==================== block 1
$ cat src/rtl/single_adder_pkg.sv
// Purpose: shared constants for the single_adder block (default width, flag bit positions).
// Latency: n/a (declarations only).
// Backpressure: n/a (no handshake).
package single_adder_pkg;

  // Default operand/result width of the adder.
  localparam int DEFAULT_WIDTH = 32;

  // Bit positions inside the 4-bit {N, Z, C, V} flags word.
  localparam int FLAG_N = 3;
  localparam int FLAG_Z = 2;
  localparam int FLAG_C = 1;
  localparam int FLAG_V = 0;

endpackage : single_adder_pkg

$ cat src/rtl/single_adder_full_adder.sv
// Purpose: one-bit full adder cell used to build the ripple-carry chain.
// Latency: purely combinational, zero cycles.
// Backpressure: none; no handshake.
//
// Ports:
//   a, b  - operand bits
//   cin   - carry in from the next-lower bit
//   s     - sum bit
//   cout  - carry out to the next-higher bit
module full_adder (
  input  logic a,
  input  logic b,
  input  logic cin,
  output logic s,
  output logic cout
);

  logic half_sum;

  assign half_sum = a ^ b;
  assign s        = half_sum ^ cin;
  // Carry is generated by a&b or propagated when exactly one operand bit is set.
  assign cout     = (a & b) | (cin & half_sum);

endmodule : full_adder

$ cat src/rtl/single_adder.sv
// Purpose: N-bit ripple-carry adder with combinational sum/carry/overflow and registered sum + {N,Z,C,V} flags.
// Latency: Y/C/V combinational (0 cycles); Y_q/flags_q one cycle after the operands.
// Backpressure: none; a new operand pair is accepted and registered on every clock edge.
//
// Ports:
//   clk     - clock, registers update on its rising edge
//   rst     - synchronous active-high reset of Y_q/flags_q only
//   A, B    - operands (sign-agnostic)
//   Y       - (A + B) mod 2^N, combinational
//   C       - carry out of bit N-1, combinational
//   V       - signed overflow, combinational
//   Y_q     - registered Y
//   flags_q - registered {N, Z, C, V} of the registered sum
module single_adder
  import single_adder_pkg::*;
#(
  parameter int N = DEFAULT_WIDTH
) (
  input  logic         clk,
  input  logic         rst,
  input  logic [N-1:0] A,
  input  logic [N-1:0] B,
  output logic [N-1:0] Y,
  output logic         C,
  output logic         V,
  output logic [N-1:0] Y_q,
  output logic [3:0]   flags_q
);

  // carry[i] feeds bit i; carry[N] is the adder's carry-out. Carry-in is tied low.
  logic [N:0] carry;
  logic [3:0] flags_d;

  assign carry[0] = 1'b0;

  for (genvar i = 0; i < N; i++) begin : g_ripple
    full_adder u_fa (
      .a    (A[i]),
      .b    (B[i]),
      .cin  (carry[i]),
      .s    (Y[i]),
      .cout (carry[i+1])
    );
  end

  assign C = carry[N];
  // Overflow: operands share a sign but the result's sign differs from it.
  assign V = (A[N-1] == B[N-1]) && (Y[N-1] != A[N-1]);

  always_comb begin
    flags_d         = 4'b0000;
    flags_d[FLAG_N] = Y[N-1];
    flags_d[FLAG_Z] = (Y == '0);
    flags_d[FLAG_C] = C;
    flags_d[FLAG_V] = V;
  end

  // Reset only clears the registers; the combinational outputs keep tracking A/B.
  always_ff @(posedge clk) begin
    if (rst) begin
      Y_q     <= '0;
      flags_q <= 4'b0000;
    end else begin
      Y_q     <= Y;
      flags_q <= flags_d;
    end
  end

endmodule : single_adder

$ cat config.mk
export PLATFORM = sky130hd
export DESIGN_NAME = single_adder
export DESIGN_NICKNAME = d
export VERILOG_FILES = /design/src/rtl/single_adder_pkg.sv /design/src/rtl/single_adder_full_adder.sv /design/src/rtl/single_adder.sv
export SDC_FILE = /design/constraint.sdc
export NUM_CORES = 1
export LEC_CHECK = 0
export CAP_MARGIN = 40
export CORE_ASPECT_RATIO = 1.4
export CORE_MARGIN = 4
export CORE_UTILIZATION = 55
export DETAILED_ROUTE_END_ITERATION = 8
export DONT_BUFFER_PORTS = 1
export GPL_TIMING_DRIVEN = 0
export PLACE_DENSITY = 0.67
export SYNTH_ARGS = -nofsm -noshare
export SYNTH_HDL_FRONTEND = slang
export SYNTH_SLANG_ARGS = --single-unit
$ cat constraint.sdc
create_clock -name clk -period 30.8 [get_ports clk]
set_clock_uncertainty 0.05 [all_clocks]
set_input_delay 3.08 -clock clk [delete_from_list [all_inputs] [get_ports clk]]
set_output_delay 3.08 -clock clk [all_outputs]
set_load 0.02 [all_outputs]
==> impl_metrics.json <==
{
  "numSynthFlops": 35,
  "mux_share_pct": 0,
  "buf_share_pct": 12.5,
  "crit_path_max_fanout": 4,
  "clock_buffers": 6,
  "avgSynthCellArea_sq_um": 12.1,
  "slowest_stage": "fa_1",
  "max_freq_mhz": 52.4,
  "via_per_inst": 5.18,
  "yosys.stat.seqShare_pct": 35.8,
  "finalHoldViolations": 0,
  "total_power_w": 0.000142,
  "grt_overflow": 0,
  "timing.hold.ws_ns": 2.82,
  "largest_cell_class": "combinational gates",
  "drc": 0,
  "buffers": 36,
  "cts_setup_buffers": 0,
  "comb_cells": 81,
  "num_tap_cells": 40,
  "wl_met2_um": 2170,
  "combinationalPowerShare_pct": 34.2,
  "die_h_um": 78.6,
  "edf_count": 0,
  "routedWlPerCell_um": 18.9,
  "area_leaders": "dfxtp_1, fa_1, buf_4",
  "core.rowCount": 25,
  "wl_met3_um": 525,
  "status": "complete, no violations",
  "fp_nets": 261,
  "syn_inst": 162,
  "cts-hold-fix-buffers": 0,
  "drt_iter0_markers": 15,
  "clk_pin_slew_ns": 0.06,
  "power_density_nw_per_um2": 67.8,
  "portBuffers": 0,
  "worstPathRequired_ns": 27.67,
  "fa_ha_area_share_pct": 33.0,
  "ios": 136,
  "htree_levels": 2
}
-- through the flow --
stage / setup slack (ns) / std cells / utilization (%)
floorplan: 12.23 / 162 / -
global placement: 11.83 / 202 / 58.9
detailed placement: 11.71 / 202 / 58.9
CTS: 11.68 / 209 / 61.5
global route: 11.17 / 209 / 61.5
finish: 11.72 / 209 / 61.5
-- power groups by stage --
stage | registers, W | clock network [W] | logic (W)
after floorplan | 0.0000608 | 0 | 0.0000426
after global placement | 0.0000618 | 0 | 0.0000481
final | 0.0000608 | 0.0000327 | 0.0000486
after global routing | 0.0000613 | 0.0000355 | 0.0000532
after CTS | 0.0000610 | 0.0000336 | 0.0000494
after detailed placement | 0.0000620 | 0 | 0.0000490
-- per-layer routing --
layer  vias up  GRT usage [%]
met5         -              0
met1       508           17.3
li1        479              -
met2        85           31.8
met3        11           8.22
met4         0           7.89
-- critical path, delay by kind of cell --
| kind | cells | cell delay (ns) |
|---|---|---|
| xor+xnor | 1 | 0.18 |
| fa+ha+maj | 32 | 12.17 |
| buf+inv | 3 | 0.21 |
| simple gates | 1 | 0.32 |
-- state kept, by name (all words and copies together) (netlist names) --
register  cells
flags_q       3
Y_q          32
Figure 1. Met1 routing (block 1).
Drawn at 4 px/um. Supply wires on this layer in grey.
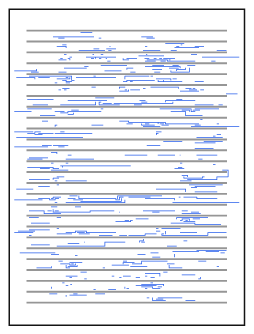
nets with wire on the layer	188
longest straight run	17.5 um
wire length on this layer	1150 um
main direction	horizontal
share of all routed wire	29%


==================== block 2
==> src/rtl/jk_pkg.sv <==
// Shared state type, JK code points and the per-bit excitation rule for the
// JK bank driver.
package jk_pkg;

    typedef enum logic [1:0] {
        IDLE  = 2'd0,
        DRIVE = 2'd1,
        CHECK = 2'd2
    } state_t;

    localparam logic [1:0] JK_CLR = 2'b01;
    localparam logic [1:0] JK_SET = 2'b10;
    localparam logic [1:0] JK_TGL = 2'b11;

    // {j,k} that moves one cell from s to t. JK=00 clears the cell, so a bit that
    // stays at 1 still needs SET.
    function automatic logic [1:0] jk_excite(input logic s, input logic t, input logic prefer_toggle);
        logic [1:0] code;
        code = JK_CLR;
        case ({s, t})
            2'b00:   code = JK_CLR;
            2'b01:   code = prefer_toggle ? JK_TGL : JK_SET;
            2'b11:   code = JK_SET;
            2'b10:   code = prefer_toggle ? JK_TGL : JK_CLR;
            default: code = JK_CLR;
        endcase
        return code;
    endfunction

endpackage

==> src/rtl/jk_excite_bit.sv <==
// Combinational J/K excitation for a single cell of the bank.
module jk_excite_bit
    import jk_pkg::*;
#(
    parameter int PREFER_TOGGLE = 0
) (
    input  logic s,
    input  logic t,
    output logic j,
    output logic k
);

    logic [1:0] code_s;

    assign code_s = jk_excite(s, t, (PREFER_TOGGLE != 0));
    assign j      = code_s[1];
    assign k      = code_s[0];

endmodule

==> src/rtl/jk_bank_driver.sv <==
// Write side of a JK register bank: turns accepted target words into one cycle of
// J/K excitation, then reads the bank back and tracks mismatches.
module jk_bank_driver
    import jk_pkg::*;
#(
    parameter int WIDTH         = 8,
    parameter int PREFER_TOGGLE = 0,
    parameter int ERR_CNT_W     = 8
) (
    input  logic                 clk,
    input  logic                 reset,
    input  logic                 tgt_valid,
    input  logic [WIDTH-1:0]     tgt_data,
    output logic                 tgt_ready,
    output logic [WIDTH-1:0]     j_out,
    output logic [WIDTH-1:0]     k_out,
    input  logic [WIDTH-1:0]     q_in,
    output logic                 busy,
    output logic                 done,
    output logic                 err_pulse,
    output logic [ERR_CNT_W-1:0] err_count
);

    localparam logic [ERR_CNT_W-1:0] CNT_MAX  = {ERR_CNT_W{1'b1}};
    localparam logic [ERR_CNT_W-1:0] CNT_ONE  = ERR_CNT_W'(1'b1);
    localparam logic [WIDTH-1:0]     ZERO_W   = {WIDTH{1'b0}};

    state_t                 state_r;
    state_t                 state_nxt_s;
    logic [WIDTH-1:0]       shadow_r;
    logic [WIDTH-1:0]       shadow_nxt_s;
    logic [WIDTH-1:0]       expected_r;
    logic [WIDTH-1:0]       expected_nxt_s;
    logic [WIDTH-1:0]       exc_j_s;
    logic [WIDTH-1:0]       exc_k_s;
    logic [WIDTH-1:0]       j_nxt_s;
    logic [WIDTH-1:0]       k_nxt_s;
    logic [WIDTH-1:0]       j_out_r;
    logic [WIDTH-1:0]       k_out_r;
    logic [ERR_CNT_W-1:0]   err_count_r;
    logic [ERR_CNT_W-1:0]   err_count_nxt_s;
    logic                   tgt_ready_r;
    logic                   busy_r;
    logic                   done_r;
    logic                   accept_s;
    logic                   mismatch_s;

    for (genvar i = 0; i < WIDTH; i++) begin : g_bit
        jk_excite_bit #(
            .PREFER_TOGGLE (PREFER_TOGGLE)
        ) u_excite (
            .s (shadow_r[i]),
            .t (tgt_data[i]),
            .j (exc_j_s[i]),
            .k (exc_k_s[i])
        );
    end

    assign accept_s   = tgt_valid && tgt_ready_r;
    assign mismatch_s = (q_in != expected_r);

    // Next state plus the J/K code to present next cycle; outside DRIVE that is the hold code.
    always_comb begin
        state_nxt_s     = state_r;
        shadow_nxt_s    = shadow_r;
        expected_nxt_s  = expected_r;
        err_count_nxt_s = err_count_r;
        j_nxt_s         = shadow_r;
        k_nxt_s         = ZERO_W;
        case (state_r)
            IDLE: begin
                if (accept_s) begin
                    state_nxt_s    = DRIVE;
                    expected_nxt_s = tgt_data;
                    j_nxt_s        = exc_j_s;
                    k_nxt_s        = exc_k_s;
                end else begin
                    state_nxt_s    = IDLE;
                end
            end
            DRIVE: begin
                state_nxt_s = CHECK;
                j_nxt_s     = expected_r;
            end
            CHECK: begin
                state_nxt_s = IDLE;
                if (mismatch_s) begin
                    shadow_nxt_s = q_in;
                    j_nxt_s      = q_in;
                    if (err_count_r != CNT_MAX) begin
                        err_count_nxt_s = err_count_r + CNT_ONE;
                    end else begin
                        err_count_nxt_s = err_count_r;
                    end
                end else begin
                    shadow_nxt_s = expected_r;
                    j_nxt_s      = expected_r;
                end
            end
            default: begin
                state_nxt_s = IDLE;
            end
        endcase
    end

    // State, shadow and registered outputs.
    always_ff @(posedge clk) begin
        if (reset) begin
            state_r     <= IDLE;
            shadow_r    <= ZERO_W;
            expected_r  <= ZERO_W;
            err_count_r <= {ERR_CNT_W{1'b0}};
            j_out_r     <= ZERO_W;
            k_out_r     <= ZERO_W;
            tgt_ready_r <= 1'b0;
            busy_r      <= 1'b0;
            done_r      <= 1'b0;
        end else begin
            state_r     <= state_nxt_s;
            shadow_r    <= shadow_nxt_s;
            expected_r  <= expected_nxt_s;
            err_count_r <= err_count_nxt_s;
            j_out_r     <= j_nxt_s;
            k_out_r     <= k_nxt_s;
            tgt_ready_r <= (state_nxt_s == IDLE);
            busy_r      <= (state_nxt_s != IDLE);
            done_r      <= (state_nxt_s == CHECK);
        end
    end

    // The readback is only valid during CHECK itself, so the error flag qualifies the
    // registered done with the live compare; reset suppresses both.
    assign done      = done_r && !reset;
    assign err_pulse = done_r && !reset && mismatch_s;
    assign tgt_ready = tgt_ready_r;
    assign busy      = busy_r;
    assign j_out     = j_out_r;
    assign k_out     = k_out_r;
    assign err_count = err_count_r;

endmodule

==> config.mk <==
export PLATFORM = sky130hd
export DESIGN_NAME = jk_bank_driver
export DESIGN_NICKNAME = d
export VERILOG_FILES = /design/src/rtl/jk_pkg.sv /design/src/rtl/jk_excite_bit.sv /design/src/rtl/jk_bank_driver.sv
export SDC_FILE = /design/constraint.sdc
export NUM_CORES = 1
export LEC_CHECK = 0
export CORE_MARGIN = 1.5
export CORE_UTILIZATION = 51
export CTS_CLUSTER_DIAMETER = 50
export DETAILED_ROUTE_END_ITERATION = 7
export PLACE_DENSITY = 0.93
export SYNTH_ARGS = -nofsm -noshare
export SYNTH_HDL_FRONTEND = slang
export SYNTH_SLANG_ARGS = --single-unit
export TNS_END_PERCENT = 100
==> constraint.sdc <==
create_clock -name clk -period 5.3 [get_ports clk]
set_clock_uncertainty 0.05 [all_clocks]
set_input_delay 1.325 -clock clk [delete_from_list [all_inputs] [get_ports clk]]
set_output_delay 1.325 -clock clk [all_outputs]
set_load 0.1 [all_outputs]
Figure 2. Met1 routing (block 2).
Drawn at 6 px/um. Supply wires on this layer in grey.
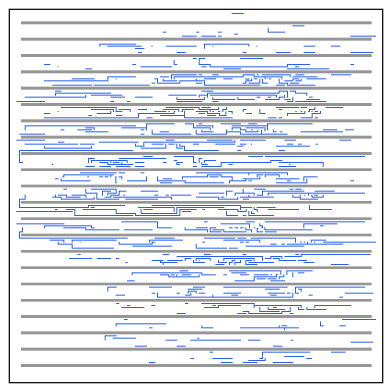
main direction	horizontal
nets with wire on the layer	230
share of all routed wire	42%
wire length on this layer	1730 um
longest straight run	22.5 um
global-route met1 utilization: 28.7%
routed vias: 1543

Figure 3. The metal 2 layer (block 2).
Drawn at 4 px/um.
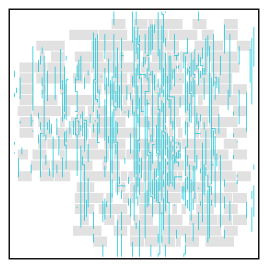
share of all routed wire	48%
nets with wire on the layer	224
longest straight run	36.7 um
met2 GRT Util: 36.8%
WL final: 4100 um

==> impl_metrics.json <==
{
  "fp_nets": 215,
  "fin_area_sq_um": 2350,
  "placed_cell_area_sq_um": 2260,
  "hold_depth": 2,
  "syn_to_final_growth_pct": 32.7,
  "power_clock_w": 0.000221,
  "power_density_nw_per_um2": 291,
  "cts_max_path_buffers": 2,
  "reg2reg_to": "err_count[4]",
  "avgSynthCellArea_sq_um": 9.10,
  "grt_start_max_net_pins": 33,
  "r2r-start": "state_r[0]",
  "path_cells": "clkdlybuf4s50_1 > xor2_1 > nor4_4 > a21boi_1 > buf_4",
  "cts_tree": "done",
  "top_area_share_pct": 49.6,
  "dieWidth_um": 62.0,
  "syn_inst": 195,
  "status": "complete, no violations",
  "path_depth": 5,
  "crit_path_max_fanout": 4,
  "dpl.hpwl_um": 2740,
  "cts-hold-fix-buffers": 0,
  "insertion_delay_ns": 0.36,
  "cp-startpoint": "q_in[6]"
}
Figure 4. Met3 routing (block 2).
Drawn at 6 px/um.
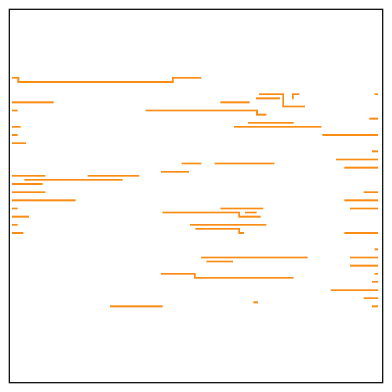
main direction	horizontal
share of all routed wire	8.2%
nets with wire on the layer	46
routing usage on met3: 7.87%

[area by class of cell]
type | instances | area share (%)
Timing Repair Buffer | 48 | 20.0
Multi-Input combinational cell | 139 | 35.8
Sequential cell | 44 | 37.4
Tap cell | 46 | 2.45
Clock buffer | 6 | 2.18
Inverter | 3 | 0.478
Clock inverter | 2 | 1.65
[per-layer routing]
layer / share of wire (%) / global-route usage (%)
met1: 42 / 28.7
met5: 0 / 0
met2: 48 / 36.8
met4: 1.5 / 8.21
met3: 8.2 / 7.87
[metrics by stage]
stage	util [%]	instances	total power (W)	worst slack [ns]
after global routing	70.5	288	0.000714	1.01
final	70.5	288	0.000684	1.04
after detailed placement	67.8	280	0.000469	1.06
after CTS	70.5	288	0.000688	1.06
after global placement	67.8	280	0.000467	1.07
after floorplan	-	195	0.000431	0.00791
[kinds of logic after synthesis]
logic type	share of synthesized area, %
simple gates	22.2
compound gates	17.8
flops	49.6
fa+ha+maj	0.705
xor+xnor	5.43
buf+inv	2.96
mux	1.20
[flip-flops by register name, summed over array words and instances (netlist names)]
register / count
busy: 1
done_r: 1
err_count: 8
expected_r: 8
j_out: 8
k_out: 8
shadow_r: 8
state_r: 1
tgt_ready: 1

==================== block 3
===== config.mk =====
export PLATFORM = sky130hd
export DESIGN_NAME = mem_arbiter
export DESIGN_NICKNAME = d
export VERILOG_FILES = /design/src/rtl/mem_arbiter.sv
export SDC_FILE = /design/constraint.sdc
export NUM_CORES = 1
export LEC_CHECK = 0
export CORE_AREA = 5 5 63 76
export CTS_CLUSTER_SIZE = 10
export DETAILED_ROUTE_END_ITERATION = 16
export DIE_AREA = 0 0 68 81
export PLACE_DENSITY = 0.73
export SLEW_MARGIN = 25
export SYNTH_ARGS = -nofsm -noshare
export SYNTH_HDL_FRONTEND = slang
export SYNTH_SLANG_ARGS = --single-unit

===== constraint.sdc =====
create_clock -name clk -period 2.1 [get_ports clk]
set_input_delay 0.63 -clock clk [delete_from_list [all_inputs] [get_ports clk]]
set_output_delay 0.63 -clock clk [all_outputs]
set_load 0.005 [all_outputs]

===== src/rtl/mem_arbiter.sv =====
`default_nettype none
// ============================================================================
// Module   : mem_arbiter
// Purpose  : Two-requester arbiter in front of a single-port memory with a
//            fixed read latency. FSM: IDLE -> ACCESS -> (WAIT) -> RESP.
// Config   : MEM_ARB_RR_EN defined   -> round-robin on simultaneous requests
//            MEM_ARB_RR_EN undefined -> fixed priority, requester 0 wins
// Revision : 1.0 - initial release
// ============================================================================
module mem_arbiter #(
  parameter int ADDR_W = 6,
  parameter int DATA_W = 8,
  parameter int RD_LAT = 1   // legal range 1..4
) (
  input  logic              clk,
  input  logic              rst_n,
  input  logic              req0,
  input  logic              req1,
  input  logic              wr0,
  input  logic              wr1,
  input  logic [ADDR_W-1:0] addr0,
  input  logic [ADDR_W-1:0] addr1,
  input  logic [DATA_W-1:0] wdata0,
  input  logic [DATA_W-1:0] wdata1,
  output logic              ack0,
  output logic              ack1,
  output logic [DATA_W-1:0] rdata,
  output logic              busy,
  output logic              mem_en,
  output logic              mem_wr,
  output logic [ADDR_W-1:0] mem_addr,
  output logic [DATA_W-1:0] mem_wdata,
  input  logic [DATA_W-1:0] mem_rdata
);

  // WAIT counter is loaded with RD_LAT-1 and counts down to zero,
  // so two bits cover the whole 1..4 latency range.
  localparam logic [1:0] c_WAIT_LOAD = 2'(RD_LAT - 1);

  typedef enum logic [1:0] {
    ST_IDLE   = 2'd0,
    ST_ACCESS = 2'd1,
    ST_WAIT   = 2'd2,
    ST_RESP   = 2'd3
  } state_t;

  state_t            r_state;
  logic              r_winner;   // 0 = requester 0, 1 = requester 1
  logic [1:0]        r_cnt;
  logic              r_ack0;
  logic              r_ack1;
  logic              r_busy;
  logic              r_mem_en;
  logic              r_mem_wr;
  logic [ADDR_W-1:0] r_mem_addr;
  logic [DATA_W-1:0] r_mem_wdata;
  logic [DATA_W-1:0] r_rdata;
`ifdef MEM_ARB_RR_EN
  logic              r_last;     // requester granted most recently
`endif

  logic              w_any_req;
  logic              w_grant;
  logic              w_sel_wr;
  logic [ADDR_W-1:0] w_sel_addr;
  logic [DATA_W-1:0] w_sel_wdata;

  // Pick the winner among the requests currently presented.
  always_comb begin
    w_any_req = req0 | req1;
`ifdef MEM_ARB_RR_EN
    // On contention the requester not granted last wins.
    if (req0 && req1) begin
      w_grant = ~r_last;
    end else begin
      w_grant = req1;
    end
`else
    // Requester 0 always wins when it is asking.
    w_grant = ~req0;
`endif
    w_sel_wr    = w_grant ? wr1    : wr0;
    w_sel_addr  = w_grant ? addr1  : addr0;
    w_sel_wdata = w_grant ? wdata1 : wdata0;
  end

  // Transaction FSM; all outputs are registered here.
  always_ff @(posedge clk or negedge rst_n) begin
    if (!rst_n) begin
      r_state     <= ST_IDLE;
      r_winner    <= 1'b0;
      r_cnt       <= '0;
      r_ack0      <= 1'b0;
      r_ack1      <= 1'b0;
      r_busy      <= 1'b0;
      r_mem_en    <= 1'b0;
      r_mem_wr    <= 1'b0;
      r_mem_addr  <= '0;
      r_mem_wdata <= '0;
      r_rdata     <= '0;
`ifdef MEM_ARB_RR_EN
      r_last      <= 1'b1;
`endif
    end else begin
      // Pulses default low; only the transition that needs them raises them.
      r_ack0   <= 1'b0;
      r_ack1   <= 1'b0;
      r_mem_en <= 1'b0;
      case (r_state)
        ST_IDLE: begin
          if (w_any_req) begin
            // The memory command registers double as the latched request,
            // so they naturally hold their values outside ACCESS.
            r_winner    <= w_grant;
            r_mem_wr    <= w_sel_wr;
            r_mem_addr  <= w_sel_addr;
            r_mem_wdata <= w_sel_wdata;
            r_mem_en    <= 1'b1;
            r_busy      <= 1'b1;
            r_state     <= ST_ACCESS;
`ifdef MEM_ARB_RR_EN
            r_last      <= w_grant;
`endif
          end
        end
        ST_ACCESS: begin
          if (r_mem_wr) begin
            r_ack0  <= ~r_winner;
            r_ack1  <= r_winner;
            r_state <= ST_RESP;
          end else begin
            r_cnt   <= c_WAIT_LOAD;
            r_state <= ST_WAIT;
          end
        end
        ST_WAIT: begin
          if (r_cnt == 2'd0) begin
            r_rdata <= mem_rdata;
            r_ack0  <= ~r_winner;
            r_ack1  <= r_winner;
            r_state <= ST_RESP;
          end else begin
            r_cnt <= r_cnt - 2'd1;
          end
        end
        ST_RESP: begin
          r_busy  <= 1'b0;
          r_state <= ST_IDLE;
        end
        default: begin
          r_busy  <= 1'b0;
          r_state <= ST_IDLE;
        end
      endcase
    end
  end

  assign ack0      = r_ack0;
  assign ack1      = r_ack1;
  assign rdata     = r_rdata;
  assign busy      = r_busy;
  assign mem_en    = r_mem_en;
  assign mem_wr    = r_mem_wr;
  assign mem_addr  = r_mem_addr;
  assign mem_wdata = r_mem_wdata;

endmodule
`default_nettype wire


==> impl_metrics.json <==
{
  "status": "complete, no violations",
  "netlist_area_sq_um": 1540,
  "num_tap_cells": 54,
  "grt_start_max_net_pins": 34,
  "regArea_sq_um": 801,
  "comb_cells": 87,
  "worstPathRequired_ns": 1.47,
  "topCombFamilyByArea": "multiplexers",
  "cp-startpoint": "mem_wr",
  "grt_use_met1_pct": 15.0,
  "fa_ha_area_share_pct": 5.67,
  "fin_crit_ns": 1.84,
  "post-route-util_pct": 61.3,
  "placed_cell_area_sq_um": 2300,
  "met2_usage_pct": 27.0,
  "drt_iter0_markers": 54,
  "inverters": 6,
  "cap_violations": 0,
  "fp_nets": 179,
  "ys_sh_simple_pct": 8.35,
  "wl_met3_um": 155,
  "rsz0062_at_grt": "false",
  "syn_to_final_growth_pct": 55.3,
  "maxSlewHeadroom_pct": 74.0,
  "coreArea_sq_um": 3910,
  "xor_area_share_pct": 0,
  "buf_share_pct": 30.4,
  "grt_first_pass_wirelength_um": 6000,
  "fin_crit_sh_pct": 87.4,
  "dominantRegCellSynth": "dfrtp_1",
  "maxUsedRoutingLayer": "met4",
  "async_flop_share_pct": 100,
  "hp-start": "r_winner",
  "edf_count": 0,
  "cp.buffers_inverters": 1,
  "yosys_warnings": 0,
  "buffers": 71,
  "critPathArrivalTime_ns": 1.21,
  "fp_util_pct": 39.5,
  "insertion_delay_ns": 0.27,
  "dp_cells": 250,
  "r2r-start": "r_cnt[0]",
  "max_freq_mhz": 545,
  "core.rowCount": 25,
  "dp_slack_ns": 0.0756
}
-- registers in the layout (all words and copies together) (netlist names) --
signal	flops
mem_en	1
mem_addr	6
mem_wr	1
ack0	1
r_winner	1
rdata	8
mem_wdata	8
r_state	2
r_cnt	2
ack1	1
busy	1
-- cells in the final DEF, fill, tap and decap left out, types with 2 or more instances in the layout --
cell type,netlist,routed
clkdlybuf4s50_1,0,68
dfrtp_1,32,32
nand2_1,18,18
mux2i_1,15,15
o21ai_1,14,14
mux2_2,9,9
ha_1,7,7
clkbuf_8,0,7
inv_1,6,6
o21ai_0,5,5
nor2_1,3,3
a22o_1,2,2
buf_12,0,2
-- power breakdown --
group | internal [W] | total, W | switching (W)
Sequential | 0.000903 | 0.00107 | 0.000163
Combinational | 0.000843 | 0.00137 | 0.000530
Clock | 0.000292 | 0.000495 | 0.000204
-- path summary, 6_finish.rpt --
check | endpoint | slack [ns] | cells after the start
max | mem_wr | 0.26 | 1
min in group asynchronous | busy | 0.76 | 2
max in group asynchronous | mem_addr[1] | 1.05 | 2
min | ack0 | 0.45 | 1
min reg2reg | ack0 | 0.45 | 1
max reg2reg | r_state[1] | 0.51 | 5
Figure 5. Pin placement (block 3).
Drawn at 4 px/um. Pins as bars across the die edge, other pins in grey.
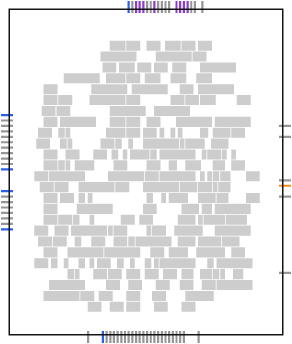
port	colour	pins	direction	edge
addr0	blue	6	input	4 west, 1 north, 1 south
ack0	orange	1	output	east
mem_rdata	purple	8	input	north
all pins by edge	25 south, 19 west, 19 north, 6 east
die y size: 81 um
PortBufs: 68


==================== block 4
Figure 6. Met1 routing (block 4).
Drawn at 6 px/um. Supply wires on this layer in grey.
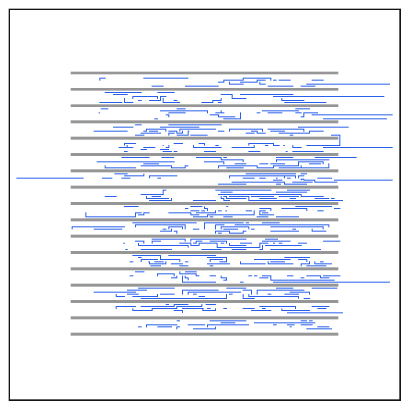
## config.mk

```make
export PLATFORM = sky130hd
export DESIGN_NAME = multicycle_control_unit
export DESIGN_NICKNAME = d
export VERILOG_FILES = /design/src/rtl/multicycle_control_unit.sv
export SDC_FILE = /design/constraint.sdc
export NUM_CORES = 1
export LEC_CHECK = 0
export ABC_AREA = 1
export CORE_MARGIN = 10
export CORE_UTILIZATION = 37
export CTS_CLUSTER_SIZE = 10
export DETAILED_ROUTE_END_ITERATION = 6
export GPL_TIMING_DRIVEN = 0
export PLACE_DENSITY = 0.85
export SYNTH_ARGS = -nofsm -noshare
export SYNTH_HDL_FRONTEND = slang
export SYNTH_SLANG_ARGS = --single-unit
export TNS_END_PERCENT = 100
```

## constraint.sdc

```tcl
create_clock -name clk -period 1.2 [get_ports clk]
set_input_delay 0.36 -clock clk [delete_from_list [all_inputs] [get_ports clk]]
set_output_delay 0.36 -clock clk [all_outputs]
set_load 0.005 [all_outputs]
```

## src/rtl/multicycle_control_unit.sv

```systemverilog
// ============================================================================
// Module      : multicycle_control_unit
// Description : Moore main-control FSM for a multicycle RV32I datapath with a
//               shared instruction/data memory, a memory-ready handshake with
//               a timeout, and sticky illegal-opcode / bus-error flags.
//               Define MC_JAL_EN to add the JAL sequence (DECODE -> JAL -> ALUWB).
// Revision    : 1.0 - initial release
// ============================================================================
`default_nettype none

module multicycle_control_unit #(
  parameter int ALU_OP_W    = 2,
  parameter int STATE_W     = 4,
  parameter int MEM_TIMEOUT = 15
) (
  input  logic                clk,
  input  logic                reset,
  input  logic [6:0]          opcode,
  input  logic                zero,
  input  logic                mem_ready,
  output logic                pc_write,
  output logic                adr_src,
  output logic                mem_req,
  output logic                mem_write,
  output logic                ir_write,
  output logic                reg_write,
  output logic [1:0]          result_src,
  output logic [1:0]          alu_src_a,
  output logic [1:0]          alu_src_b,
  output logic [ALU_OP_W-1:0] alu_op,
  output logic                illegal_op,
  output logic                bus_err,
  output logic [STATE_W-1:0]  dbg_state
);

  typedef enum logic [STATE_W-1:0] {
    S_FETCH    = STATE_W'(0),
    S_DECODE   = STATE_W'(1),
    S_MEMADR   = STATE_W'(2),
    S_MEMREAD  = STATE_W'(3),
    S_MEMWB    = STATE_W'(4),
    S_MEMWRITE = STATE_W'(5),
    S_EXECR    = STATE_W'(6),
    S_ALUWB    = STATE_W'(7),
    S_EXECI    = STATE_W'(8),
    S_BEQ      = STATE_W'(9),
    S_JAL      = STATE_W'(10)
  } state_t;

  localparam logic [6:0] OP_LOAD  = 7'b0000011;
  localparam logic [6:0] OP_STORE = 7'b0100011;
  localparam logic [6:0] OP_RTYPE = 7'b0110011;
  localparam logic [6:0] OP_ITYPE = 7'b0010011;
  localparam logic [6:0] OP_BEQ   = 7'b1100011;
  localparam logic [6:0] OP_JAL   = 7'b1101111;

  localparam logic [ALU_OP_W-1:0] ALU_ADD   = ALU_OP_W'(2'b00);
  localparam logic [ALU_OP_W-1:0] ALU_SUB   = ALU_OP_W'(2'b01);
  localparam logic [ALU_OP_W-1:0] ALU_RFUNC = ALU_OP_W'(2'b10);
  localparam logic [ALU_OP_W-1:0] ALU_IFUNC = ALU_OP_W'(2'b11);

  localparam int               CNT_W       = (MEM_TIMEOUT > 0) ? $clog2(MEM_TIMEOUT + 1) : 1;
  localparam logic [CNT_W-1:0] TIMEOUT_VAL = CNT_W'(MEM_TIMEOUT);

  state_t           state_q, state_d;
  logic [CNT_W-1:0] wait_cnt_q, wait_cnt_d;
  logic             illegal_q, illegal_d;
  logic             bus_err_q, bus_err_d;

  logic pc_update;
  logic branch;
  logic wait_state;
  logic timeout;

  always_ff @(posedge clk or posedge reset) begin
    if (reset) begin
      state_q    <= S_FETCH;
      wait_cnt_q <= '0;
      illegal_q  <= 1'b0;
      bus_err_q  <= 1'b0;
    end else begin
      state_q    <= state_d;
      wait_cnt_q <= wait_cnt_d;
      illegal_q  <= illegal_d;
      bus_err_q  <= bus_err_d;
    end
  end

  // Next state, wait counter and sticky flags
  always_comb begin
    state_d    = state_q;
    wait_cnt_d = wait_cnt_q;
    illegal_d  = illegal_q;
    bus_err_d  = bus_err_q;

    wait_state = (state_q == S_FETCH) || (state_q == S_MEMREAD) || (state_q == S_MEMWRITE);
    timeout    = (MEM_TIMEOUT != 0) && wait_state && !mem_ready && (wait_cnt_q == TIMEOUT_VAL);

    case (state_q)
      S_FETCH:    if (mem_ready) state_d = S_DECODE;
      S_DECODE: begin
        case (opcode)
          OP_LOAD, OP_STORE: state_d = S_MEMADR;
          OP_RTYPE:          state_d = S_EXECR;
          OP_ITYPE:          state_d = S_EXECI;
          OP_BEQ:            state_d = S_BEQ;
`ifdef MC_JAL_EN
          OP_JAL:            state_d = S_JAL;
`endif
          default: begin
            state_d   = S_FETCH;
            illegal_d = 1'b1;
          end
        endcase
      end
      S_MEMADR:   state_d = (opcode == OP_LOAD) ? S_MEMREAD : S_MEMWRITE;
      S_MEMREAD:  if (mem_ready) state_d = S_MEMWB;
      S_MEMWB:    state_d = S_FETCH;
      S_MEMWRITE: if (mem_ready) state_d = S_FETCH;
      S_EXECR:    state_d = S_ALUWB;
      S_EXECI:    state_d = S_ALUWB;
      S_ALUWB:    state_d = S_FETCH;
      S_BEQ:      state_d = S_FETCH;
      S_JAL:      state_d = S_ALUWB;
      default:    state_d = S_FETCH;
    endcase

    // A timeout in FETCH is not a state change, so the counter is cleared explicitly
    if (timeout) begin
      state_d    = S_FETCH;
      bus_err_d  = 1'b1;
      wait_cnt_d = '0;
    end else if (state_d != state_q) begin
      wait_cnt_d = '0;
    end else if (wait_state && !mem_ready) begin
      wait_cnt_d = wait_cnt_q + CNT_W'(1);
    end
  end

  // Moore output decode; only FETCH and BEQ look at inputs
  always_comb begin
    pc_update  = 1'b0;
    branch     = 1'b0;
    adr_src    = 1'b0;
    mem_req    = 1'b0;
    mem_write  = 1'b0;
    ir_write   = 1'b0;
    reg_write  = 1'b0;
    result_src = 2'b00;
    alu_src_a  = 2'b00;
    alu_src_b  = 2'b00;
    alu_op     = ALU_ADD;

    case (state_q)
      S_FETCH: begin
        mem_req    = 1'b1;
        alu_src_b  = 2'b10;
        result_src = 2'b10;
        ir_write   = mem_ready;
        pc_update  = mem_ready;
      end
      S_DECODE: begin
        alu_src_a = 2'b01;
        alu_src_b = 2'b01;
      end
      S_MEMADR: begin
        alu_src_a = 2'b10;
        alu_src_b = 2'b01;
      end
      S_MEMREAD: begin
        mem_req = 1'b1;
        adr_src = 1'b1;
      end
      S_MEMWB: begin
        result_src = 2'b01;
        reg_write  = 1'b1;
      end
      S_MEMWRITE: begin
        mem_req   = 1'b1;
        mem_write = 1'b1;
        adr_src   = 1'b1;
      end
      S_EXECR: begin
        alu_src_a = 2'b10;
        alu_op    = ALU_RFUNC;
      end
      S_EXECI: begin
        alu_src_a = 2'b10;
        alu_src_b = 2'b01;
        alu_op    = ALU_IFUNC;
      end
      S_ALUWB: reg_write = 1'b1;
      S_BEQ: begin
        alu_src_a = 2'b10;
        alu_op    = ALU_SUB;
        branch    = 1'b1;
      end
`ifdef MC_JAL_EN
      S_JAL: begin
        alu_src_a = 2'b01;
        alu_src_b = 2'b10;
        pc_update = 1'b1;
      end
`endif
      default: ;
    endcase

    pc_write = pc_update | (branch & zero);
  end

  assign illegal_op = illegal_q;
  assign bus_err    = bus_err_q;
  assign dbg_state  = state_q;

endmodule

`default_nettype wire

```

==> impl_metrics.json <==
{
  "setup_violations": 27,
  "core.rowCount": 16,
  "post_cts_resized": 106,
  "cts_max_path_buffers": 2,
  "top_area_share_pct": 33.6,
  "dpl.hpwl_um": 1800,
  "dominantRegCellSynth": "dfrtp_1",
  "path_class": "reg -> out",
  "violations": "negative setup slack",
  "grtUsageMet3_pct": 4.30,
  "finalHoldViolations": 0,
  "grt_use_met1_pct": 11.3,
  "tool_warnings": 29,
  "ant_nets": 0,
  "grt.total_usage_pct": 12.9,
  "worst_slack_ns": -0.535,
  "status": "finished, violations left",
  "ys_cells": 116
}
## Picture notes: Figure 6
share of all routed wire	37%
nets with wire on the layer	179
main direction	horizontal
wire length on this layer	1260 um

==> worst paths after layout <==
kind                                end  depth (start not counted)
max                            pc_write                          7
min                          illegal_op                          2
max reg2reg                     bus_err                         11
min in group clk                bus_err                          1
min reg2reg                     bus_err                          1
max in group asynchronous  dbg_state[1]                          2
==> cell families after synthesis <==
logic type / after synthesis
simple gates: 73
buf+inv: 25
flops: 10
compound gates: 5
xor+xnor: 2
fa+ha+maj: 1
==> area by class of cell <==
type	instances	area, sq um
sequential	10	255
inverter	25	106
tap	27	33.8
timing repair buffer	59	539
multi-input combinational	81	551
clock buffer	4	36.3
fill	101	420
==> where the power goes <==
part / leakage, nW / switching [W] / total, W / internal [W]
Combinational: 0.700 / 0.000249 / 0.000527 / 0.000278
Sequential: 0.125 / 0.0000236 / 0.000378 / 0.000354
Clock: 0.0210 / 0.000114 / 0.000298 / 0.000184
Total: 0.846 / 0.000386 / 0.00120 / 0.000816
==> registers in the layout, summed over array words and instances, names as in the netlist <==
name	count
illegal_op	1
wait_cnt_q	4
bus_err	1
dbg_state	4
==> worst reg2reg max path: cells and delay by family, from the launching register on <==
kind          cells  cell delay, ns
simple gates      6            0.56
buf+inv           5            0.57
flops             1            0.44

==================== block 5
$ cat src/rtl/imager_tx.sv
// imager_tx: emits an 8-byte W/H header followed by W*H*3 pixel bytes as an imager byte stream.
// Optional inter-line blanking is compiled in with IMAGER_TX_GAP_EN (LINE_GAP blank cycles per line break).
module imager_tx #(
  parameter int unsigned LINE_GAP = 4
) (
  input  logic        clk_in,
  input  logic        rst,
  input  logic        start,
  input  logic [31:0] line_width,
  input  logic [31:0] pic_height,
  input  logic [7:0]  d_in,
  input  logic        d_valid,
  output logic        d_ready,
  output logic        pxq,
  output logic [7:0]  dout,
  output logic        busy,
  output logic        frame_done,
  output logic [1:0]  dbg_state
);

  // Handshake: a pixel byte transfers on a rising edge where d_valid and d_ready are both 1;
  // d_ready depends only on state, never on d_valid.
  typedef enum logic [1:0] {
    S_IDLE = 2'd0,
    S_HDR  = 2'd1,
    S_PIX  = 2'd2
`ifdef IMAGER_TX_GAP_EN
    ,
    S_GAP  = 2'd3
`endif
  } state_t;

  state_t      state_q, state_d;
  logic [31:0] w_q, w_d;
  logic [31:0] h_q, h_d;
  logic [2:0]  hdr_idx_q, hdr_idx_d;
  logic [1:0]  byte_cnt_q, byte_cnt_d;
  logic [31:0] col_cnt_q, col_cnt_d;
  logic [31:0] row_cnt_q, row_cnt_d;
  logic        pxq_q, pxq_d;
  logic [7:0]  dout_q, dout_d;
  logic        busy_q, busy_d;
  logic        frame_done_q, frame_done_d;
`ifdef IMAGER_TX_GAP_EN
  logic [31:0] gap_cnt_q, gap_cnt_d;
`else
  logic        unused_line_gap;
  assign unused_line_gap = ^LINE_GAP;
`endif

  logic [2:0]  hdr_next;
  logic [63:0] hdr_shift;
  logic        last_col;
  logic        last_row;

  // hdr_idx_q is the header byte already on dout; byte 0 goes out straight from IDLE.
  assign hdr_next  = hdr_idx_q + 3'd1;
  assign hdr_shift = {w_q, h_q} << {hdr_next, 3'b000};
  assign last_col  = (col_cnt_q == w_q - 32'd1);
  assign last_row  = (row_cnt_q == h_q - 32'd1);

  always_ff @(posedge clk_in or negedge rst) begin
    if (!rst) begin
      state_q      <= S_IDLE;
      w_q          <= '0;
      h_q          <= '0;
      hdr_idx_q    <= '0;
      byte_cnt_q   <= '0;
      col_cnt_q    <= '0;
      row_cnt_q    <= '0;
      pxq_q        <= 1'b0;
      dout_q       <= '0;
      busy_q       <= 1'b0;
      frame_done_q <= 1'b0;
`ifdef IMAGER_TX_GAP_EN
      gap_cnt_q    <= '0;
`endif
    end else begin
      state_q      <= state_d;
      w_q          <= w_d;
      h_q          <= h_d;
      hdr_idx_q    <= hdr_idx_d;
      byte_cnt_q   <= byte_cnt_d;
      col_cnt_q    <= col_cnt_d;
      row_cnt_q    <= row_cnt_d;
      pxq_q        <= pxq_d;
      dout_q       <= dout_d;
      busy_q       <= busy_d;
      frame_done_q <= frame_done_d;
`ifdef IMAGER_TX_GAP_EN
      gap_cnt_q    <= gap_cnt_d;
`endif
    end
  end

  always_comb begin
    state_d      = state_q;
    w_d          = w_q;
    h_d          = h_q;
    hdr_idx_d    = hdr_idx_q;
    byte_cnt_d   = byte_cnt_q;
    col_cnt_d    = col_cnt_q;
    row_cnt_d    = row_cnt_q;
    pxq_d        = 1'b0;
    dout_d       = dout_q;
    busy_d       = busy_q;
    frame_done_d = 1'b0;
`ifdef IMAGER_TX_GAP_EN
    gap_cnt_d    = gap_cnt_q;
`endif
    case (state_q)
      S_IDLE: begin
        if (start) begin
          w_d       = line_width;
          h_d       = pic_height;
          hdr_idx_d = 3'd0;
          busy_d    = 1'b1;
          pxq_d     = 1'b1;
          dout_d    = line_width[31:24];
          state_d   = S_HDR;
        end
      end
      S_HDR: begin
        pxq_d     = 1'b1;
        dout_d    = hdr_shift[63:56];
        hdr_idx_d = hdr_next;
        if (hdr_idx_q == 3'd6) begin
          hdr_idx_d  = 3'd0;
          byte_cnt_d = '0;
          col_cnt_d  = '0;
          row_cnt_d  = '0;
          if (w_q == 32'd0 || h_q == 32'd0) begin
            state_d      = S_IDLE;
            busy_d       = 1'b0;
            frame_done_d = 1'b1;
          end else begin
            state_d = S_PIX;
          end
        end
      end
      S_PIX: begin
        if (d_valid) begin
          pxq_d  = 1'b1;
          dout_d = d_in;
          if (byte_cnt_q == 2'd2) begin
            byte_cnt_d = 2'd0;
            if (last_col) begin
              col_cnt_d = '0;
              if (last_row) begin
                row_cnt_d    = '0;
                state_d      = S_IDLE;
                busy_d       = 1'b0;
                frame_done_d = 1'b1;
              end else begin
                row_cnt_d = row_cnt_q + 32'd1;
`ifdef IMAGER_TX_GAP_EN
                if (LINE_GAP != 0) begin
                  gap_cnt_d = '0;
                  state_d   = S_GAP;
                end
`endif
              end
            end else begin
              col_cnt_d = col_cnt_q + 32'd1;
            end
          end else begin
            byte_cnt_d = byte_cnt_q + 2'd1;
          end
        end
      end
`ifdef IMAGER_TX_GAP_EN
      S_GAP: begin
        if (gap_cnt_q == LINE_GAP - 32'd1) begin
          gap_cnt_d = '0;
          state_d   = S_PIX;
        end else begin
          gap_cnt_d = gap_cnt_q + 32'd1;
        end
      end
`endif
      default: state_d = S_IDLE;
    endcase
  end

  assign d_ready    = (state_q == S_PIX);
  assign pxq        = pxq_q;
  assign dout       = dout_q;
  assign busy       = busy_q;
  assign frame_done = frame_done_q;
  assign dbg_state  = state_q;

endmodule

$ cat config.mk
export PLATFORM = sky130hd
export DESIGN_NAME = imager_tx
export DESIGN_NICKNAME = d
export VERILOG_FILES = /design/src/rtl/imager_tx.sv
export SDC_FILE = /design/constraint.sdc
export NUM_CORES = 1
export LEC_CHECK = 0
export ABC_AREA = 1
export CORE_MARGIN = 3
export CORE_UTILIZATION = 45
export DETAILED_ROUTE_END_ITERATION = 12
export HOLD_SLACK_MARGIN = 0.08
export MAX_ROUTING_LAYER = met4
export PLACE_DENSITY = 0.65
export RECOVER_POWER = 25
export SYNTH_ARGS = -nofsm -noshare
export SYNTH_HDL_FRONTEND = slang
export SYNTH_SLANG_ARGS = --single-unit
$ cat constraint.sdc
create_clock -name clk_in -period 6.3 [get_ports clk_in]
set_clock_uncertainty 0.2 [all_clocks]
set_input_delay 1.26 -clock clk_in [delete_from_list [all_inputs] [get_ports clk_in]]
set_output_delay 1.26 -clock clk_in [all_outputs]
set_load 0.05 [all_outputs]
==> impl_metrics.json <==
{
  "clk_share_pct": 4.79,
  "numSynthFlops": 146,
  "fa_ha_area_share_pct": 1.13,
  "power_leader": "combinational cells",
  "status": "finished, violations left",
  "ff2ff_setup_slack_ns": 2.32,
  "synth_dominant_cell_count": "nand2_1",
  "timing.hold.ws_ns": 0.289,
  "violations": "max-capacitance violations, max-slew violations",
  "critPathLaunchType": "input pin",
  "topCombFamilyByArea": "simple AND/OR/NAND/NOR gates",
  "edf_count": 0,
  "cap_violations": 1,
  "crit_path_max_incr_delay_ns": 2.66,
  "cp-endpoint": "dout[3]",
  "drv_slew": 67,
  "slowest_stage": "clkbuf_1",
  "finalHoldViolations": 0,
  "dp_slack_ns": 2.34,
  "dieWidth_um": 163,
  "setup_violations": 0
}
## sequential cells by signal, indices dropped and copies added (netlist names)
| register | cells |
|---|---|
| busy | 1 |
| byte_cnt_q | 2 |
| col_cnt_q | 32 |
| dbg_state | 2 |
| dout | 8 |
| frame_done | 1 |
| h_q | 32 |
| hdr_idx_q | 3 |
| pxq | 1 |
| row_cnt_q | 32 |
| w_q | 32 |
## worst register-to-register path: stages, from the launching register on
cell and delay (ns):
dfrtp_1 0.43, inv_1 0.19, ha_1 0.36, nand2_1 0.11, nor2_1 0.12, nor2_1 0.05, nor2_1 0.08, nand2_1 0.05
nor2_1 0.29, nand2_1 0.10, nor2_1 0.09, nand2_1 0.07, nor2_2 0.13, nand3_2 0.19, nand2_2 0.45, nand2_4 0.55
and3_1 0.39
## metal layers
| layer | track usage (%) | vias to the layer above | share of wire [%] |
|---|---|---|---|
| met1 | 47.2 | 5306 | 50 |
| met2 | 39.1 | 513 | 40 |
| met3 | 4.84 | 29 | 9.8 |
| met5 | - | - | 0 |
| met4 | 4.92 | 0 | 0.99 |
| li1 | - | 5538 | - |
Figure 7. Met1 routing (block 5).
Drawn at 2 px/um. Supply wires on this layer in grey.
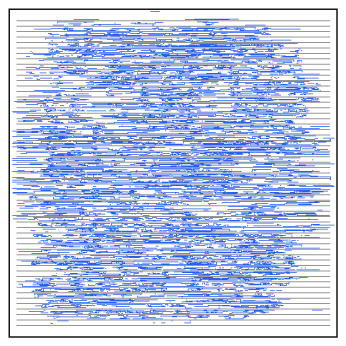
main direction	horizontal
longest straight run	54.7 um

Figure 8. Met3 routing (block 5).
Drawn at 2 px/um.
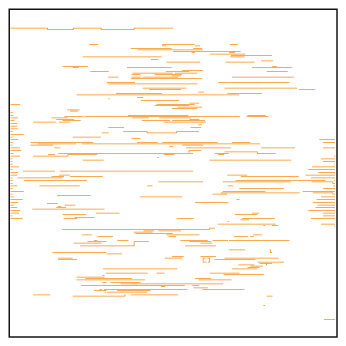
longest straight run	88.8 um
wire length on this layer	3710 um
nets with wire on the layer	249
main direction	horizontal

Figure 9. Metal 4 (block 5).
Drawn at 2 px/um. Supply wires on this layer in grey.
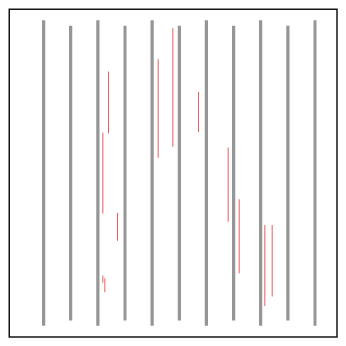
main direction	vertical
wire length on this layer	371 um
longest straight run	59.2 um
share of all routed wire	0.99%
nets with wire on the layer	8
routed vias: 11386
WL final: 37700 um


==================== block 6
Figure 10. Met1 routing (block 6).
Drawn at 4 px/um. Supply wires on this layer in grey.
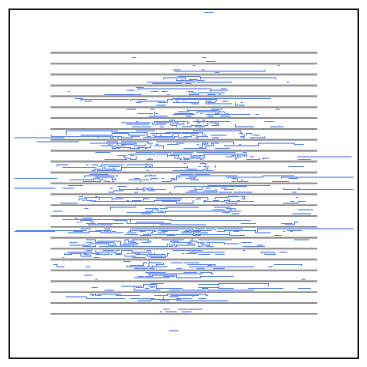
Figure 11. The metal 2 layer (block 6).
Drawn at 3 px/um.
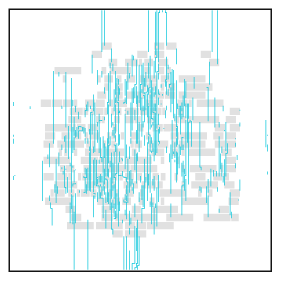
Figure 12. Met3 routing (block 6).
Drawn at 4 px/um.
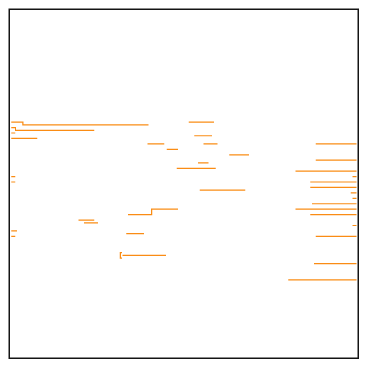
<file path="src/rtl/lcd_timing.sv">
`default_nettype none
// ============================================================================
// Module   : lcd_timing
// Brief    : Dot/line timing generator: LY, dot counter, LCD mode, drawline,
//            LY=LYC coincidence, VBlank and STAT interrupt pulses.
// Revision : 1.0 - initial release
// ============================================================================
module lcd_timing #(
    parameter int DOTS_PER_LINE = 456,
    parameter int OAM_DOTS      = 80,
    parameter int XFER_DOTS     = 172,
    parameter int VISIBLE_LINES = 144,
    parameter int TOTAL_LINES   = 154
) (
    input  logic       clk,
    input  logic       reset_n,
    input  logic       dot_en,
    input  logic       lcd_enable,
    input  logic [7:0] lyc,
    input  logic [3:0] stat_ie,
    output logic [7:0] ly,
    output logic [8:0] dot_x,
    output logic [1:0] mode,
    output logic       coincidence,
    output logic       drawline,
    output logic       frame_start,
    output logic       vblank_irq,
    output logic       stat_irq
);

    localparam logic [0:0] c_st_idle = 1'b0;
    localparam logic [0:0] c_st_run  = 1'b1;

    localparam logic [1:0] c_mode_hblank = 2'd0;
    localparam logic [1:0] c_mode_vblank = 2'd1;
    localparam logic [1:0] c_mode_oam    = 2'd2;
    localparam logic [1:0] c_mode_xfer   = 2'd3;

    localparam logic [8:0] c_last_dot  = 9'(DOTS_PER_LINE - 1);
    localparam logic [8:0] c_oam_end   = 9'(OAM_DOTS);
    localparam logic [8:0] c_xfer_end  = 9'(OAM_DOTS + XFER_DOTS);
    localparam logic [7:0] c_last_line = 8'(TOTAL_LINES - 1);
    localparam logic [7:0] c_vis_lines = 8'(VISIBLE_LINES);

    logic [0:0] r_state;
    logic [0:0] w_state_next;
    logic       r_stat_line_q;

    logic [8:0] w_dot_next;
    logic [7:0] w_ly_next;
    logic [1:0] w_mode_next;
    logic       w_adv;
    logic       w_wrap;
    logic       w_drawline_next;
    logic       w_vblank_next;
    logic       w_frame_next;
    logic       w_stat_line;

    // Idle means "was disabled at the previous edge"; the next enabled edge is the load edge.
    always_ff @(posedge clk or negedge reset_n) begin
        if (!reset_n) begin
            r_state <= c_st_idle;
        end else begin
            r_state <= w_state_next;
        end
    end

    always_comb begin
        w_state_next = r_state;
        if (!lcd_enable) begin
            w_state_next = c_st_idle;
        end else begin
            w_state_next = c_st_run;
        end
    end

    always_comb begin
        w_dot_next = dot_x;
        w_ly_next  = ly;
        w_adv      = 1'b0;
        w_wrap     = 1'b0;
        if (r_state == c_st_idle) begin
            w_dot_next = '0;
            w_ly_next  = '0;
        end else if (dot_en) begin
            w_adv = 1'b1;
            if (dot_x == c_last_dot) begin
                w_dot_next = '0;
                w_wrap     = 1'b1;
                w_ly_next  = (ly == c_last_line) ? 8'd0 : ly + 8'd1;
            end else begin
                w_dot_next = dot_x + 9'd1;
            end
        end

        if (w_ly_next >= c_vis_lines) begin
            w_mode_next = c_mode_vblank;
        end else if (w_dot_next < c_oam_end) begin
            w_mode_next = c_mode_oam;
        end else if (w_dot_next < c_xfer_end) begin
            w_mode_next = c_mode_xfer;
        end else begin
            w_mode_next = c_mode_hblank;
        end

        w_drawline_next = w_adv && (w_dot_next == c_oam_end) && (w_ly_next < c_vis_lines);
        w_vblank_next   = w_wrap && (w_ly_next == c_vis_lines);
        w_frame_next    = (r_state == c_st_idle) || (w_wrap && (w_ly_next == 8'd0));

        // The STAT line is held low on the load edge so enabling never raises a stale request.
        w_stat_line = (r_state == c_st_run) &&
                      ((stat_ie[0] && (mode == c_mode_hblank)) ||
                       (stat_ie[1] && (mode == c_mode_vblank)) ||
                       (stat_ie[2] && (mode == c_mode_oam))    ||
                       (stat_ie[3] && coincidence));
    end

    always_ff @(posedge clk or negedge reset_n) begin
        if (!reset_n) begin
            dot_x         <= '0;
            ly            <= '0;
            mode          <= c_mode_hblank;
            coincidence   <= 1'b0;
            drawline      <= 1'b0;
            frame_start   <= 1'b0;
            vblank_irq    <= 1'b0;
            stat_irq      <= 1'b0;
            r_stat_line_q <= 1'b0;
        end else if (!lcd_enable) begin
            dot_x         <= '0;
            ly            <= '0;
            mode          <= c_mode_hblank;
            coincidence   <= 1'b0;
            drawline      <= 1'b0;
            frame_start   <= 1'b0;
            vblank_irq    <= 1'b0;
            stat_irq      <= 1'b0;
            r_stat_line_q <= 1'b0;
        end else begin
            dot_x         <= w_dot_next;
            ly            <= w_ly_next;
            mode          <= w_mode_next;
            coincidence   <= (w_ly_next == lyc);
            drawline      <= w_drawline_next;
            frame_start   <= w_frame_next;
            vblank_irq    <= w_vblank_next;
            stat_irq      <= w_stat_line && !r_stat_line_q;
            r_stat_line_q <= w_stat_line;
        end
    end

endmodule
`default_nettype wire

</file>
<file path="config.mk">
export PLATFORM = sky130hd
export DESIGN_NAME = lcd_timing
export DESIGN_NICKNAME = d
export VERILOG_FILES = /design/src/rtl/lcd_timing.sv
export SDC_FILE = /design/constraint.sdc
export NUM_CORES = 1
export LEC_CHECK = 0
export CAP_MARGIN = 20
export CORE_MARGIN = 10
export CORE_UTILIZATION = 40
export CTS_CLUSTER_SIZE = 20
export DETAILED_ROUTE_END_ITERATION = 16
export MAX_ROUTING_LAYER = met4
export PLACE_DENSITY = 0.75
export SLEW_MARGIN = 0
export SYNTH_ARGS = -nofsm -noshare
export SYNTH_HDL_FRONTEND = slang
export SYNTH_SLANG_ARGS = --single-unit
export TNS_END_PERCENT = 10
</file>
<file path="constraint.sdc">
create_clock -name clk -period 5.75 [get_ports clk]
set_input_delay 1.15 -clock clk [delete_from_list [all_inputs] [get_ports clk]]
set_output_delay 1.15 -clock clk [all_outputs]
set_load 0.05 [all_outputs]
</file>
==> impl_metrics.json <==
{
  "status": "complete, no violations",
  "post_cts_resized": 0,
  "r2r-start": "dot_x[0]",
  "ir_drop_v": 0.000165,
  "power_density_nw_per_um2": 166,
  "yosys_warnings": 0,
  "avgSynthCellArea_sq_um": 8.94,
  "die_h_um": 86.9,
  "reg2regPathDepth": 8,
  "clkSinkCount": 26,
  "yosys.stat.seqShare_pct": 36.4,
  "hp-start": "r_stat_line_q",
  "timing.hold.ws_ns": 0.407,
  "syn_to_final_growth_pct": 27.5,
  "via_per_inst": 5.70,
  "finalWeightedCongestion": 0.896,
  "grt_first_pass_wirelength_um": 7850,
  "worstMarginPinSlew_ns": 0.716,
  "setup_violations": 0,
  "critPathCaptureType": "flop",
  "placed_cell_area_sq_um": 2210,
  "ys_cells": 200,
  "grt_pass1_vias": 1580,
  "dp_cells": 286
}
Notes on Figure 10 above:
wire length on this layer	2270 um
main direction	horizontal
longest straight run	27.1 um
nets with wire on the layer	230
share of all routed wire	47%
routed vias: 1653
global-route met1 utilization: 16.5%

Notes on Figure 11 above:
main direction	vertical
longest straight run	38.1 um
nets with wire on the layer	223
met2 GRT Util: 20.7%
WL final: 4780 um

Notes on Figure 12 above:
nets with wire on the layer	34
share of all routed wire	5.9%
wire length on this layer	284 um
longest straight run	31.3 um
main direction	horizontal

final cells by class:
cell class	count	area, sq um
Fill cell	414	2070
Multi-Input combinational cell	160	1060
Sequential cell	26	651
Timing Repair Buffer	40	398
Tap cell	52	65.1
Clock buffer	3	41.3
Clock inverter	1	30.0
Inverter	8	30.0
routing by layer:
layer / part of all wire [%] / vias up
met2: 46 / 49
li1: - / 814
met1: 47 / 785
met5: 0 / -
met4: 0.40 / 0
met3: 5.9 / 5
cells by family (layout without fill, tap and decap cells):
family | Yosys count | count (layout) | share of synthesized area [%]
compound gates | 41 | 41 | 17.5
xor+xnor | 9 | 9 | 4.41
fa+ha+maj | 3 | 3 | 2.10
buf+inv | 14 | 52 | 4.06
flops | 26 | 26 | 36.4
mux | 4 | 4 | 2.24
simple gates | 103 | 103 | 33.3
power breakdown:
group	internal [W]	switching (W)	total [W]	leakage, nW
Combinational	0.0000176	0.0000212	0.0000387	0.507
Clock	0.0000933	0.0000594	0.000153	0.0357
Sequential	0.000185	0.00000340	0.000188	0.356
Total	0.000296	0.0000840	0.000380	0.899
worst max-delay path: cells and delay by family:
family	cells	cell delay [ns]
compound gates	1	0.24
buf+inv	1	0.61
mux	1	0.37
simple gates	5	1.02

==================== block 7
Figure 13. Met1 routing (block 7).
Drawn at 4 px/um. Supply wires on this layer in grey.
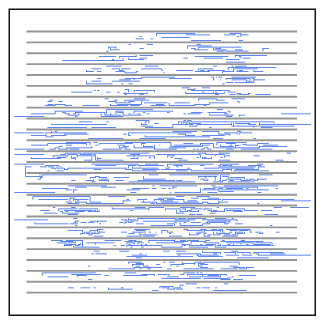
Figure 14. The metal 2 layer (block 7).
Drawn at 4 px/um.
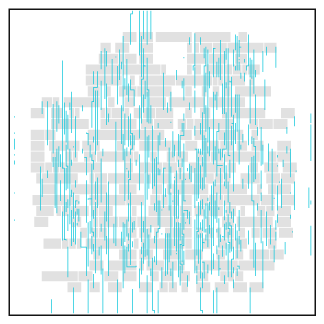
===== src/rtl/vm_pkg.sv =====
// Shared vending-machine definitions: denominations, refund width, dispenser state encoding.
package vm_pkg;

  localparam int VM_VALUE_W = 8;

  localparam int DENOM10 = 10;
  localparam int DENOM5  = 5;
  localparam int DENOM1  = 1;

  typedef enum logic [2:0] {
    S_IDLE   = 3'd0,
    S_SELECT = 3'd1,
    S_EJECT  = 3'd2,
    S_GAP    = 3'd3,
    S_DONE   = 3'd4,
    S_FAULT  = 3'd5
  } disp_state_e;

  typedef enum logic [1:0] {
    D_1  = 2'd0,
    D_5  = 2'd1,
    D_10 = 2'd2
  } denom_e;

endpackage


===== src/rtl/eject_timer.sv =====
// Loadable down-counter timing the eject timeout and inter-coin gap windows.
module eject_timer #(
  parameter int W = 5
) (
  input  logic         clk,
  input  logic         rst_n,
  input  logic         load,
  input  logic [W-1:0] load_val,
  output logic         expire,
  output logic         running
);

  logic [W-1:0] count;

  always_ff @(posedge clk or negedge rst_n) begin
    if (!rst_n) begin
      count   <= '0;
      running <= 1'b0;
    end else if (load) begin
      count   <= load_val;
      running <= 1'b1;
    end else if (running) begin
      if (count == '0) running <= 1'b0;
      else             count   <= count - 1'b1;
    end
  end

  // A load of N expires on the (N+1)th cycle after the load edge.
  assign expire = running && (count == '0);

endmodule


===== src/rtl/change_dispenser.sv =====
// Refund payout: greedy 10/5/1 coin ejection with drop-sensor handshake, inventory and jam tracking.
// Optional build macro LOW_STOCK_EN adds the low_stock output and LOW_THRESH parameter.
module change_dispenser
  import vm_pkg::*;
#(
  parameter int VALUE_W    = VM_VALUE_W,
  parameter int CNT_W      = 5,
  parameter int INIT_C10   = 8,
  parameter int INIT_C5    = 8,
  parameter int INIT_C1    = 16,
  parameter int GAP_CYCLES = 2,
  parameter int TIMEOUT    = 16
`ifdef LOW_STOCK_EN
  , parameter int LOW_THRESH = 2
`endif
) (
  input  logic               clk,
  input  logic               rst,
  input  logic               ret_coin,
  input  logic [VALUE_W-1:0] ret_value,
  input  logic               coin_sensed,
  input  logic               refill,
  output logic               busy,
  output logic               eject10,
  output logic               eject5,
  output logic               eject1,
  output logic               done,
  output logic               short,
  output logic [VALUE_W-1:0] owed,
  output logic               fault,
  output logic [CNT_W-1:0]   cnt10,
  output logic [CNT_W-1:0]   cnt5,
  output logic [CNT_W-1:0]   cnt1
`ifdef LOW_STOCK_EN
  , output logic             low_stock
`endif
);

  localparam int TMR_MAX = (TIMEOUT > GAP_CYCLES) ? TIMEOUT : GAP_CYCLES;
  localparam int TMR_W   = $clog2(TMR_MAX) + 1;

  disp_state_e        state, next_state;
  denom_e             sel, pick;
  logic               pick_ok;
  logic [VALUE_W-1:0] remaining, sel_amt;
  logic               tmr_load, tmr_expire, tmr_run;
  logic [TMR_W-1:0]   tmr_val;
  logic               reload;

  always_comb begin
    pick    = D_1;
    pick_ok = 1'b0;
    if (remaining >= VALUE_W'(DENOM10) && cnt10 != '0) begin
      pick = D_10; pick_ok = 1'b1;
    end else if (remaining >= VALUE_W'(DENOM5) && cnt5 != '0) begin
      pick = D_5;  pick_ok = 1'b1;
    end else if (remaining >= VALUE_W'(DENOM1) && cnt1 != '0) begin
      pick = D_1;  pick_ok = 1'b1;
    end
  end

  always_comb begin
    case (sel)
      D_10:    sel_amt = VALUE_W'(DENOM10);
      D_5:     sel_amt = VALUE_W'(DENOM5);
      default: sel_amt = VALUE_W'(DENOM1);
    endcase
  end

  always_ff @(posedge clk or negedge rst) begin
    if (!rst) state <= S_IDLE;
    else      state <= next_state;
  end

  always_comb begin
    next_state = state;
    case (state)
      S_IDLE:   if (!refill && ret_coin) next_state = S_SELECT;
      S_SELECT: next_state = (remaining == '0 || !pick_ok) ? S_DONE : S_EJECT;
      S_EJECT: begin
        if (coin_sensed)     next_state = S_GAP;
        else if (tmr_expire) next_state = S_FAULT;
      end
      S_GAP:    if (tmr_expire || !tmr_run) next_state = S_SELECT;
      S_DONE:   next_state = S_IDLE;
      S_FAULT:  if (refill) next_state = S_IDLE;
      default:  next_state = S_IDLE;
    endcase
  end

  always_comb begin
    busy    = (state != S_IDLE);
    eject10 = (state == S_EJECT) && (sel == D_10);
    eject5  = (state == S_EJECT) && (sel == D_5);
    eject1  = (state == S_EJECT) && (sel == D_1);
    done    = (state == S_DONE);
    short   = (state == S_DONE) && (remaining != '0);
    owed    = (state == S_DONE || state == S_FAULT) ? remaining : '0;
    fault   = (state == S_FAULT);
  end

  // Timer is reloaded on the edges entering EJECT (timeout window) and GAP (gap window).
  assign tmr_load = ((state == S_SELECT) && (next_state == S_EJECT)) ||
                    ((state == S_EJECT)  && (next_state == S_GAP));
  assign tmr_val  = (state == S_SELECT) ? TMR_W'(TIMEOUT - 1) : TMR_W'(GAP_CYCLES - 1);

  eject_timer #(.W(TMR_W)) u_timer (
    .clk      (clk),
    .rst_n    (rst),
    .load     (tmr_load),
    .load_val (tmr_val),
    .expire   (tmr_expire),
    .running  (tmr_run)
  );

  assign reload = refill && (state == S_IDLE || state == S_FAULT);

  always_ff @(posedge clk or negedge rst) begin
    if (!rst) begin
      remaining <= '0;
      sel       <= D_1;
      cnt10     <= CNT_W'(INIT_C10);
      cnt5      <= CNT_W'(INIT_C5);
      cnt1      <= CNT_W'(INIT_C1);
    end else if (reload) begin
      cnt10     <= CNT_W'(INIT_C10);
      cnt5      <= CNT_W'(INIT_C5);
      cnt1      <= CNT_W'(INIT_C1);
    end else if (state == S_IDLE && ret_coin) begin
      remaining <= ret_value;
    end else if (state == S_SELECT) begin
      sel       <= pick;
    end else if (state == S_EJECT && coin_sensed) begin
      remaining <= remaining - sel_amt;
      case (sel)
        D_10:    if (cnt10 != '0) cnt10 <= cnt10 - 1'b1;
        D_5:     if (cnt5  != '0) cnt5  <= cnt5  - 1'b1;
        default: if (cnt1  != '0) cnt1  <= cnt1  - 1'b1;
      endcase
    end
  end

`ifdef LOW_STOCK_EN
  always_ff @(posedge clk or negedge rst) begin
    if (!rst) low_stock <= 1'b0;
    else      low_stock <= (int'(cnt10) < LOW_THRESH) || (int'(cnt5) < LOW_THRESH) ||
                           (int'(cnt1) < LOW_THRESH);
  end
`endif

endmodule


===== config.mk =====
export PLATFORM = sky130hd
export DESIGN_NAME = change_dispenser
export DESIGN_NICKNAME = d
export VERILOG_FILES = /design/src/rtl/vm_pkg.sv /design/src/rtl/eject_timer.sv /design/src/rtl/change_dispenser.sv
export SDC_FILE = /design/constraint.sdc
export NUM_CORES = 1
export LEC_CHECK = 0
export CORE_MARGIN = 4
export CORE_UTILIZATION = 50
export CTS_CLUSTER_SIZE = 8
export DETAILED_ROUTE_END_ITERATION = 10
export PLACE_DENSITY = 0.86
export SETUP_SLACK_MARGIN = 0.4
export SLEW_MARGIN = 20
export SYNTH_ARGS = -nofsm -noshare
export SYNTH_HDL_FRONTEND = slang
export SYNTH_SLANG_ARGS = --single-unit
export TNS_END_PERCENT = 100

===== constraint.sdc =====
create_clock -name clk -period 4.53 [get_ports clk]
set_input_delay 1.1325 -clock clk [delete_from_list [all_inputs] [get_ports clk]]
set_output_delay 1.1325 -clock clk [all_outputs]
set_load 0.01 [all_outputs]

==> impl_metrics.json <==
{
  "status": "complete, no violations",
  "drt_iter0_markers": 173,
  "die_area_sq_um": 5790,
  "yosys.stat.seqShare_pct": 36.9,
  "wl_met2_um": 2530,
  "edf_count": 0,
  "grt.total_usage_pct": 19.3,
  "busiest_layer": "met2",
  "comb_cells": 189,
  "clock_buffers": 8,
  "path_class": "reg -> out",
  "power_clock_w": 0.000219,
  "cp-endpoint": "short",
  "yosys_warnings": 0,
  "numSynthFlops": 34,
  "dp_cells": 332,
  "slowest_stage": "nor4_1",
  "drt-met1-wl_um": 2550,
  "tool_warnings": 32,
  "finalHoldViolations": 0,
  "top_area_share_pct": 33.5,
  "dieWidth_um": 76.1,
  "critPathCaptureType": "primary output",
  "ff2ff_setup_slack_ns": 2.22,
  "max_freq_mhz": 306,
  "buf_share_pct": 15.0,
  "cts_setup_buffers": 0
}
## Picture notes: Figure 13
nets with wire on the layer	279
longest straight run	20.7 um
main direction	horizontal
share of all routed wire	47%
routed vias: 1954
WL final: 5420 um
global-route met1 utilization: 25.3%

## Picture notes: Figure 14
main direction	vertical
wire length on this layer	2530 um
met2 GRT Util: 29.8%

per-stage QoR:
step | setup WS, ns | hold slack (ns) | utilization, % | total power, W
6_report | 1.26 | 0.523 | 64.7 | 0.00194
5_1_grt | 1.20 | 0.541 | 64.7 | 0.00211
4_1_cts | 1.27 | 0.526 | 64.7 | 0.00194
3_5_place_dp | 1.46 | 0.515 | 62.8 | 0.00172
3_3_place_gp | 1.48 | 0.500 | 62.8 | 0.00166
2_1_floorplan | 2.28 | 0.475 | - | 0.00137
layout by cell type (no fill, tap or decap), drive strengths merged, types with 6 or more instances in the layout:
master	n
xor2	6
o21ai	20
nor2	20
and2	9
clkdlybuf4s50	42
a21oi	8
nand3	6
nor3	9
ha	15
inv	14
clkbuf	8
nor4b	7
nand2	19
dfrtp	31
nor2b	8
cell families after synthesis:
group	after synthesis	synth area share [%]
and+or+nand+nor	103	27.4
AOI/OAI and AO/OA	58	18.3
DFF	34	36.9
buffers and inverters	21	3.89
adders and majority gates	16	8.96
xor gates and xnor gates	11	4.16
muxes	1	0.432
flip-flops by register name, indices dropped and copies added (netlist names):
name,cells
u_timer.running,1
state,3
cnt5,5
sel,2
cnt10,5
u_timer.count,5
cnt1,5
remaining,8

==================== block 8
Figure 15. Met1 routing (block 8).
Drawn at 4 px/um. Supply wires on this layer in grey.
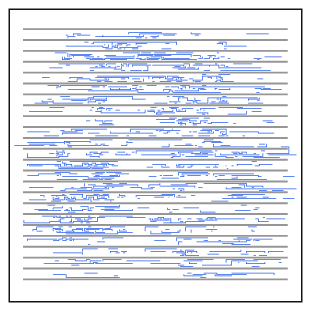
Figure 16. The metal 2 layer (block 8).
Drawn at 4 px/um.
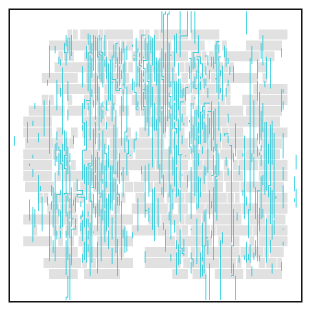
===== src/rtl/bmp_row_packer.sv =====
// bmp_row_packer
// Takes pixels from a first-word-fall-through FIFO and turns each one into
// NUM_CHANNELS identical bytes (the top 8 bits of the pixel). At the end of
// each row it adds 0x00 bytes so that the row length is a multiple of 4,
// as BMP requires. It tracks the pixel column and the row, and raises
// frame_done for one cycle after the last byte of a frame.
//
// Ports
//   clock       rising-edge clock
//   reset       asynchronous, active-low; clears all state while low
//   in_dout     head of the upstream FIFO, valid while in_empty=0
//   in_empty    upstream FIFO is empty
//   in_rd_en    pops the upstream FIFO on this clock edge
//   out_din     byte for the downstream FIFO
//   out_full    downstream FIFO is full
//   out_wr_en   writes out_din on this clock edge
//   col, row    current pixel column and row
//   frame_done  one-cycle pulse after the last byte of a frame
//
// state   | meaning
// --------+-----------------------------------------------------------
// FETCH   | wait for a pixel, pop it and latch it
// EMIT    | write NUM_CHANNELS copies of the latched pixel's top byte
// PAD     | write the 0x00 bytes that pad the row
// ROW_END | one idle cycle: move to the next row, or end the frame
// DONE    | one cycle with frame_done high
module bmp_row_packer #(
  parameter int IMG_WIDTH    = 720,
  parameter int IMG_HEIGHT   = 540,
  parameter int DWIDTH       = 8,
  parameter int NUM_CHANNELS = 3,
  parameter int PAD_ROWS     = 1,
  localparam int CW = (IMG_WIDTH > 1) ? $clog2(IMG_WIDTH) : 1,
  localparam int RW = (IMG_HEIGHT > 1) ? $clog2(IMG_HEIGHT) : 1
) (
  input  logic              clock,
  input  logic              reset,
  input  logic [DWIDTH-1:0] in_dout,
  input  logic              in_empty,
  output logic              in_rd_en,
  output logic [7:0]        out_din,
  input  logic              out_full,
  output logic              out_wr_en,
  output logic [CW-1:0]     col,
  output logic [RW-1:0]     row,
  output logic              frame_done
);

  localparam logic [2:0] S_FETCH   = 3'd0;
  localparam logic [2:0] S_EMIT    = 3'd1;
  localparam logic [2:0] S_PAD     = 3'd2;
  localparam logic [2:0] S_ROW_END = 3'd3;
  localparam logic [2:0] S_DONE    = 3'd4;

  // Number of zero bytes needed to bring a row up to a multiple of 4 bytes.
  localparam int PAD = (PAD_ROWS != 0) ? (4 - (IMG_WIDTH * NUM_CHANNELS) % 4) % 4 : 0;
  localparam int LAST_PAD_I = (PAD > 0) ? PAD - 1 : 0;

  localparam logic [1:0]    LAST_CH  = 2'(NUM_CHANNELS - 1);
  localparam logic [1:0]    LAST_PAD = 2'(LAST_PAD_I);
  localparam logic [CW-1:0] LAST_COL = CW'(IMG_WIDTH - 1);
  localparam logic [RW-1:0] LAST_ROW = RW'(IMG_HEIGHT - 1);

  logic [2:0]        state_q, state_d;
  logic [CW-1:0]     col_q, col_d;
  logic [RW-1:0]     row_q, row_d;
  logic [1:0]        chan_q, chan_d;
  logic [1:0]        pad_q, pad_d;
  logic [DWIDTH-1:0] pix_q, pix_d;

  always_comb begin
    state_d = state_q;
    col_d   = col_q;
    row_d   = row_q;
    chan_d  = chan_q;
    pad_d   = pad_q;
    pix_d   = pix_q;

    // The strobes are gated by reset so the FIFOs are left alone while
    // the block is held in reset.
    in_rd_en   = reset && (state_q == S_FETCH) && !in_empty;
    out_wr_en  = reset && ((state_q == S_EMIT) || (state_q == S_PAD)) && !out_full;
    out_din    = (state_q == S_EMIT) ? pix_q[DWIDTH-1 -: 8] : 8'h00;
    frame_done = (state_q == S_DONE);

    case (state_q)
      S_FETCH: begin
        if (!in_empty) begin
          pix_d   = in_dout;
          chan_d  = 2'd0;
          state_d = S_EMIT;
        end
      end
      S_EMIT: begin
        if (!out_full) begin
          if (chan_q == LAST_CH) begin
            chan_d = 2'd0;
            if (col_q != LAST_COL) begin
              col_d   = col_q + 1'b1;
              state_d = S_FETCH;
            end else if (PAD > 0) begin
              pad_d   = 2'd0;
              state_d = S_PAD;
            end else begin
              state_d = S_ROW_END;
            end
          end else begin
            chan_d = chan_q + 2'd1;
          end
        end
      end
      S_PAD: begin
        if (!out_full) begin
          if (pad_q == LAST_PAD) state_d = S_ROW_END;
          else                   pad_d   = pad_q + 2'd1;
        end
      end
      S_ROW_END: begin
        col_d = '0;
        if (row_q != LAST_ROW) begin
          row_d   = row_q + 1'b1;
          state_d = S_FETCH;
        end else begin
          row_d   = '0;
          state_d = S_DONE;
        end
      end
      S_DONE:  state_d = S_FETCH;
      default: state_d = S_FETCH;
    endcase
  end

  always_ff @(posedge clock or negedge reset) begin
    if (!reset) begin
      state_q <= S_FETCH;
      col_q   <= '0;
      row_q   <= '0;
      chan_q  <= 2'd0;
      pad_q   <= 2'd0;
      pix_q   <= '0;
    end else begin
      state_q <= state_d;
      col_q   <= col_d;
      row_q   <= row_d;
      chan_q  <= chan_d;
      pad_q   <= pad_d;
      pix_q   <= pix_d;
    end
  end

  assign col = col_q;
  assign row = row_q;

endmodule


===== config.mk =====
export PLATFORM = sky130hd
export DESIGN_NAME = bmp_row_packer
export DESIGN_NICKNAME = d
export VERILOG_FILES = /design/src/rtl/bmp_row_packer.sv
export SDC_FILE = /design/constraint.sdc
export NUM_CORES = 1
export LEC_CHECK = 0
export ABC_AREA = 1
export CORE_MARGIN = 3
export CORE_UTILIZATION = 45
export CTS_CLUSTER_DIAMETER = 100
export CTS_CLUSTER_SIZE = 40
export DETAILED_ROUTE_END_ITERATION = 12
export PLACE_DENSITY = 0.78
export SLEW_MARGIN = 30
export SYNTH_ARGS = -nofsm -noshare
export SYNTH_HDL_FRONTEND = slang
export SYNTH_SLANG_ARGS = --single-unit
export TNS_END_PERCENT = 5

===== constraint.sdc =====
create_clock -name clock -period 1.5 [get_ports clock]
set_input_delay 0.45 -clock clock [delete_from_list [all_inputs] [get_ports clock]]
set_output_delay 0.45 -clock clock [all_outputs]
set_load 0.1 [all_outputs]

==> impl_metrics.json <==
{
  "finalWeightedCongestion": 0.846,
  "antenna_found_initial": 0,
  "via_per_inst": 5.23,
  "grt_first_pass_wirelength_um": 9330,
  "netSwitchingPower_w": 0.00303,
  "clk_pin_slew_ns": 0.07,
  "cp_common_cell": "nor2_4",
  "ys_types": 25,
  "drt_pass1_iterations": 4,
  "dp_cells": 397,
  "placed_cell_area_sq_um": 3050,
  "cts_max_path_buffers": 2,
  "worst_slack_ns": -0.379,
  "grt.total_usage_pct": 22.9,
  "ios": 43,
  "maxSlewHeadroom_pct": 70.1,
  "violations": "negative setup slack",
  "cts_setup_buffers": 2,
  "clockRootBuffer": "clkbuf_8",
  "ys_area_sq_um": 2010,
  "inverters": 38,
  "lay_top_cells": "nand2_1, inv_1, nor2_1, buf_12, buf_4",
  "fp_nets": 294,
  "slowest_stage": "dfrtp_2",
  "fin_crit_sh_pct": 125,
  "fin_area_sq_um": 3270,
  "status": "finished, violations left",
  "finalNonFillerCells": 407,
  "dieWidth_um": 72.8,
  "setup_violations": 14,
  "nNetsFinal": 371,
  "hold_class": "in -> async",
  "xor_area_share_pct": 2.18
}
Notes on Figure 15 above:
wire length on this layer	2290 um
share of all routed wire	40%
main direction	horizontal
longest straight run	20.7 um
nets with wire on the layer	323
global-route met1 utilization: 27.4%
routed vias: 2129

Notes on Figure 16 above:
main direction	vertical
longest straight run	38.1 um
share of all routed wire	50%
wire length on this layer	2860 um

==> state kept, by name (all words and copies together) (netlist names) <==
name	cells
col	10
row	10
pix_q	8
state_q	3
chan_q	2
pad_q	2
==> power by group through the flow <==
stage	registers [W]	clock network, W	logic (W)
final	0.00123	0.000721	0.00401
after global routing	0.00124	0.000773	0.00420
after CTS	0.00122	0.000724	0.00394
after detailed placement	0.00124	0	0.00372
after global placement	0.00124	0	0.00366
after floorplan	0.00157	0	0.00198
==> path summary, 6_finish.rpt <==
check                      startpoint         end  depth (start not counted)
max                        state_q[2]  out_din[7]                          5
min                             reset    pix_q[1]                          2
max reg2reg                state_q[0]  state_q[0]                          9
min reg2reg                  pad_q[1]    pad_q[1]                          2
max in group asynchronous       reset  state_q[1]                          2
min in group clock           pad_q[1]    pad_q[1]                          2
==> routing by layer <==
layer	global-route usage [%]	part of all wire, %	routed length, um	vias up
li1	-	-	-	1037
met1	27.4	40	2290	996
met2	39.5	50	2860	81
met3	5.79	7.5	428	15
met4	8.61	2.5	144	0
met5	0	0	0	-

==================== block 9
--- src/rtl/regfile_pkg.sv ---
// rtl/regfile_pkg.sv - shared types and constants for the register-file controller
package regfile_pkg;

  localparam int NUM_REGS = 4;
  localparam int IDX_W    = 2;

  typedef enum logic [1:0] {
    OP_READ  = 2'b00,
    OP_WRITE = 2'b01,
    OP_COPY  = 2'b10,
    OP_SWAP  = 2'b11
  } opcode_e;

  typedef enum logic [1:0] {
    IDLE = 2'b00,
    EX1  = 2'b01,
    EX2  = 2'b10,
    EX3  = 2'b11
  } state_e;

  // Source of the register-file write data in the current exec cycle
  typedef enum logic [1:0] {
    WR_ZERO    = 2'b00,
    WR_LATCHED = 2'b01,
    WR_RDDATA  = 2'b10,
    WR_TEMP    = 2'b11
  } wr_src_e;

  function automatic logic [NUM_REGS-1:0] reg_onehot(input logic [IDX_W-1:0] idx);
    return NUM_REGS'(1) << idx;
  endfunction

endpackage

--- src/rtl/regfile_ctrl_if.sv ---
// rtl/regfile_ctrl_if.sv - requester and register-file signal bundle for regfile_ctrl
interface regfile_ctrl_if #(parameter int N = 4);
  import regfile_pkg::*;

  logic [1:0]                 iReq;
  logic [1:0][1:0]            iOp;
  logic [1:0][IDX_W-1:0]      iSrc;
  logic [1:0][IDX_W-1:0]      iDst;
  logic [1:0][N-1:0]          iData;
  logic [1:0]                 oGnt;
  logic [1:0]                 oAck;
  logic [N-1:0]               oRdData;
  logic                       oBusy;
  logic [NUM_REGS-1:0]        oLoad;
  logic [N-1:0]               oWrData;
  logic [IDX_W-1:0]           oRdIdx;
  logic [N-1:0]               iRdData;

  modport slave (
    input  iReq, iOp, iSrc, iDst, iData, iRdData,
    output oGnt, oAck, oRdData, oBusy, oLoad, oWrData, oRdIdx
  );

  modport master (
    output iReq, iOp, iSrc, iDst, iData, iRdData,
    input  oGnt, oAck, oRdData, oBusy, oLoad, oWrData, oRdIdx
  );

endinterface

--- src/rtl/regfile_ctrl_arb.sv ---
// rtl/regfile_ctrl_arb.sv - two-requester round-robin arbiter
module rr_arbiter2 (
  input  logic       Clk,
  input  logic       Reset,
  input  logic [1:0] iReq,
  input  logic       iUpdate,
  output logic [1:0] oGnt
);

  // ptr names the requester that wins when both are requesting
  logic ptr;

  // Lone requester always wins; on contention the pointer side wins
  always_comb begin
    oGnt = 2'b00;
    case (iReq)
      2'b01:   oGnt = 2'b01;
      2'b10:   oGnt = 2'b10;
      2'b11:   oGnt = ptr ? 2'b10 : 2'b01;
      default: oGnt = 2'b00;
    endcase
  end

  // After every accepted grant the pointer moves to the other requester
  always_ff @(posedge Clk) begin
    if (Reset) begin
      ptr <= 1'b0;
    end else if (iUpdate && (|oGnt)) begin
      ptr <= oGnt[0];
    end
  end

endmodule

--- src/rtl/regfile_ctrl.sv ---
// rtl/regfile_ctrl.sv - arbitrated READ/WRITE/COPY/SWAP sequencer for a 4-entry register file
module regfile_ctrl
  import regfile_pkg::*;
#(
  parameter int N = 4
) (
  input  logic           Clk,
  input  logic           Reset,
  regfile_ctrl_if.slave  bus
);

  state_e              state;
  opcode_e             op_q;
  logic [IDX_W-1:0]    src_q;
  logic [IDX_W-1:0]    dst_q;
  logic [N-1:0]        data_q;
  logic [N-1:0]        temp_q;
  logic [1:0]          owner_q;

  logic [1:0]          gnt_q;
  logic [1:0]          ack_q;
  logic                busy_q;
  logic [NUM_REGS-1:0] load_q;
  logic [IDX_W-1:0]    rd_idx_q;
  wr_src_e             wr_sel;
  logic                rd_valid;

  logic [1:0]          arb_gnt;
  logic                sel;
  opcode_e             new_op;
  logic [IDX_W-1:0]    new_src;
  logic [IDX_W-1:0]    new_dst;
  logic [N-1:0]        new_data;

  // The arbiter only advances when a grant is actually taken in IDLE
  rr_arbiter2 u_arb (
    .Clk     (Clk),
    .Reset   (Reset),
    .iReq    (bus.iReq),
    .iUpdate (state == IDLE),
    .oGnt    (arb_gnt)
  );

  assign sel      = arb_gnt[1];
  assign new_op   = opcode_e'(bus.iOp[sel]);
  assign new_src  = bus.iSrc[sel];
  assign new_dst  = bus.iDst[sel];
  assign new_data = bus.iData[sel];

  // Sequencer: control outputs are registered for the cycle being entered;
  // only read-data paths stay combinational through the external read mux
  always_ff @(posedge Clk) begin
    if (Reset) begin
      state    <= IDLE;
      op_q     <= OP_READ;
      src_q    <= '0;
      dst_q    <= '0;
      data_q   <= '0;
      temp_q   <= '0;
      owner_q  <= '0;
      gnt_q    <= '0;
      ack_q    <= '0;
      busy_q   <= 1'b0;
      load_q   <= '0;
      rd_idx_q <= '0;
      wr_sel   <= WR_ZERO;
      rd_valid <= 1'b0;
    end else begin
      gnt_q    <= '0;
      ack_q    <= '0;
      busy_q   <= 1'b0;
      load_q   <= '0;
      rd_idx_q <= '0;
      wr_sel   <= WR_ZERO;
      rd_valid <= 1'b0;
      case (state)
        IDLE: begin
          if (|arb_gnt) begin
            owner_q <= arb_gnt;
            op_q    <= new_op;
            src_q   <= new_src;
            dst_q   <= new_dst;
            data_q  <= new_data;
            gnt_q   <= arb_gnt;
            busy_q  <= 1'b1;
            state   <= EX1;
            case (new_op)
              OP_READ: begin
                rd_idx_q <= new_src;
                rd_valid <= 1'b1;
                ack_q    <= arb_gnt;
              end
              OP_WRITE: begin
                load_q <= reg_onehot(new_dst);
                wr_sel <= WR_LATCHED;
                ack_q  <= arb_gnt;
              end
              OP_COPY: begin
                rd_idx_q <= new_src;
                load_q   <= reg_onehot(new_dst);
                wr_sel   <= WR_RDDATA;
                ack_q    <= arb_gnt;
              end
              default: begin
                rd_idx_q <= new_src;
              end
            endcase
          end
        end
        EX1: begin
          if (op_q == OP_SWAP) begin
            temp_q   <= bus.iRdData;
            gnt_q    <= owner_q;
            busy_q   <= 1'b1;
            rd_idx_q <= dst_q;
            load_q   <= reg_onehot(src_q);
            wr_sel   <= WR_RDDATA;
            state    <= EX2;
          end else begin
            state <= IDLE;
          end
        end
        EX2: begin
          gnt_q  <= owner_q;
          busy_q <= 1'b1;
          load_q <= reg_onehot(dst_q);
          wr_sel <= WR_TEMP;
          ack_q  <= owner_q;
          state  <= EX3;
        end
        default: begin
          state <= IDLE;
        end
      endcase
    end
  end

  // Write-data mux selected by the registered source tag
  always_comb begin
    bus.oWrData = '0;
    case (wr_sel)
      WR_LATCHED: bus.oWrData = data_q;
      WR_RDDATA:  bus.oWrData = bus.iRdData;
      WR_TEMP:    bus.oWrData = temp_q;
      default:    bus.oWrData = '0;
    endcase
  end

  assign bus.oGnt    = gnt_q;
  assign bus.oAck    = ack_q;
  assign bus.oBusy   = busy_q;
  assign bus.oLoad   = load_q;
  assign bus.oRdIdx  = rd_idx_q;
  assign bus.oRdData = rd_valid ? bus.iRdData : '0;

endmodule

--- src/flat_wrapper.sv ---
// flat-port wrapper written by rule: the top's interface ports become plain ports
module regfile_ctrl_flat import regfile_pkg::*;
#(
  parameter int N = 4
)
  (Clk, Reset, bus_iReq, bus_iOp, bus_iSrc, bus_iDst, bus_iData, bus_iRdData, bus_oGnt, bus_oAck, bus_oRdData, bus_oBusy, bus_oLoad, bus_oWrData, bus_oRdIdx);
  regfile_ctrl_if #(.N(N)) bus_i ();
  input  logic Clk;
  input  logic Reset;
  input wire logic [$bits(bus_i.iReq)-1:0] bus_iReq;
  input wire logic [$bits(bus_i.iOp)-1:0] bus_iOp;
  input wire logic [$bits(bus_i.iSrc)-1:0] bus_iSrc;
  input wire logic [$bits(bus_i.iDst)-1:0] bus_iDst;
  input wire logic [$bits(bus_i.iData)-1:0] bus_iData;
  input wire logic [$bits(bus_i.iRdData)-1:0] bus_iRdData;
  output wire logic [$bits(bus_i.oGnt)-1:0] bus_oGnt;
  output wire logic [$bits(bus_i.oAck)-1:0] bus_oAck;
  output wire logic [$bits(bus_i.oRdData)-1:0] bus_oRdData;
  output wire logic [$bits(bus_i.oBusy)-1:0] bus_oBusy;
  output wire logic [$bits(bus_i.oLoad)-1:0] bus_oLoad;
  output wire logic [$bits(bus_i.oWrData)-1:0] bus_oWrData;
  output wire logic [$bits(bus_i.oRdIdx)-1:0] bus_oRdIdx;
  assign bus_i.iReq = bus_iReq;
  assign bus_i.iOp = bus_iOp;
  assign bus_i.iSrc = bus_iSrc;
  assign bus_i.iDst = bus_iDst;
  assign bus_i.iData = bus_iData;
  assign bus_i.iRdData = bus_iRdData;
  assign bus_oGnt = bus_i.oGnt;
  assign bus_oAck = bus_i.oAck;
  assign bus_oRdData = bus_i.oRdData;
  assign bus_oBusy = bus_i.oBusy;
  assign bus_oLoad = bus_i.oLoad;
  assign bus_oWrData = bus_i.oWrData;
  assign bus_oRdIdx = bus_i.oRdIdx;
  regfile_ctrl #(.N(N)) u_core (.Clk(Clk), .Reset(Reset), .bus(bus_i));
endmodule
--- config.mk ---
export PLATFORM = sky130hd
export DESIGN_NAME = regfile_ctrl_flat
export DESIGN_NICKNAME = d
export VERILOG_FILES = /design/src/rtl/regfile_pkg.sv /design/src/rtl/regfile_ctrl_if.sv /design/src/rtl/regfile_ctrl_arb.sv /design/src/rtl/regfile_ctrl.sv /design/src/flat_wrapper.sv
export SDC_FILE = /design/constraint.sdc
export NUM_CORES = 1
export LEC_CHECK = 0
export CAP_MARGIN = 5
export CORE_MARGIN = 4
export CORE_UTILIZATION = 43
export CTS_CLUSTER_DIAMETER = 30
export CTS_CLUSTER_SIZE = 40
export DETAILED_ROUTE_END_ITERATION = 10
export GPL_TIMING_DRIVEN = 0
export HOLD_SLACK_MARGIN = 0.12
export PLACE_DENSITY = 0.73
export SYNTH_ARGS = -nofsm -noshare
export SYNTH_HDL_FRONTEND = slang
export SYNTH_SLANG_ARGS = --single-unit
--- constraint.sdc ---
create_clock -name Clk -period 2.94 [get_ports Clk]
set_input_delay 0.735 -clock Clk [delete_from_list [all_inputs] [get_ports Clk]]
set_output_delay 0.735 -clock Clk [all_outputs]
set_load 0.01 [all_outputs]
Figure 17. Met1 routing (block 9).
Drawn at 6 px/um. Supply wires on this layer in grey.
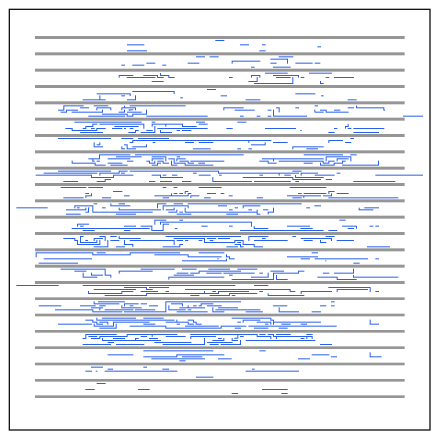
main direction	horizontal
share of all routed wire	44%
longest straight run	25.3 um

-- worst register-to-register path, stage by stage (launching register included) --
cell,delay (ns)
dfxtp_1,0.36
nand2b_1,0.17
buf_6,0.14
nand2_4,0.14
mux2i_2,0.33
inv_1,0.12
ha_1,0.23
or3_1,0.36
a211oi_2,0.23
-- how the worst min path moves through the flow --
stage                  endpoint  slack, ns  depth (start not counted)
2_1_floorplan  u_core.temp_q[0]       0.43                          2
3_3_place_gp   u_core.temp_q[2]       0.44                          2
3_5_place_dp   u_core.temp_q[1]       0.45                          2
4_1_cts        u_core.temp_q[1]       0.46                          2
5_1_grt        u_core.temp_q[2]       0.48                          2
6_report       u_core.temp_q[1]       0.45                          2
-- state kept, by name, indices dropped and copies added, names as in the netlist --
name and flops:
u_core.bus.oAck 2, u_core.bus.oBusy 1, u_core.bus.oGnt 2, u_core.bus.oLoad 4, u_core.bus.oRdIdx 2, u_core.data_q 4
u_core.dst_q 2, u_core.op_q 2, u_core.owner_q 2, u_core.rd_valid 1, u_core.src_q 2, u_core.state 2
u_core.temp_q 4, u_core.wr_sel 2
-- power by group --
group          internal, W  switching (W)
logic             0.000115       0.000111
clock network     0.000186       0.000161
registers         0.000464      0.0000211
==> impl_metrics.json <==
{
  "skew_ns": 0.00895,
  "n_fill_cell": 357,
  "synth_dominant_cell_count": "nand2_1",
  "path_class": "in -> out",
  "fin_crit_sh_pct": 97.0,
  "busiest_layer": "met2",
  "numCtsBuffers": 5,
  "status": "complete, no violations",
  "insertion_delay_ns": 0.29,
  "hold_class": "reg -> reg",
  "cts-hold-fix-buffers": 0,
  "final_common_cell": "clkdlybuf4s50_1",
  "drt-met1-wl_um": 1800,
  "grt_start_max_net_pins": 11,
  "ys_types": 42,
  "lay_top_cells": "clkdlybuf4s50_1, nand2_1, dfxtp_1",
  "timing.hold.ws_ns": 0.455,
  "die_h_um": 69.9,
  "fa_ha_area_share_pct": 3.04,
  "inverters": 5,
  "critPathLaunchType": "input pin",
  "max_freq_mhz": 351,
  "ys_sh_aoi_pct": 25.4,
  "reg2regPathDepth": 8,
  "edf_count": 0,
  "cts_setup_buffers": 0,
  "drt_pass1_iterations": 4,
  "fin_crit_ns": 2.85
}

==================== block 10
## src/rtl/y86_pkg.sv

```systemverilog
// Shared Y86-64 definitions: instruction codes, register IDs and processor status.
package y86_pkg;

  localparam logic [3:0] I_HALT   = 4'h0;
  localparam logic [3:0] I_NOP    = 4'h1;
  localparam logic [3:0] I_RRMOVQ = 4'h2;
  localparam logic [3:0] I_IRMOVQ = 4'h3;
  localparam logic [3:0] I_RMMOVQ = 4'h4;
  localparam logic [3:0] I_MRMOVQ = 4'h5;
  localparam logic [3:0] I_OPQ    = 4'h6;
  localparam logic [3:0] I_JXX    = 4'h7;
  localparam logic [3:0] I_CALL   = 4'h8;
  localparam logic [3:0] I_RET    = 4'h9;
  localparam logic [3:0] I_PUSHQ  = 4'hA;
  localparam logic [3:0] I_POPQ   = 4'hB;

  localparam logic [3:0] R_RAX    = 4'h0;
  localparam logic [3:0] R_RCX    = 4'h1;
  localparam logic [3:0] R_RDX    = 4'h2;
  localparam logic [3:0] R_RBX    = 4'h3;
  localparam logic [3:0] R_RSP    = 4'h4;
  localparam logic [3:0] R_RBP    = 4'h5;
  localparam logic [3:0] R_RSI    = 4'h6;
  localparam logic [3:0] R_RDI    = 4'h7;
  localparam logic [3:0] R_R8     = 4'h8;
  localparam logic [3:0] R_R9     = 4'h9;
  localparam logic [3:0] R_R10    = 4'hA;
  localparam logic [3:0] R_R11    = 4'hB;
  localparam logic [3:0] R_R12    = 4'hC;
  localparam logic [3:0] R_R13    = 4'hD;
  localparam logic [3:0] R_R14    = 4'hE;
  localparam logic [3:0] REG_NONE = 4'hF;

  localparam int NUM_REGS = 15;

  typedef enum logic [1:0] {
    STAT_AOK = 2'b00,
    STAT_HLT = 2'b01,
    STAT_ADR = 2'b10,
    STAT_INS = 2'b11
  } stat_t;

endpackage

```

## src/rtl/y86_stat_fsm.sv

```systemverilog
// Sticky processor status FSM; also decides whether the presented instruction commits.
module y86_stat_fsm
  import y86_pkg::*;
(
  input  logic       clk,
  input  logic       rst_n,
  input  logic       wb_valid_i,
  input  logic [3:0] icode_i,
  input  logic       instr_valid_i,
  input  logic       mem_err_i,
  output logic [1:0] stat_o,
  output logic       halted_o,
  output logic       commit_o
);

  stat_t state_q, state_d;

  always_ff @(posedge clk or negedge rst_n) begin
    if (!rst_n) begin
      state_q <= STAT_AOK;
    end else begin
      state_q <= state_d;
    end
  end

  // Any non-AOK state is terminal; a halt instruction still commits.
  always_comb begin
    state_d  = state_q;
    commit_o = 1'b0;
    if (state_q == STAT_AOK && wb_valid_i) begin
      if (mem_err_i) begin
        state_d = STAT_ADR;
      end else if (!instr_valid_i) begin
        state_d = STAT_INS;
      end else begin
        commit_o = 1'b1;
        if (icode_i == I_HALT) begin
          state_d = STAT_HLT;
        end
      end
    end
  end

  assign stat_o   = state_q;
  assign halted_o = (state_q != STAT_AOK);

endmodule

```

## src/rtl/writeback_regfile.sv

```systemverilog
// Y86-64 write-back stage and 15-entry register file with status and retire counter.
// Define WB_BYPASS_EN for write-through reads of the value being committed this cycle.
module writeback_regfile
  import y86_pkg::*;
(
  input  logic        clk,
  input  logic        rst_n,
  input  logic        wb_valid,
  input  logic [3:0]  icode,
  input  logic        instr_valid,
  input  logic        mem_err,
  input  logic [3:0]  dstE,
  input  logic [3:0]  dstM,
  input  logic [63:0] valE,
  input  logic [63:0] valM,
  input  logic [3:0]  srcA,
  input  logic [3:0]  srcB,
  output logic [63:0] valA_rd,
  output logic [63:0] valB_rd,
  output logic [1:0]  stat,
  output logic        halted,
  output logic [63:0] retired
);

  logic        commit;
  logic [63:0] reg_q [NUM_REGS];
  logic [63:0] reg_d [NUM_REGS];
  logic [63:0] retired_q, retired_d;

  y86_stat_fsm u_stat_fsm (
    .clk           (clk),
    .rst_n         (rst_n),
    .wb_valid_i    (wb_valid),
    .icode_i       (icode),
    .instr_valid_i (instr_valid),
    .mem_err_i     (mem_err),
    .stat_o        (stat),
    .halted_o      (halted),
    .commit_o      (commit)
  );

  // valM is tested first so that dstE == dstM resolves to the memory value (popq %rsp).
  for (genvar gi = 0; gi < NUM_REGS; gi++) begin : g_reg_next
    assign reg_d[gi] = (commit && dstM == 4'(gi)) ? valM :
                       (commit && dstE == 4'(gi)) ? valE : reg_q[gi];
  end

  always_ff @(posedge clk or negedge rst_n) begin
    if (!rst_n) begin
      for (int i = 0; i < NUM_REGS; i++) begin
        reg_q[i] <= '0;
      end
    end else begin
      for (int i = 0; i < NUM_REGS; i++) begin
        reg_q[i] <= reg_d[i];
      end
    end
  end

  assign retired_d = commit ? retired_q + 64'd1 : retired_q;

  always_ff @(posedge clk or negedge rst_n) begin
    if (!rst_n) begin
      retired_q <= '0;
    end else begin
      retired_q <= retired_d;
    end
  end

  assign retired = retired_q;

  function automatic logic [63:0] read_port(input logic [3:0] addr);
    logic [63:0] data;
    data = '0;
    if (addr != REG_NONE) begin
      data = reg_q[addr];
`ifdef WB_BYPASS_EN
      if (commit && dstE == addr) begin
        data = valE;
      end
      if (commit && dstM == addr) begin
        data = valM;
      end
`endif
    end
    return data;
  endfunction

  assign valA_rd = read_port(srcA);
  assign valB_rd = read_port(srcB);

endmodule

```

## config.mk

```make
export PLATFORM = sky130hd
export DESIGN_NAME = writeback_regfile
export DESIGN_NICKNAME = d
export VERILOG_FILES = /design/src/rtl/y86_pkg.sv /design/src/rtl/y86_stat_fsm.sv /design/src/rtl/writeback_regfile.sv
export SDC_FILE = /design/constraint.sdc
export NUM_CORES = 2
export LEC_CHECK = 0
export CORE_UTILIZATION = 40
export CTS_CLUSTER_SIZE = 25
export DETAILED_ROUTE_END_ITERATION = 8
export GPL_TIMING_DRIVEN = 0
export PLACE_DENSITY = 0.55
export SLEW_MARGIN = 20
export SYNTH_ARGS = -nofsm -noshare
export SYNTH_HDL_FRONTEND = slang
export SYNTH_SLANG_ARGS = --single-unit
```

## constraint.sdc

```tcl
create_clock -name clk -period 10.21 [get_ports clk]
set_input_delay 2.042 -clock clk [delete_from_list [all_inputs] [get_ports clk]]
set_output_delay 2.042 -clock clk [all_outputs]
set_load 0.005 [all_outputs]
```

Figure 18. The metal 2 layer (block 10).
Drawn at 1 px/um.
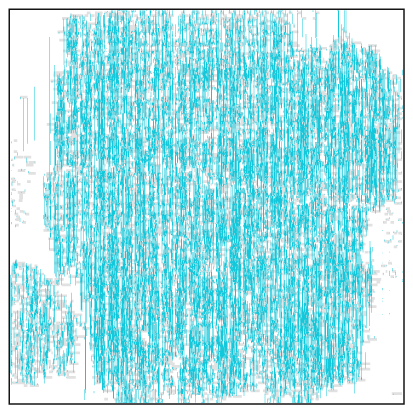
wire length on this layer	118 mm
main direction	vertical
share of all routed wire	43%

Figure 19. Met1 routing (block 10).
Drawn at 1 px/um. Supply wires on this layer in grey.
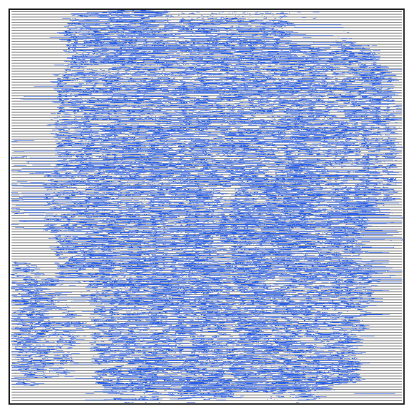
main direction	horizontal
wire length on this layer	106 mm
nets with wire on the layer	6900
share of all routed wire	38%

==> impl_metrics.json <==
{
  "worstPathRequired_ns": 8.17,
  "ant_nets": 0,
  "ys_sh_aoi_pct": 10.9,
  "path_class": "in -> out",
  "status": "complete, no violations",
  "cp-startpoint": "srcA[0]",
  "synth_dominant_cell_count": "nand2_1",
  "fa_ha_area_share_pct": 0.0204,
  "drv_slew": 0,
  "yosys.stat.seqShare_pct": 41.9,
  "netlist_area_sq_um": 61200,
  "nNetsFinal": 7398,
  "critPathArrivalTime_ns": 5.92,
  "syn_to_final_growth_pct": 17.9,
  "fp_nets": 6900,
  "total_power_w": 0.00929
}
-- worst max-delay path, delay by kind of cell --
family                 cells  cell delay (ns)
and+or+nand+nor            2             0.30
muxes                      1             0.43
AOI/OAI and AO/OA          1             0.27
buffers and inverters      6             2.84
-- state kept, by name (all words and copies together) (netlist names) --
register and flops:
reg_q 960, u_stat_fsm.stat_o 2, retired 64
-- layout make-up --
| cell class | instances | area, sq um |
|---|---|---|
| repair buffers | 376 | 4270 |
| well taps | 2030 | 2540 |
| diodes | 35 | 87.6 |
| multi-input cells | 5020 | 32600 |
| fillers | 14238 | 79800 |
| clock inverters | 42 | 427 |
| inverters | 9 | 33.8 |
| plain buffers | 691 | 3030 |
| flip-flops and latches | 1026 | 25700 |
| clock buffers | 178 | 3510 |
-- power by group through the flow --
stage	logic, W	registers (W)	clock network, W
after CTS	0.000724	0.00411	0.00447
after global routing	0.000770	0.00411	0.00462
after floorplan	0.000320	0.00418	0
after global placement	0.000697	0.00420	0
after detailed placement	0.000722	0.00418	0
final	0.000731	0.00411	0.00445

==================== block 11
==> src/rtl/register_right_seq.sv <==
// Sequential right-shift register driven by the Register library's req/fin handshake.
// A rising saveReq loads `in`; a rising rightReq shifts `out` right one bit per clock.
module register_right_seq #(
  parameter int Width = 32,
  parameter int ShW   = $clog2(Width)
) (
  input  logic             clk,
  input  logic             rst,
  input  logic             saveReq,
  output logic             saveFin,
  input  logic             rightReq,
  output logic             rightFin,
  input  logic [ShW-1:0]   shamt,
  input  logic             arith,
  input  logic [Width-1:0] in,
  output logic [Width-1:0] out,
  output logic             busy
);

  // Handshake: a request is a 0->1 transition of saveReq/rightReq seen at a clock
  // edge; its fin drops on that edge and rises again on the edge the work completes.
  typedef enum logic {IDLE, SHIFT} stateT;

  stateT          state;
  stateT          stateNext;
  logic           saveQ;
  logic           rightQ;
  logic           savePend;
  logic           rightPend;
  logic [ShW-1:0] pendAmt;
  logic           pendArith;
  logic [ShW-1:0] cnt;
  logic           mode;
  logic           saveRise;
  logic           rightRise;
  logic           fill;

  assign saveRise  = saveReq & ~saveQ;
  assign rightRise = rightReq & ~rightQ;
  assign fill      = mode & out[Width-1];

  always_ff @(posedge clk) begin
    if (rst) state <= IDLE;
    else     state <= stateNext;
  end

  always_comb begin
    stateNext = state;
    case (state)
      IDLE:  if (rightPend && (pendAmt != '0)) stateNext = SHIFT;
      SHIFT: if (cnt == ShW'(1))               stateNext = IDLE;
      default: stateNext = IDLE;
    endcase
  end

  always_comb begin
    busy = (state == SHIFT) | savePend | rightPend;
  end

  always_ff @(posedge clk) begin
    if (rst) begin
      out       <= '0;
      saveFin   <= 1'b0;
      rightFin  <= 1'b0;
      saveQ     <= 1'b0;
      rightQ    <= 1'b0;
      savePend  <= 1'b0;
      rightPend <= 1'b0;
      pendAmt   <= '0;
      pendArith <= 1'b0;
      cnt       <= '0;
      mode      <= 1'b0;
    end else begin
      saveQ  <= saveReq;
      rightQ <= rightReq;
      case (state)
        IDLE: begin
          if (savePend) begin
            out      <= in;
            savePend <= 1'b0;
            saveFin  <= 1'b1;
          end
          // A pending shift is dispatched alongside a load so it starts on the next edge.
          if (rightPend) begin
            cnt       <= pendAmt;
            mode      <= pendArith;
            rightPend <= 1'b0;
            if (pendAmt == '0) rightFin <= 1'b1;
          end
        end
        SHIFT: begin
          out <= {fill, out[Width-1:1]};
          cnt <= cnt - ShW'(1);
          if (cnt == ShW'(1)) rightFin <= 1'b1;
        end
        default: ;
      endcase
      // New requests override the completion writes above on the same edge.
      if (saveRise) begin
        saveFin  <= 1'b0;
        savePend <= 1'b1;
      end
      if (rightRise) begin
        rightFin  <= 1'b0;
        rightPend <= 1'b1;
        pendAmt   <= shamt;
        pendArith <= arith;
      end
    end
  end

endmodule

==> config.mk <==
export PLATFORM = sky130hd
export DESIGN_NAME = register_right_seq
export DESIGN_NICKNAME = d
export VERILOG_FILES = /design/src/rtl/register_right_seq.sv
export SDC_FILE = /design/constraint.sdc
export NUM_CORES = 1
export LEC_CHECK = 0
export ABC_AREA = 1
export CAP_MARGIN = 10
export CORE_ASPECT_RATIO = 0.8
export CORE_MARGIN = 4
export CORE_UTILIZATION = 40
export DETAILED_ROUTE_END_ITERATION = 16
export GPL_TIMING_DRIVEN = 0
export PLACE_DENSITY = 0.79
export SLEW_MARGIN = 20
export SYNTH_ARGS = -nofsm -noshare
export SYNTH_HDL_FRONTEND = slang
export SYNTH_SLANG_ARGS = --single-unit
==> constraint.sdc <==
create_clock -name clk -period 1.1 [get_ports clk]
set_input_delay 0.11 -clock clk [delete_from_list [all_inputs] [get_ports clk]]
set_output_delay 0.11 -clock clk [all_outputs]
set_load 0.03 [all_outputs]
Figure 20. Met1 routing (block 11).
Drawn at 4 px/um. Supply wires on this layer in grey.
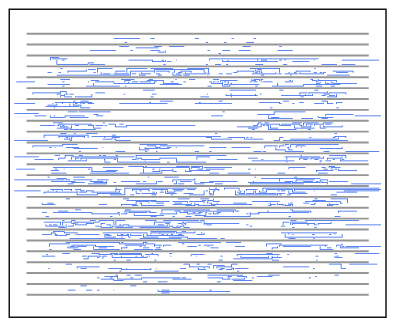
share of all routed wire	47%
nets with wire on the layer	437
wire length on this layer	2810 um
longest straight run	32.2 um
main direction	horizontal
routed vias: 2377
global-route met1 utilization: 21.0%
WL final: 5920 um

Figure 21. The metal 2 layer (block 11).
Drawn at 3 px/um.
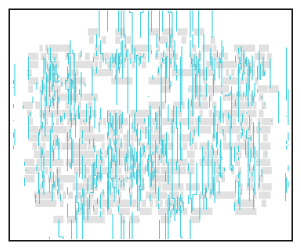
wire length on this layer	2700 um
main direction	vertical

==> impl_metrics.json <==
{
  "grt_pass1_vias": 2198,
  "xor_area_share_pct": 0,
  "setup_tns_ns": -0.00891,
  "violations": "negative setup slack",
  "netlist_area_sq_um": 2360,
  "avgSynthCellArea_sq_um": 6.53,
  "buffers": 95,
  "reg_top3": "out x32, cnt x5, pendAmt x5",
  "leakagePower_nw": 1.74,
  "drc": 0,
  "setup_violations": 1,
  "worstPathRequired_ns": 0.99,
  "topCombFamilyByArea": "simple AND/OR/NAND/NOR gates",
  "busiest_layer": "met2",
  "wl_met3_um": 333,
  "ios": 77,
  "dieWidth_um": 93.8,
  "power.internal_w": 0.00283,
  "critPathArrivalTime_ns": 1.00,
  "synthTopCellsByCount": "nand2_1, dfxtp_1, inv_1",
  "status": "finished, violations left",
  "worst_slack_ns": -0.00891
}
-- what timing repair did --
item | 4_1_cts | 5_1_grt
hold buffers | 0 | 0
buffers inserted | 1 | 2
hold endpoints to repair | 0 | 0
cloned | 0 | 1
pin swaps | 1 | 2
resized | 135 | 70
setup endpoints to repair | 69 | 61
-- cells in the final DEF, fill, tap and decap left out, types with 2 or more instances in the layout --
master	synthesis	final
nand2_1	146	138
inv_1	50	49
dfxtp_1	51	47
clkdlybuf4s50_1	0	40
nand3_1	41	37
buf_2	9	35
nor2_1	25	24
a21oi_1	9	9
nand2_2	0	8
o21ai_0	10	8
buf_6	2	5
buf_4	5	5
clkbuf_8	0	5
clkdlybuf4s15_2	0	5
nand3_2	0	4
clkbuf_1	1	3
o21ai_1	1	3
dfxtp_4	0	3
inv_2	2	2
nor2_4	0	2
buf_8	0	2
o211ai_1	2	2
-- worst max-delay path: cells and delay by family (launching register included) --
| kind | cells | cell delay [ns] |
|---|---|---|
| buffers and inverters | 1 | 0.13 |
| DFF | 1 | 0.41 |
| and+or+nand+nor | 2 | 0.16 |

==================== block 12
`src/rtl/iir_pkg.sv`:
```
// Shared widths, sample type and coefficient constants for the iir_main
// fourth-order fixed-point IIR filter.
package iir_pkg;

  localparam int COEF_W   = 32;
  localparam int FRAC     = 30;
  localparam int SAMPLE_W = 32;
  localparam int ACC_W    = 67;

  typedef logic signed [SAMPLE_W-1:0] sample_t;

  localparam logic signed [COEF_W-1:0] COEF_ONE  = 32'sh4000_0000;
  localparam logic signed [COEF_W-1:0] COEF_ZERO = 32'sd0;

  localparam sample_t SAMPLE_MAX  = 32'sh7FFF_FFFF;
  localparam sample_t SAMPLE_MIN  = 32'sh8000_0000;
  localparam sample_t SAMPLE_ZERO = 32'sd0;

endpackage

```
`src/rtl/iir_biquad.sv`:
```
// One direct-form-I biquad section: full-precision multiply-accumulate, round
// half up, then narrow (saturate when IIR_MAIN_SAT_EN is defined, else wrap).
module iir_biquad
  import iir_pkg::*;
#(
  parameter int                          COEF_BITS = 32,
  parameter int                          FRAC_BITS = 30,
  parameter logic signed [COEF_BITS-1:0] B0 = COEF_ONE,
  parameter logic signed [COEF_BITS-1:0] B1 = COEF_ZERO,
  parameter logic signed [COEF_BITS-1:0] B2 = COEF_ZERO,
  parameter logic signed [COEF_BITS-1:0] A1 = COEF_ZERO,
  parameter logic signed [COEF_BITS-1:0] A2 = COEF_ZERO
) (
  input  logic                        clk,
  input  logic                        reset,
  input  logic signed [SAMPLE_W-1:0]  x,
  output logic signed [SAMPLE_W-1:0]  y
);

  localparam int PROD_W = COEF_BITS + SAMPLE_W;
  localparam logic signed [ACC_W-1:0] HALF_LSB =
    {{(ACC_W-1){1'b0}}, 1'b1} << (FRAC_BITS - 1);

  sample_t x1_r, x2_r, y1_r, y2_r;
  sample_t y_next_s;
  logic signed [PROD_W-1:0] p_b0_s, p_b1_s, p_b2_s, p_a1_s, p_a2_s;
  logic signed [ACC_W-1:0]  acc_s, rnd_s;

  function automatic sample_t narrow(input logic signed [ACC_W-1:0] v);
`ifdef IIR_MAIN_SAT_EN
    if (v > ACC_W'(SAMPLE_MAX)) begin
      narrow = SAMPLE_MAX;
    end else if (v < ACC_W'(SAMPLE_MIN)) begin
      narrow = SAMPLE_MIN;
    end else begin
      narrow = sample_t'(v);
    end
`else
    narrow = sample_t'(v);
`endif
  endfunction

  // Exact products and sum; the feedback terms enter with a negative sign.
  always_comb begin
    p_b0_s   = PROD_W'(B0) * PROD_W'(x);
    p_b1_s   = PROD_W'(B1) * PROD_W'(x1_r);
    p_b2_s   = PROD_W'(B2) * PROD_W'(x2_r);
    p_a1_s   = PROD_W'(A1) * PROD_W'(y1_r);
    p_a2_s   = PROD_W'(A2) * PROD_W'(y2_r);
    acc_s    = ACC_W'(p_b0_s) + ACC_W'(p_b1_s) + ACC_W'(p_b2_s)
             - ACC_W'(p_a1_s) - ACC_W'(p_a2_s);
    rnd_s    = (acc_s + HALF_LSB) >>> FRAC_BITS;
    y_next_s = narrow(rnd_s);
  end

  // History shift; y1_r doubles as the section's registered output.
  always_ff @(posedge clk) begin
    if (reset) begin
      x1_r <= SAMPLE_ZERO;
      x2_r <= SAMPLE_ZERO;
      y1_r <= SAMPLE_ZERO;
      y2_r <= SAMPLE_ZERO;
    end else begin
      x1_r <= x;
      x2_r <= x1_r;
      y1_r <= y_next_s;
      y2_r <= y1_r;
    end
  end

  assign y = y1_r;

endmodule

```
`src/rtl/iir_main.sv`:
```
// Fourth-order streaming IIR filter: two cascaded biquads, one sample per clock.
// Optional macro IIR_MAIN_SAT_EN selects saturation instead of wrap on narrowing.
module iir_main #(
  parameter int                       COEF_W = 32,
  parameter int                       FRAC   = 30,
  parameter logic signed [COEF_W-1:0] S1_B0  = 32'sh4000_0000,
  parameter logic signed [COEF_W-1:0] S1_B1  = 32'sd0,
  parameter logic signed [COEF_W-1:0] S1_B2  = 32'sd0,
  parameter logic signed [COEF_W-1:0] S1_A1  = 32'sd0,
  parameter logic signed [COEF_W-1:0] S1_A2  = 32'sd0,
  parameter logic signed [COEF_W-1:0] S2_B0  = 32'sh4000_0000,
  parameter logic signed [COEF_W-1:0] S2_B1  = 32'sd0,
  parameter logic signed [COEF_W-1:0] S2_B2  = 32'sd0,
  parameter logic signed [COEF_W-1:0] S2_A1  = 32'sd0,
  parameter logic signed [COEF_W-1:0] S2_A2  = 32'sd0
) (
  input  logic                                clk,
  input  logic                                reset,
  input  logic signed [iir_pkg::SAMPLE_W-1:0] in,
  output logic signed [iir_pkg::SAMPLE_W-1:0] out
);

  import iir_pkg::*;

  sample_t s1_y_s;

  iir_biquad #(
    .COEF_BITS (COEF_W),
    .FRAC_BITS (FRAC),
    .B0 (S1_B0), .B1 (S1_B1), .B2 (S1_B2), .A1 (S1_A1), .A2 (S1_A2)
  ) u_sec1 (
    .clk   (clk),
    .reset (reset),
    .x     (in),
    .y     (s1_y_s)
  );

  // Section 2 consumes section 1's registered output, giving two-edge latency.
  iir_biquad #(
    .COEF_BITS (COEF_W),
    .FRAC_BITS (FRAC),
    .B0 (S2_B0), .B1 (S2_B1), .B2 (S2_B2), .A1 (S2_A1), .A2 (S2_A2)
  ) u_sec2 (
    .clk   (clk),
    .reset (reset),
    .x     (s1_y_s),
    .y     (out)
  );

endmodule

```
`config.mk`:
```
export PLATFORM = sky130hd
export DESIGN_NAME = iir_main
export DESIGN_NICKNAME = d
export VERILOG_FILES = /design/src/rtl/iir_pkg.sv /design/src/rtl/iir_biquad.sv /design/src/rtl/iir_main.sv
export SDC_FILE = /design/constraint.sdc
export NUM_CORES = 1
export LEC_CHECK = 0
export CAP_MARGIN = 25
export CORE_MARGIN = 2
export CORE_UTILIZATION = 44
export DETAILED_ROUTE_END_ITERATION = 10
export PLACE_DENSITY_LB_ADDON = 0.2
export SETUP_SLACK_MARGIN = 0.2
export SYNTH_ARGS = -nofsm -noshare
export SYNTH_HDL_FRONTEND = slang
export SYNTH_SLANG_ARGS = --single-unit
```
`constraint.sdc`:
```
create_clock -name clk -period 0.91 [get_ports clk]
set_input_delay 0.273 -clock clk [delete_from_list [all_inputs] [get_ports clk]]
set_output_delay 0.273 -clock clk [all_outputs]
set_load 0.02 [all_outputs]
```
Figure 22. Met1 routing (block 12).
Drawn at 6 px/um. Supply wires on this layer in grey.
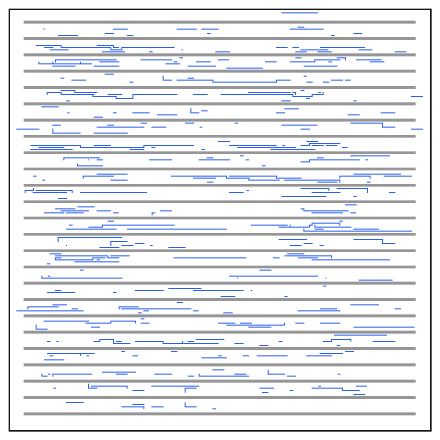
longest straight run	17.9 um
share of all routed wire	39%
WL final: 3050 um
global-route met1 utilization: 13.4%

Figure 23. The metal 2 layer (block 12).
Drawn at 4 px/um.
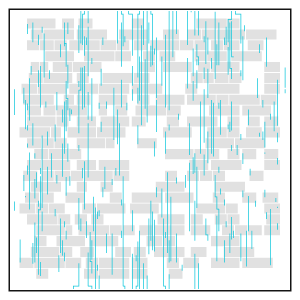
share of all routed wire	53%
main direction	vertical
nets with wire on the layer	210
longest straight run	27.7 um

==> impl_metrics.json <==
{
  "violations": "negative setup slack",
  "worst_slack_ns": -0.131,
  "buffers": 68,
  "antenna_found_initial": 0,
  "cts_max_path_buffers": 2,
  "r2r-start": "u_sec1.y[15]",
  "fp_nets": 169,
  "finalNonFillerCells": 264,
  "yosys_warnings": 0,
  "numSynthFlops": 64,
  "via_per_inst": 4.13,
  "cp-startpoint": "u_sec2.y[0]",
  "setup_violations": 32,
  "cp.buffers_inverters": 1,
  "drt_pass1_iterations": 4,
  "tool_warnings": 29,
  "cts_setup_buffers": 0,
  "grt_first_pass_wirelength_um": 4920,
  "comb_cells": 64,
  "clk_share_pct": 6.37,
  "drv_slew": 0,
  "nNetsFinal": 241,
  "power.internal_w": 0.00436,
  "fin_area_sq_um": 2870,
  "status": "finished, violations left",
  "leakagePower_nw": 1.17,
  "critPathCaptureType": "primary output",
  "fin_crit_sh_pct": 114,
  "crit_path_max_fanout": 1,
  "drive_gt1_share_pct": 67.9
}
## kinds of logic (layout without fill, tap and decap cells)
family        count (synthesis)  after routing  synth area share, %
flops                        64             64                 66.8
simple gates                 64             64                 28.7
buf+inv                       7             84                 4.50
## synthesized netlist by cell type
cell type  count  share of area [%]
buf_6          5                2.9
buf_8          2                1.6
dfxtp_1       64                 67
nor2b_1        4                1.3
nor2b_2       60                 27
## layer usage
metal	track usage (%)	wire length (um)
met4	7.69	34
met3	6.20	227
met1	13.4	1180
met2	22.5	1610
met5	0	0
## worst paths after layout
kind	end	slack [ns]	depth (start not counted)
max	out[0]	-0.13	1
min	u_sec2.y[18]	0.34	3
max reg2reg	u_sec2.y[15]	0.35	1
min reg2reg	u_sec2.y[10]	0.43	1
## tightest hold or removal path, stage by stage
cell and delay [ns]:
buf_4 0.13, buf_12 0.17, nor2b_2 0.05
## power groups by stage
stage | Combinational, W | Clock, W | Sequential, W
after floorplan | 0.000207 | 0 | 0.00309
after global placement | 0.000530 | 0 | 0.00302
after detailed placement | 0.000542 | 0 | 0.00303
after CTS | 0.000558 | 0.00218 | 0.00298
after global routing | 0.000585 | 0.00231 | 0.00299
final | 0.000548 | 0.00211 | 0.00298


==> layout pictures side by side <==
Pin placement.
picture 1
Drawn at 6 px/um. Pins as bars across the die edge, other pins in grey.
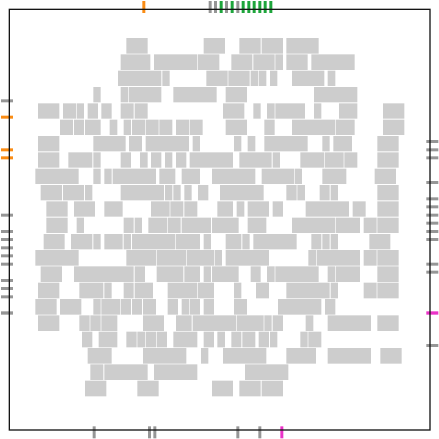
picture 2
Drawn at 6 px/um. Pins as bars across the die edge, other pins in grey.
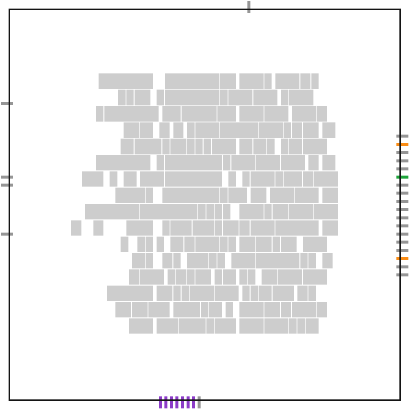
picture 3
Drawn at 4 px/um. Pins as bars across the die edge, other pins in grey.
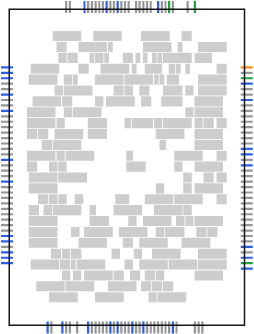
picture 4
Drawn at 4 px/um. Pins as bars across the die edge, other pins in grey.
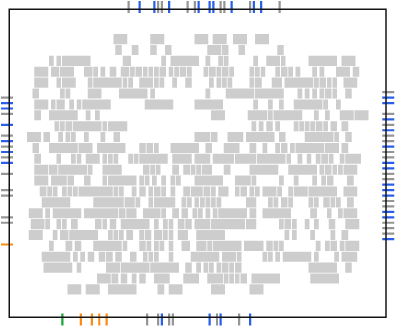
picture 5
Drawn at 4 px/um. Pins as bars across the die edge, other pins in grey.
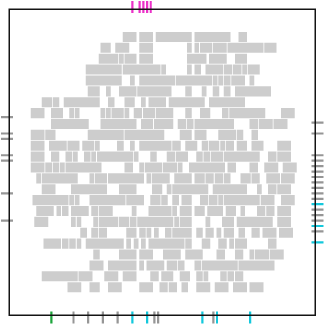
picture 6
Drawn at 6 px/um. Pins as bars across the die edge, other pins in grey.
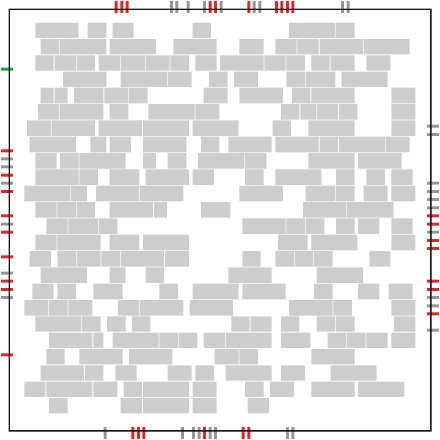
| picture | from |
|---|---|
| picture 1 | block 9 |
| picture 3 | block 1 |
| picture 2 | block 4 |
| picture 4 | block 11 |
| picture 5 | block 7 |
| picture 6 | block 12 |
The one with the most pins is picture 3.
The one with the largest die is picture 4.


==> gallery <==
Placed standard cells.
image #1
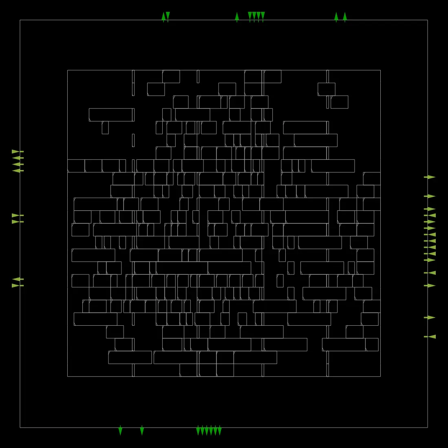
image #2
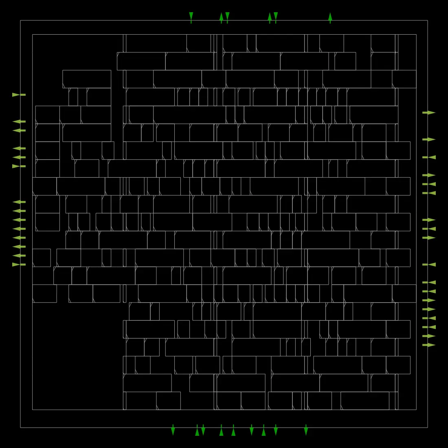
image #3
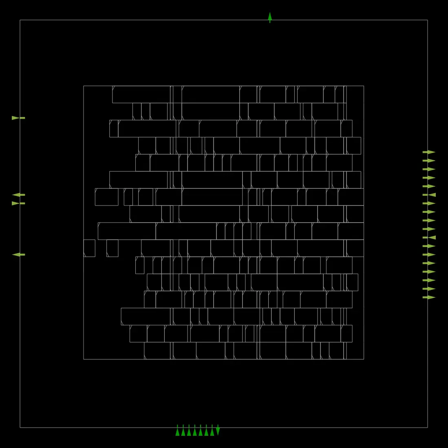
image #4
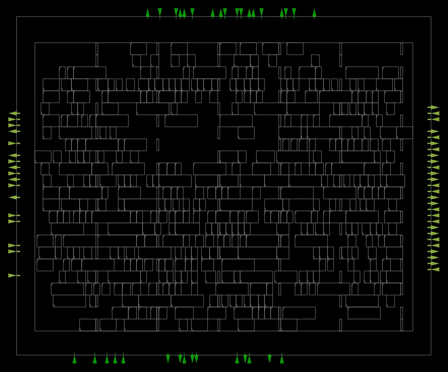
image #5
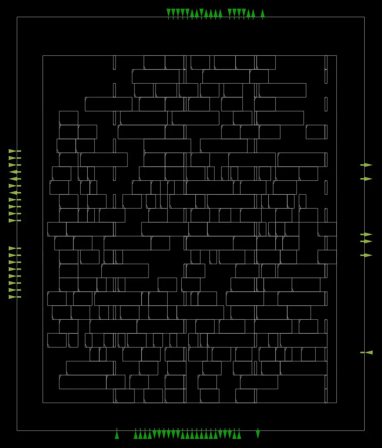
image #6
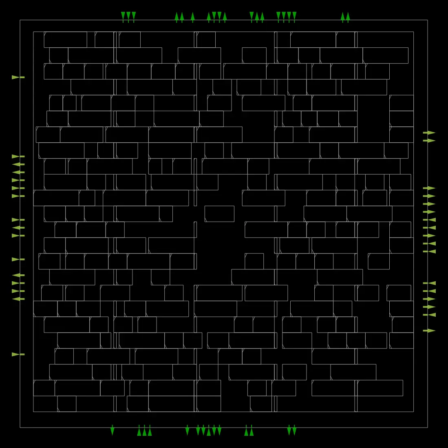
image #6: block 12
image #4: block 11
image #5: block 3
image #2: block 2
image #1: block 6
image #3: block 4

No activity file was given, so power comes from the tool's default toggle rates.
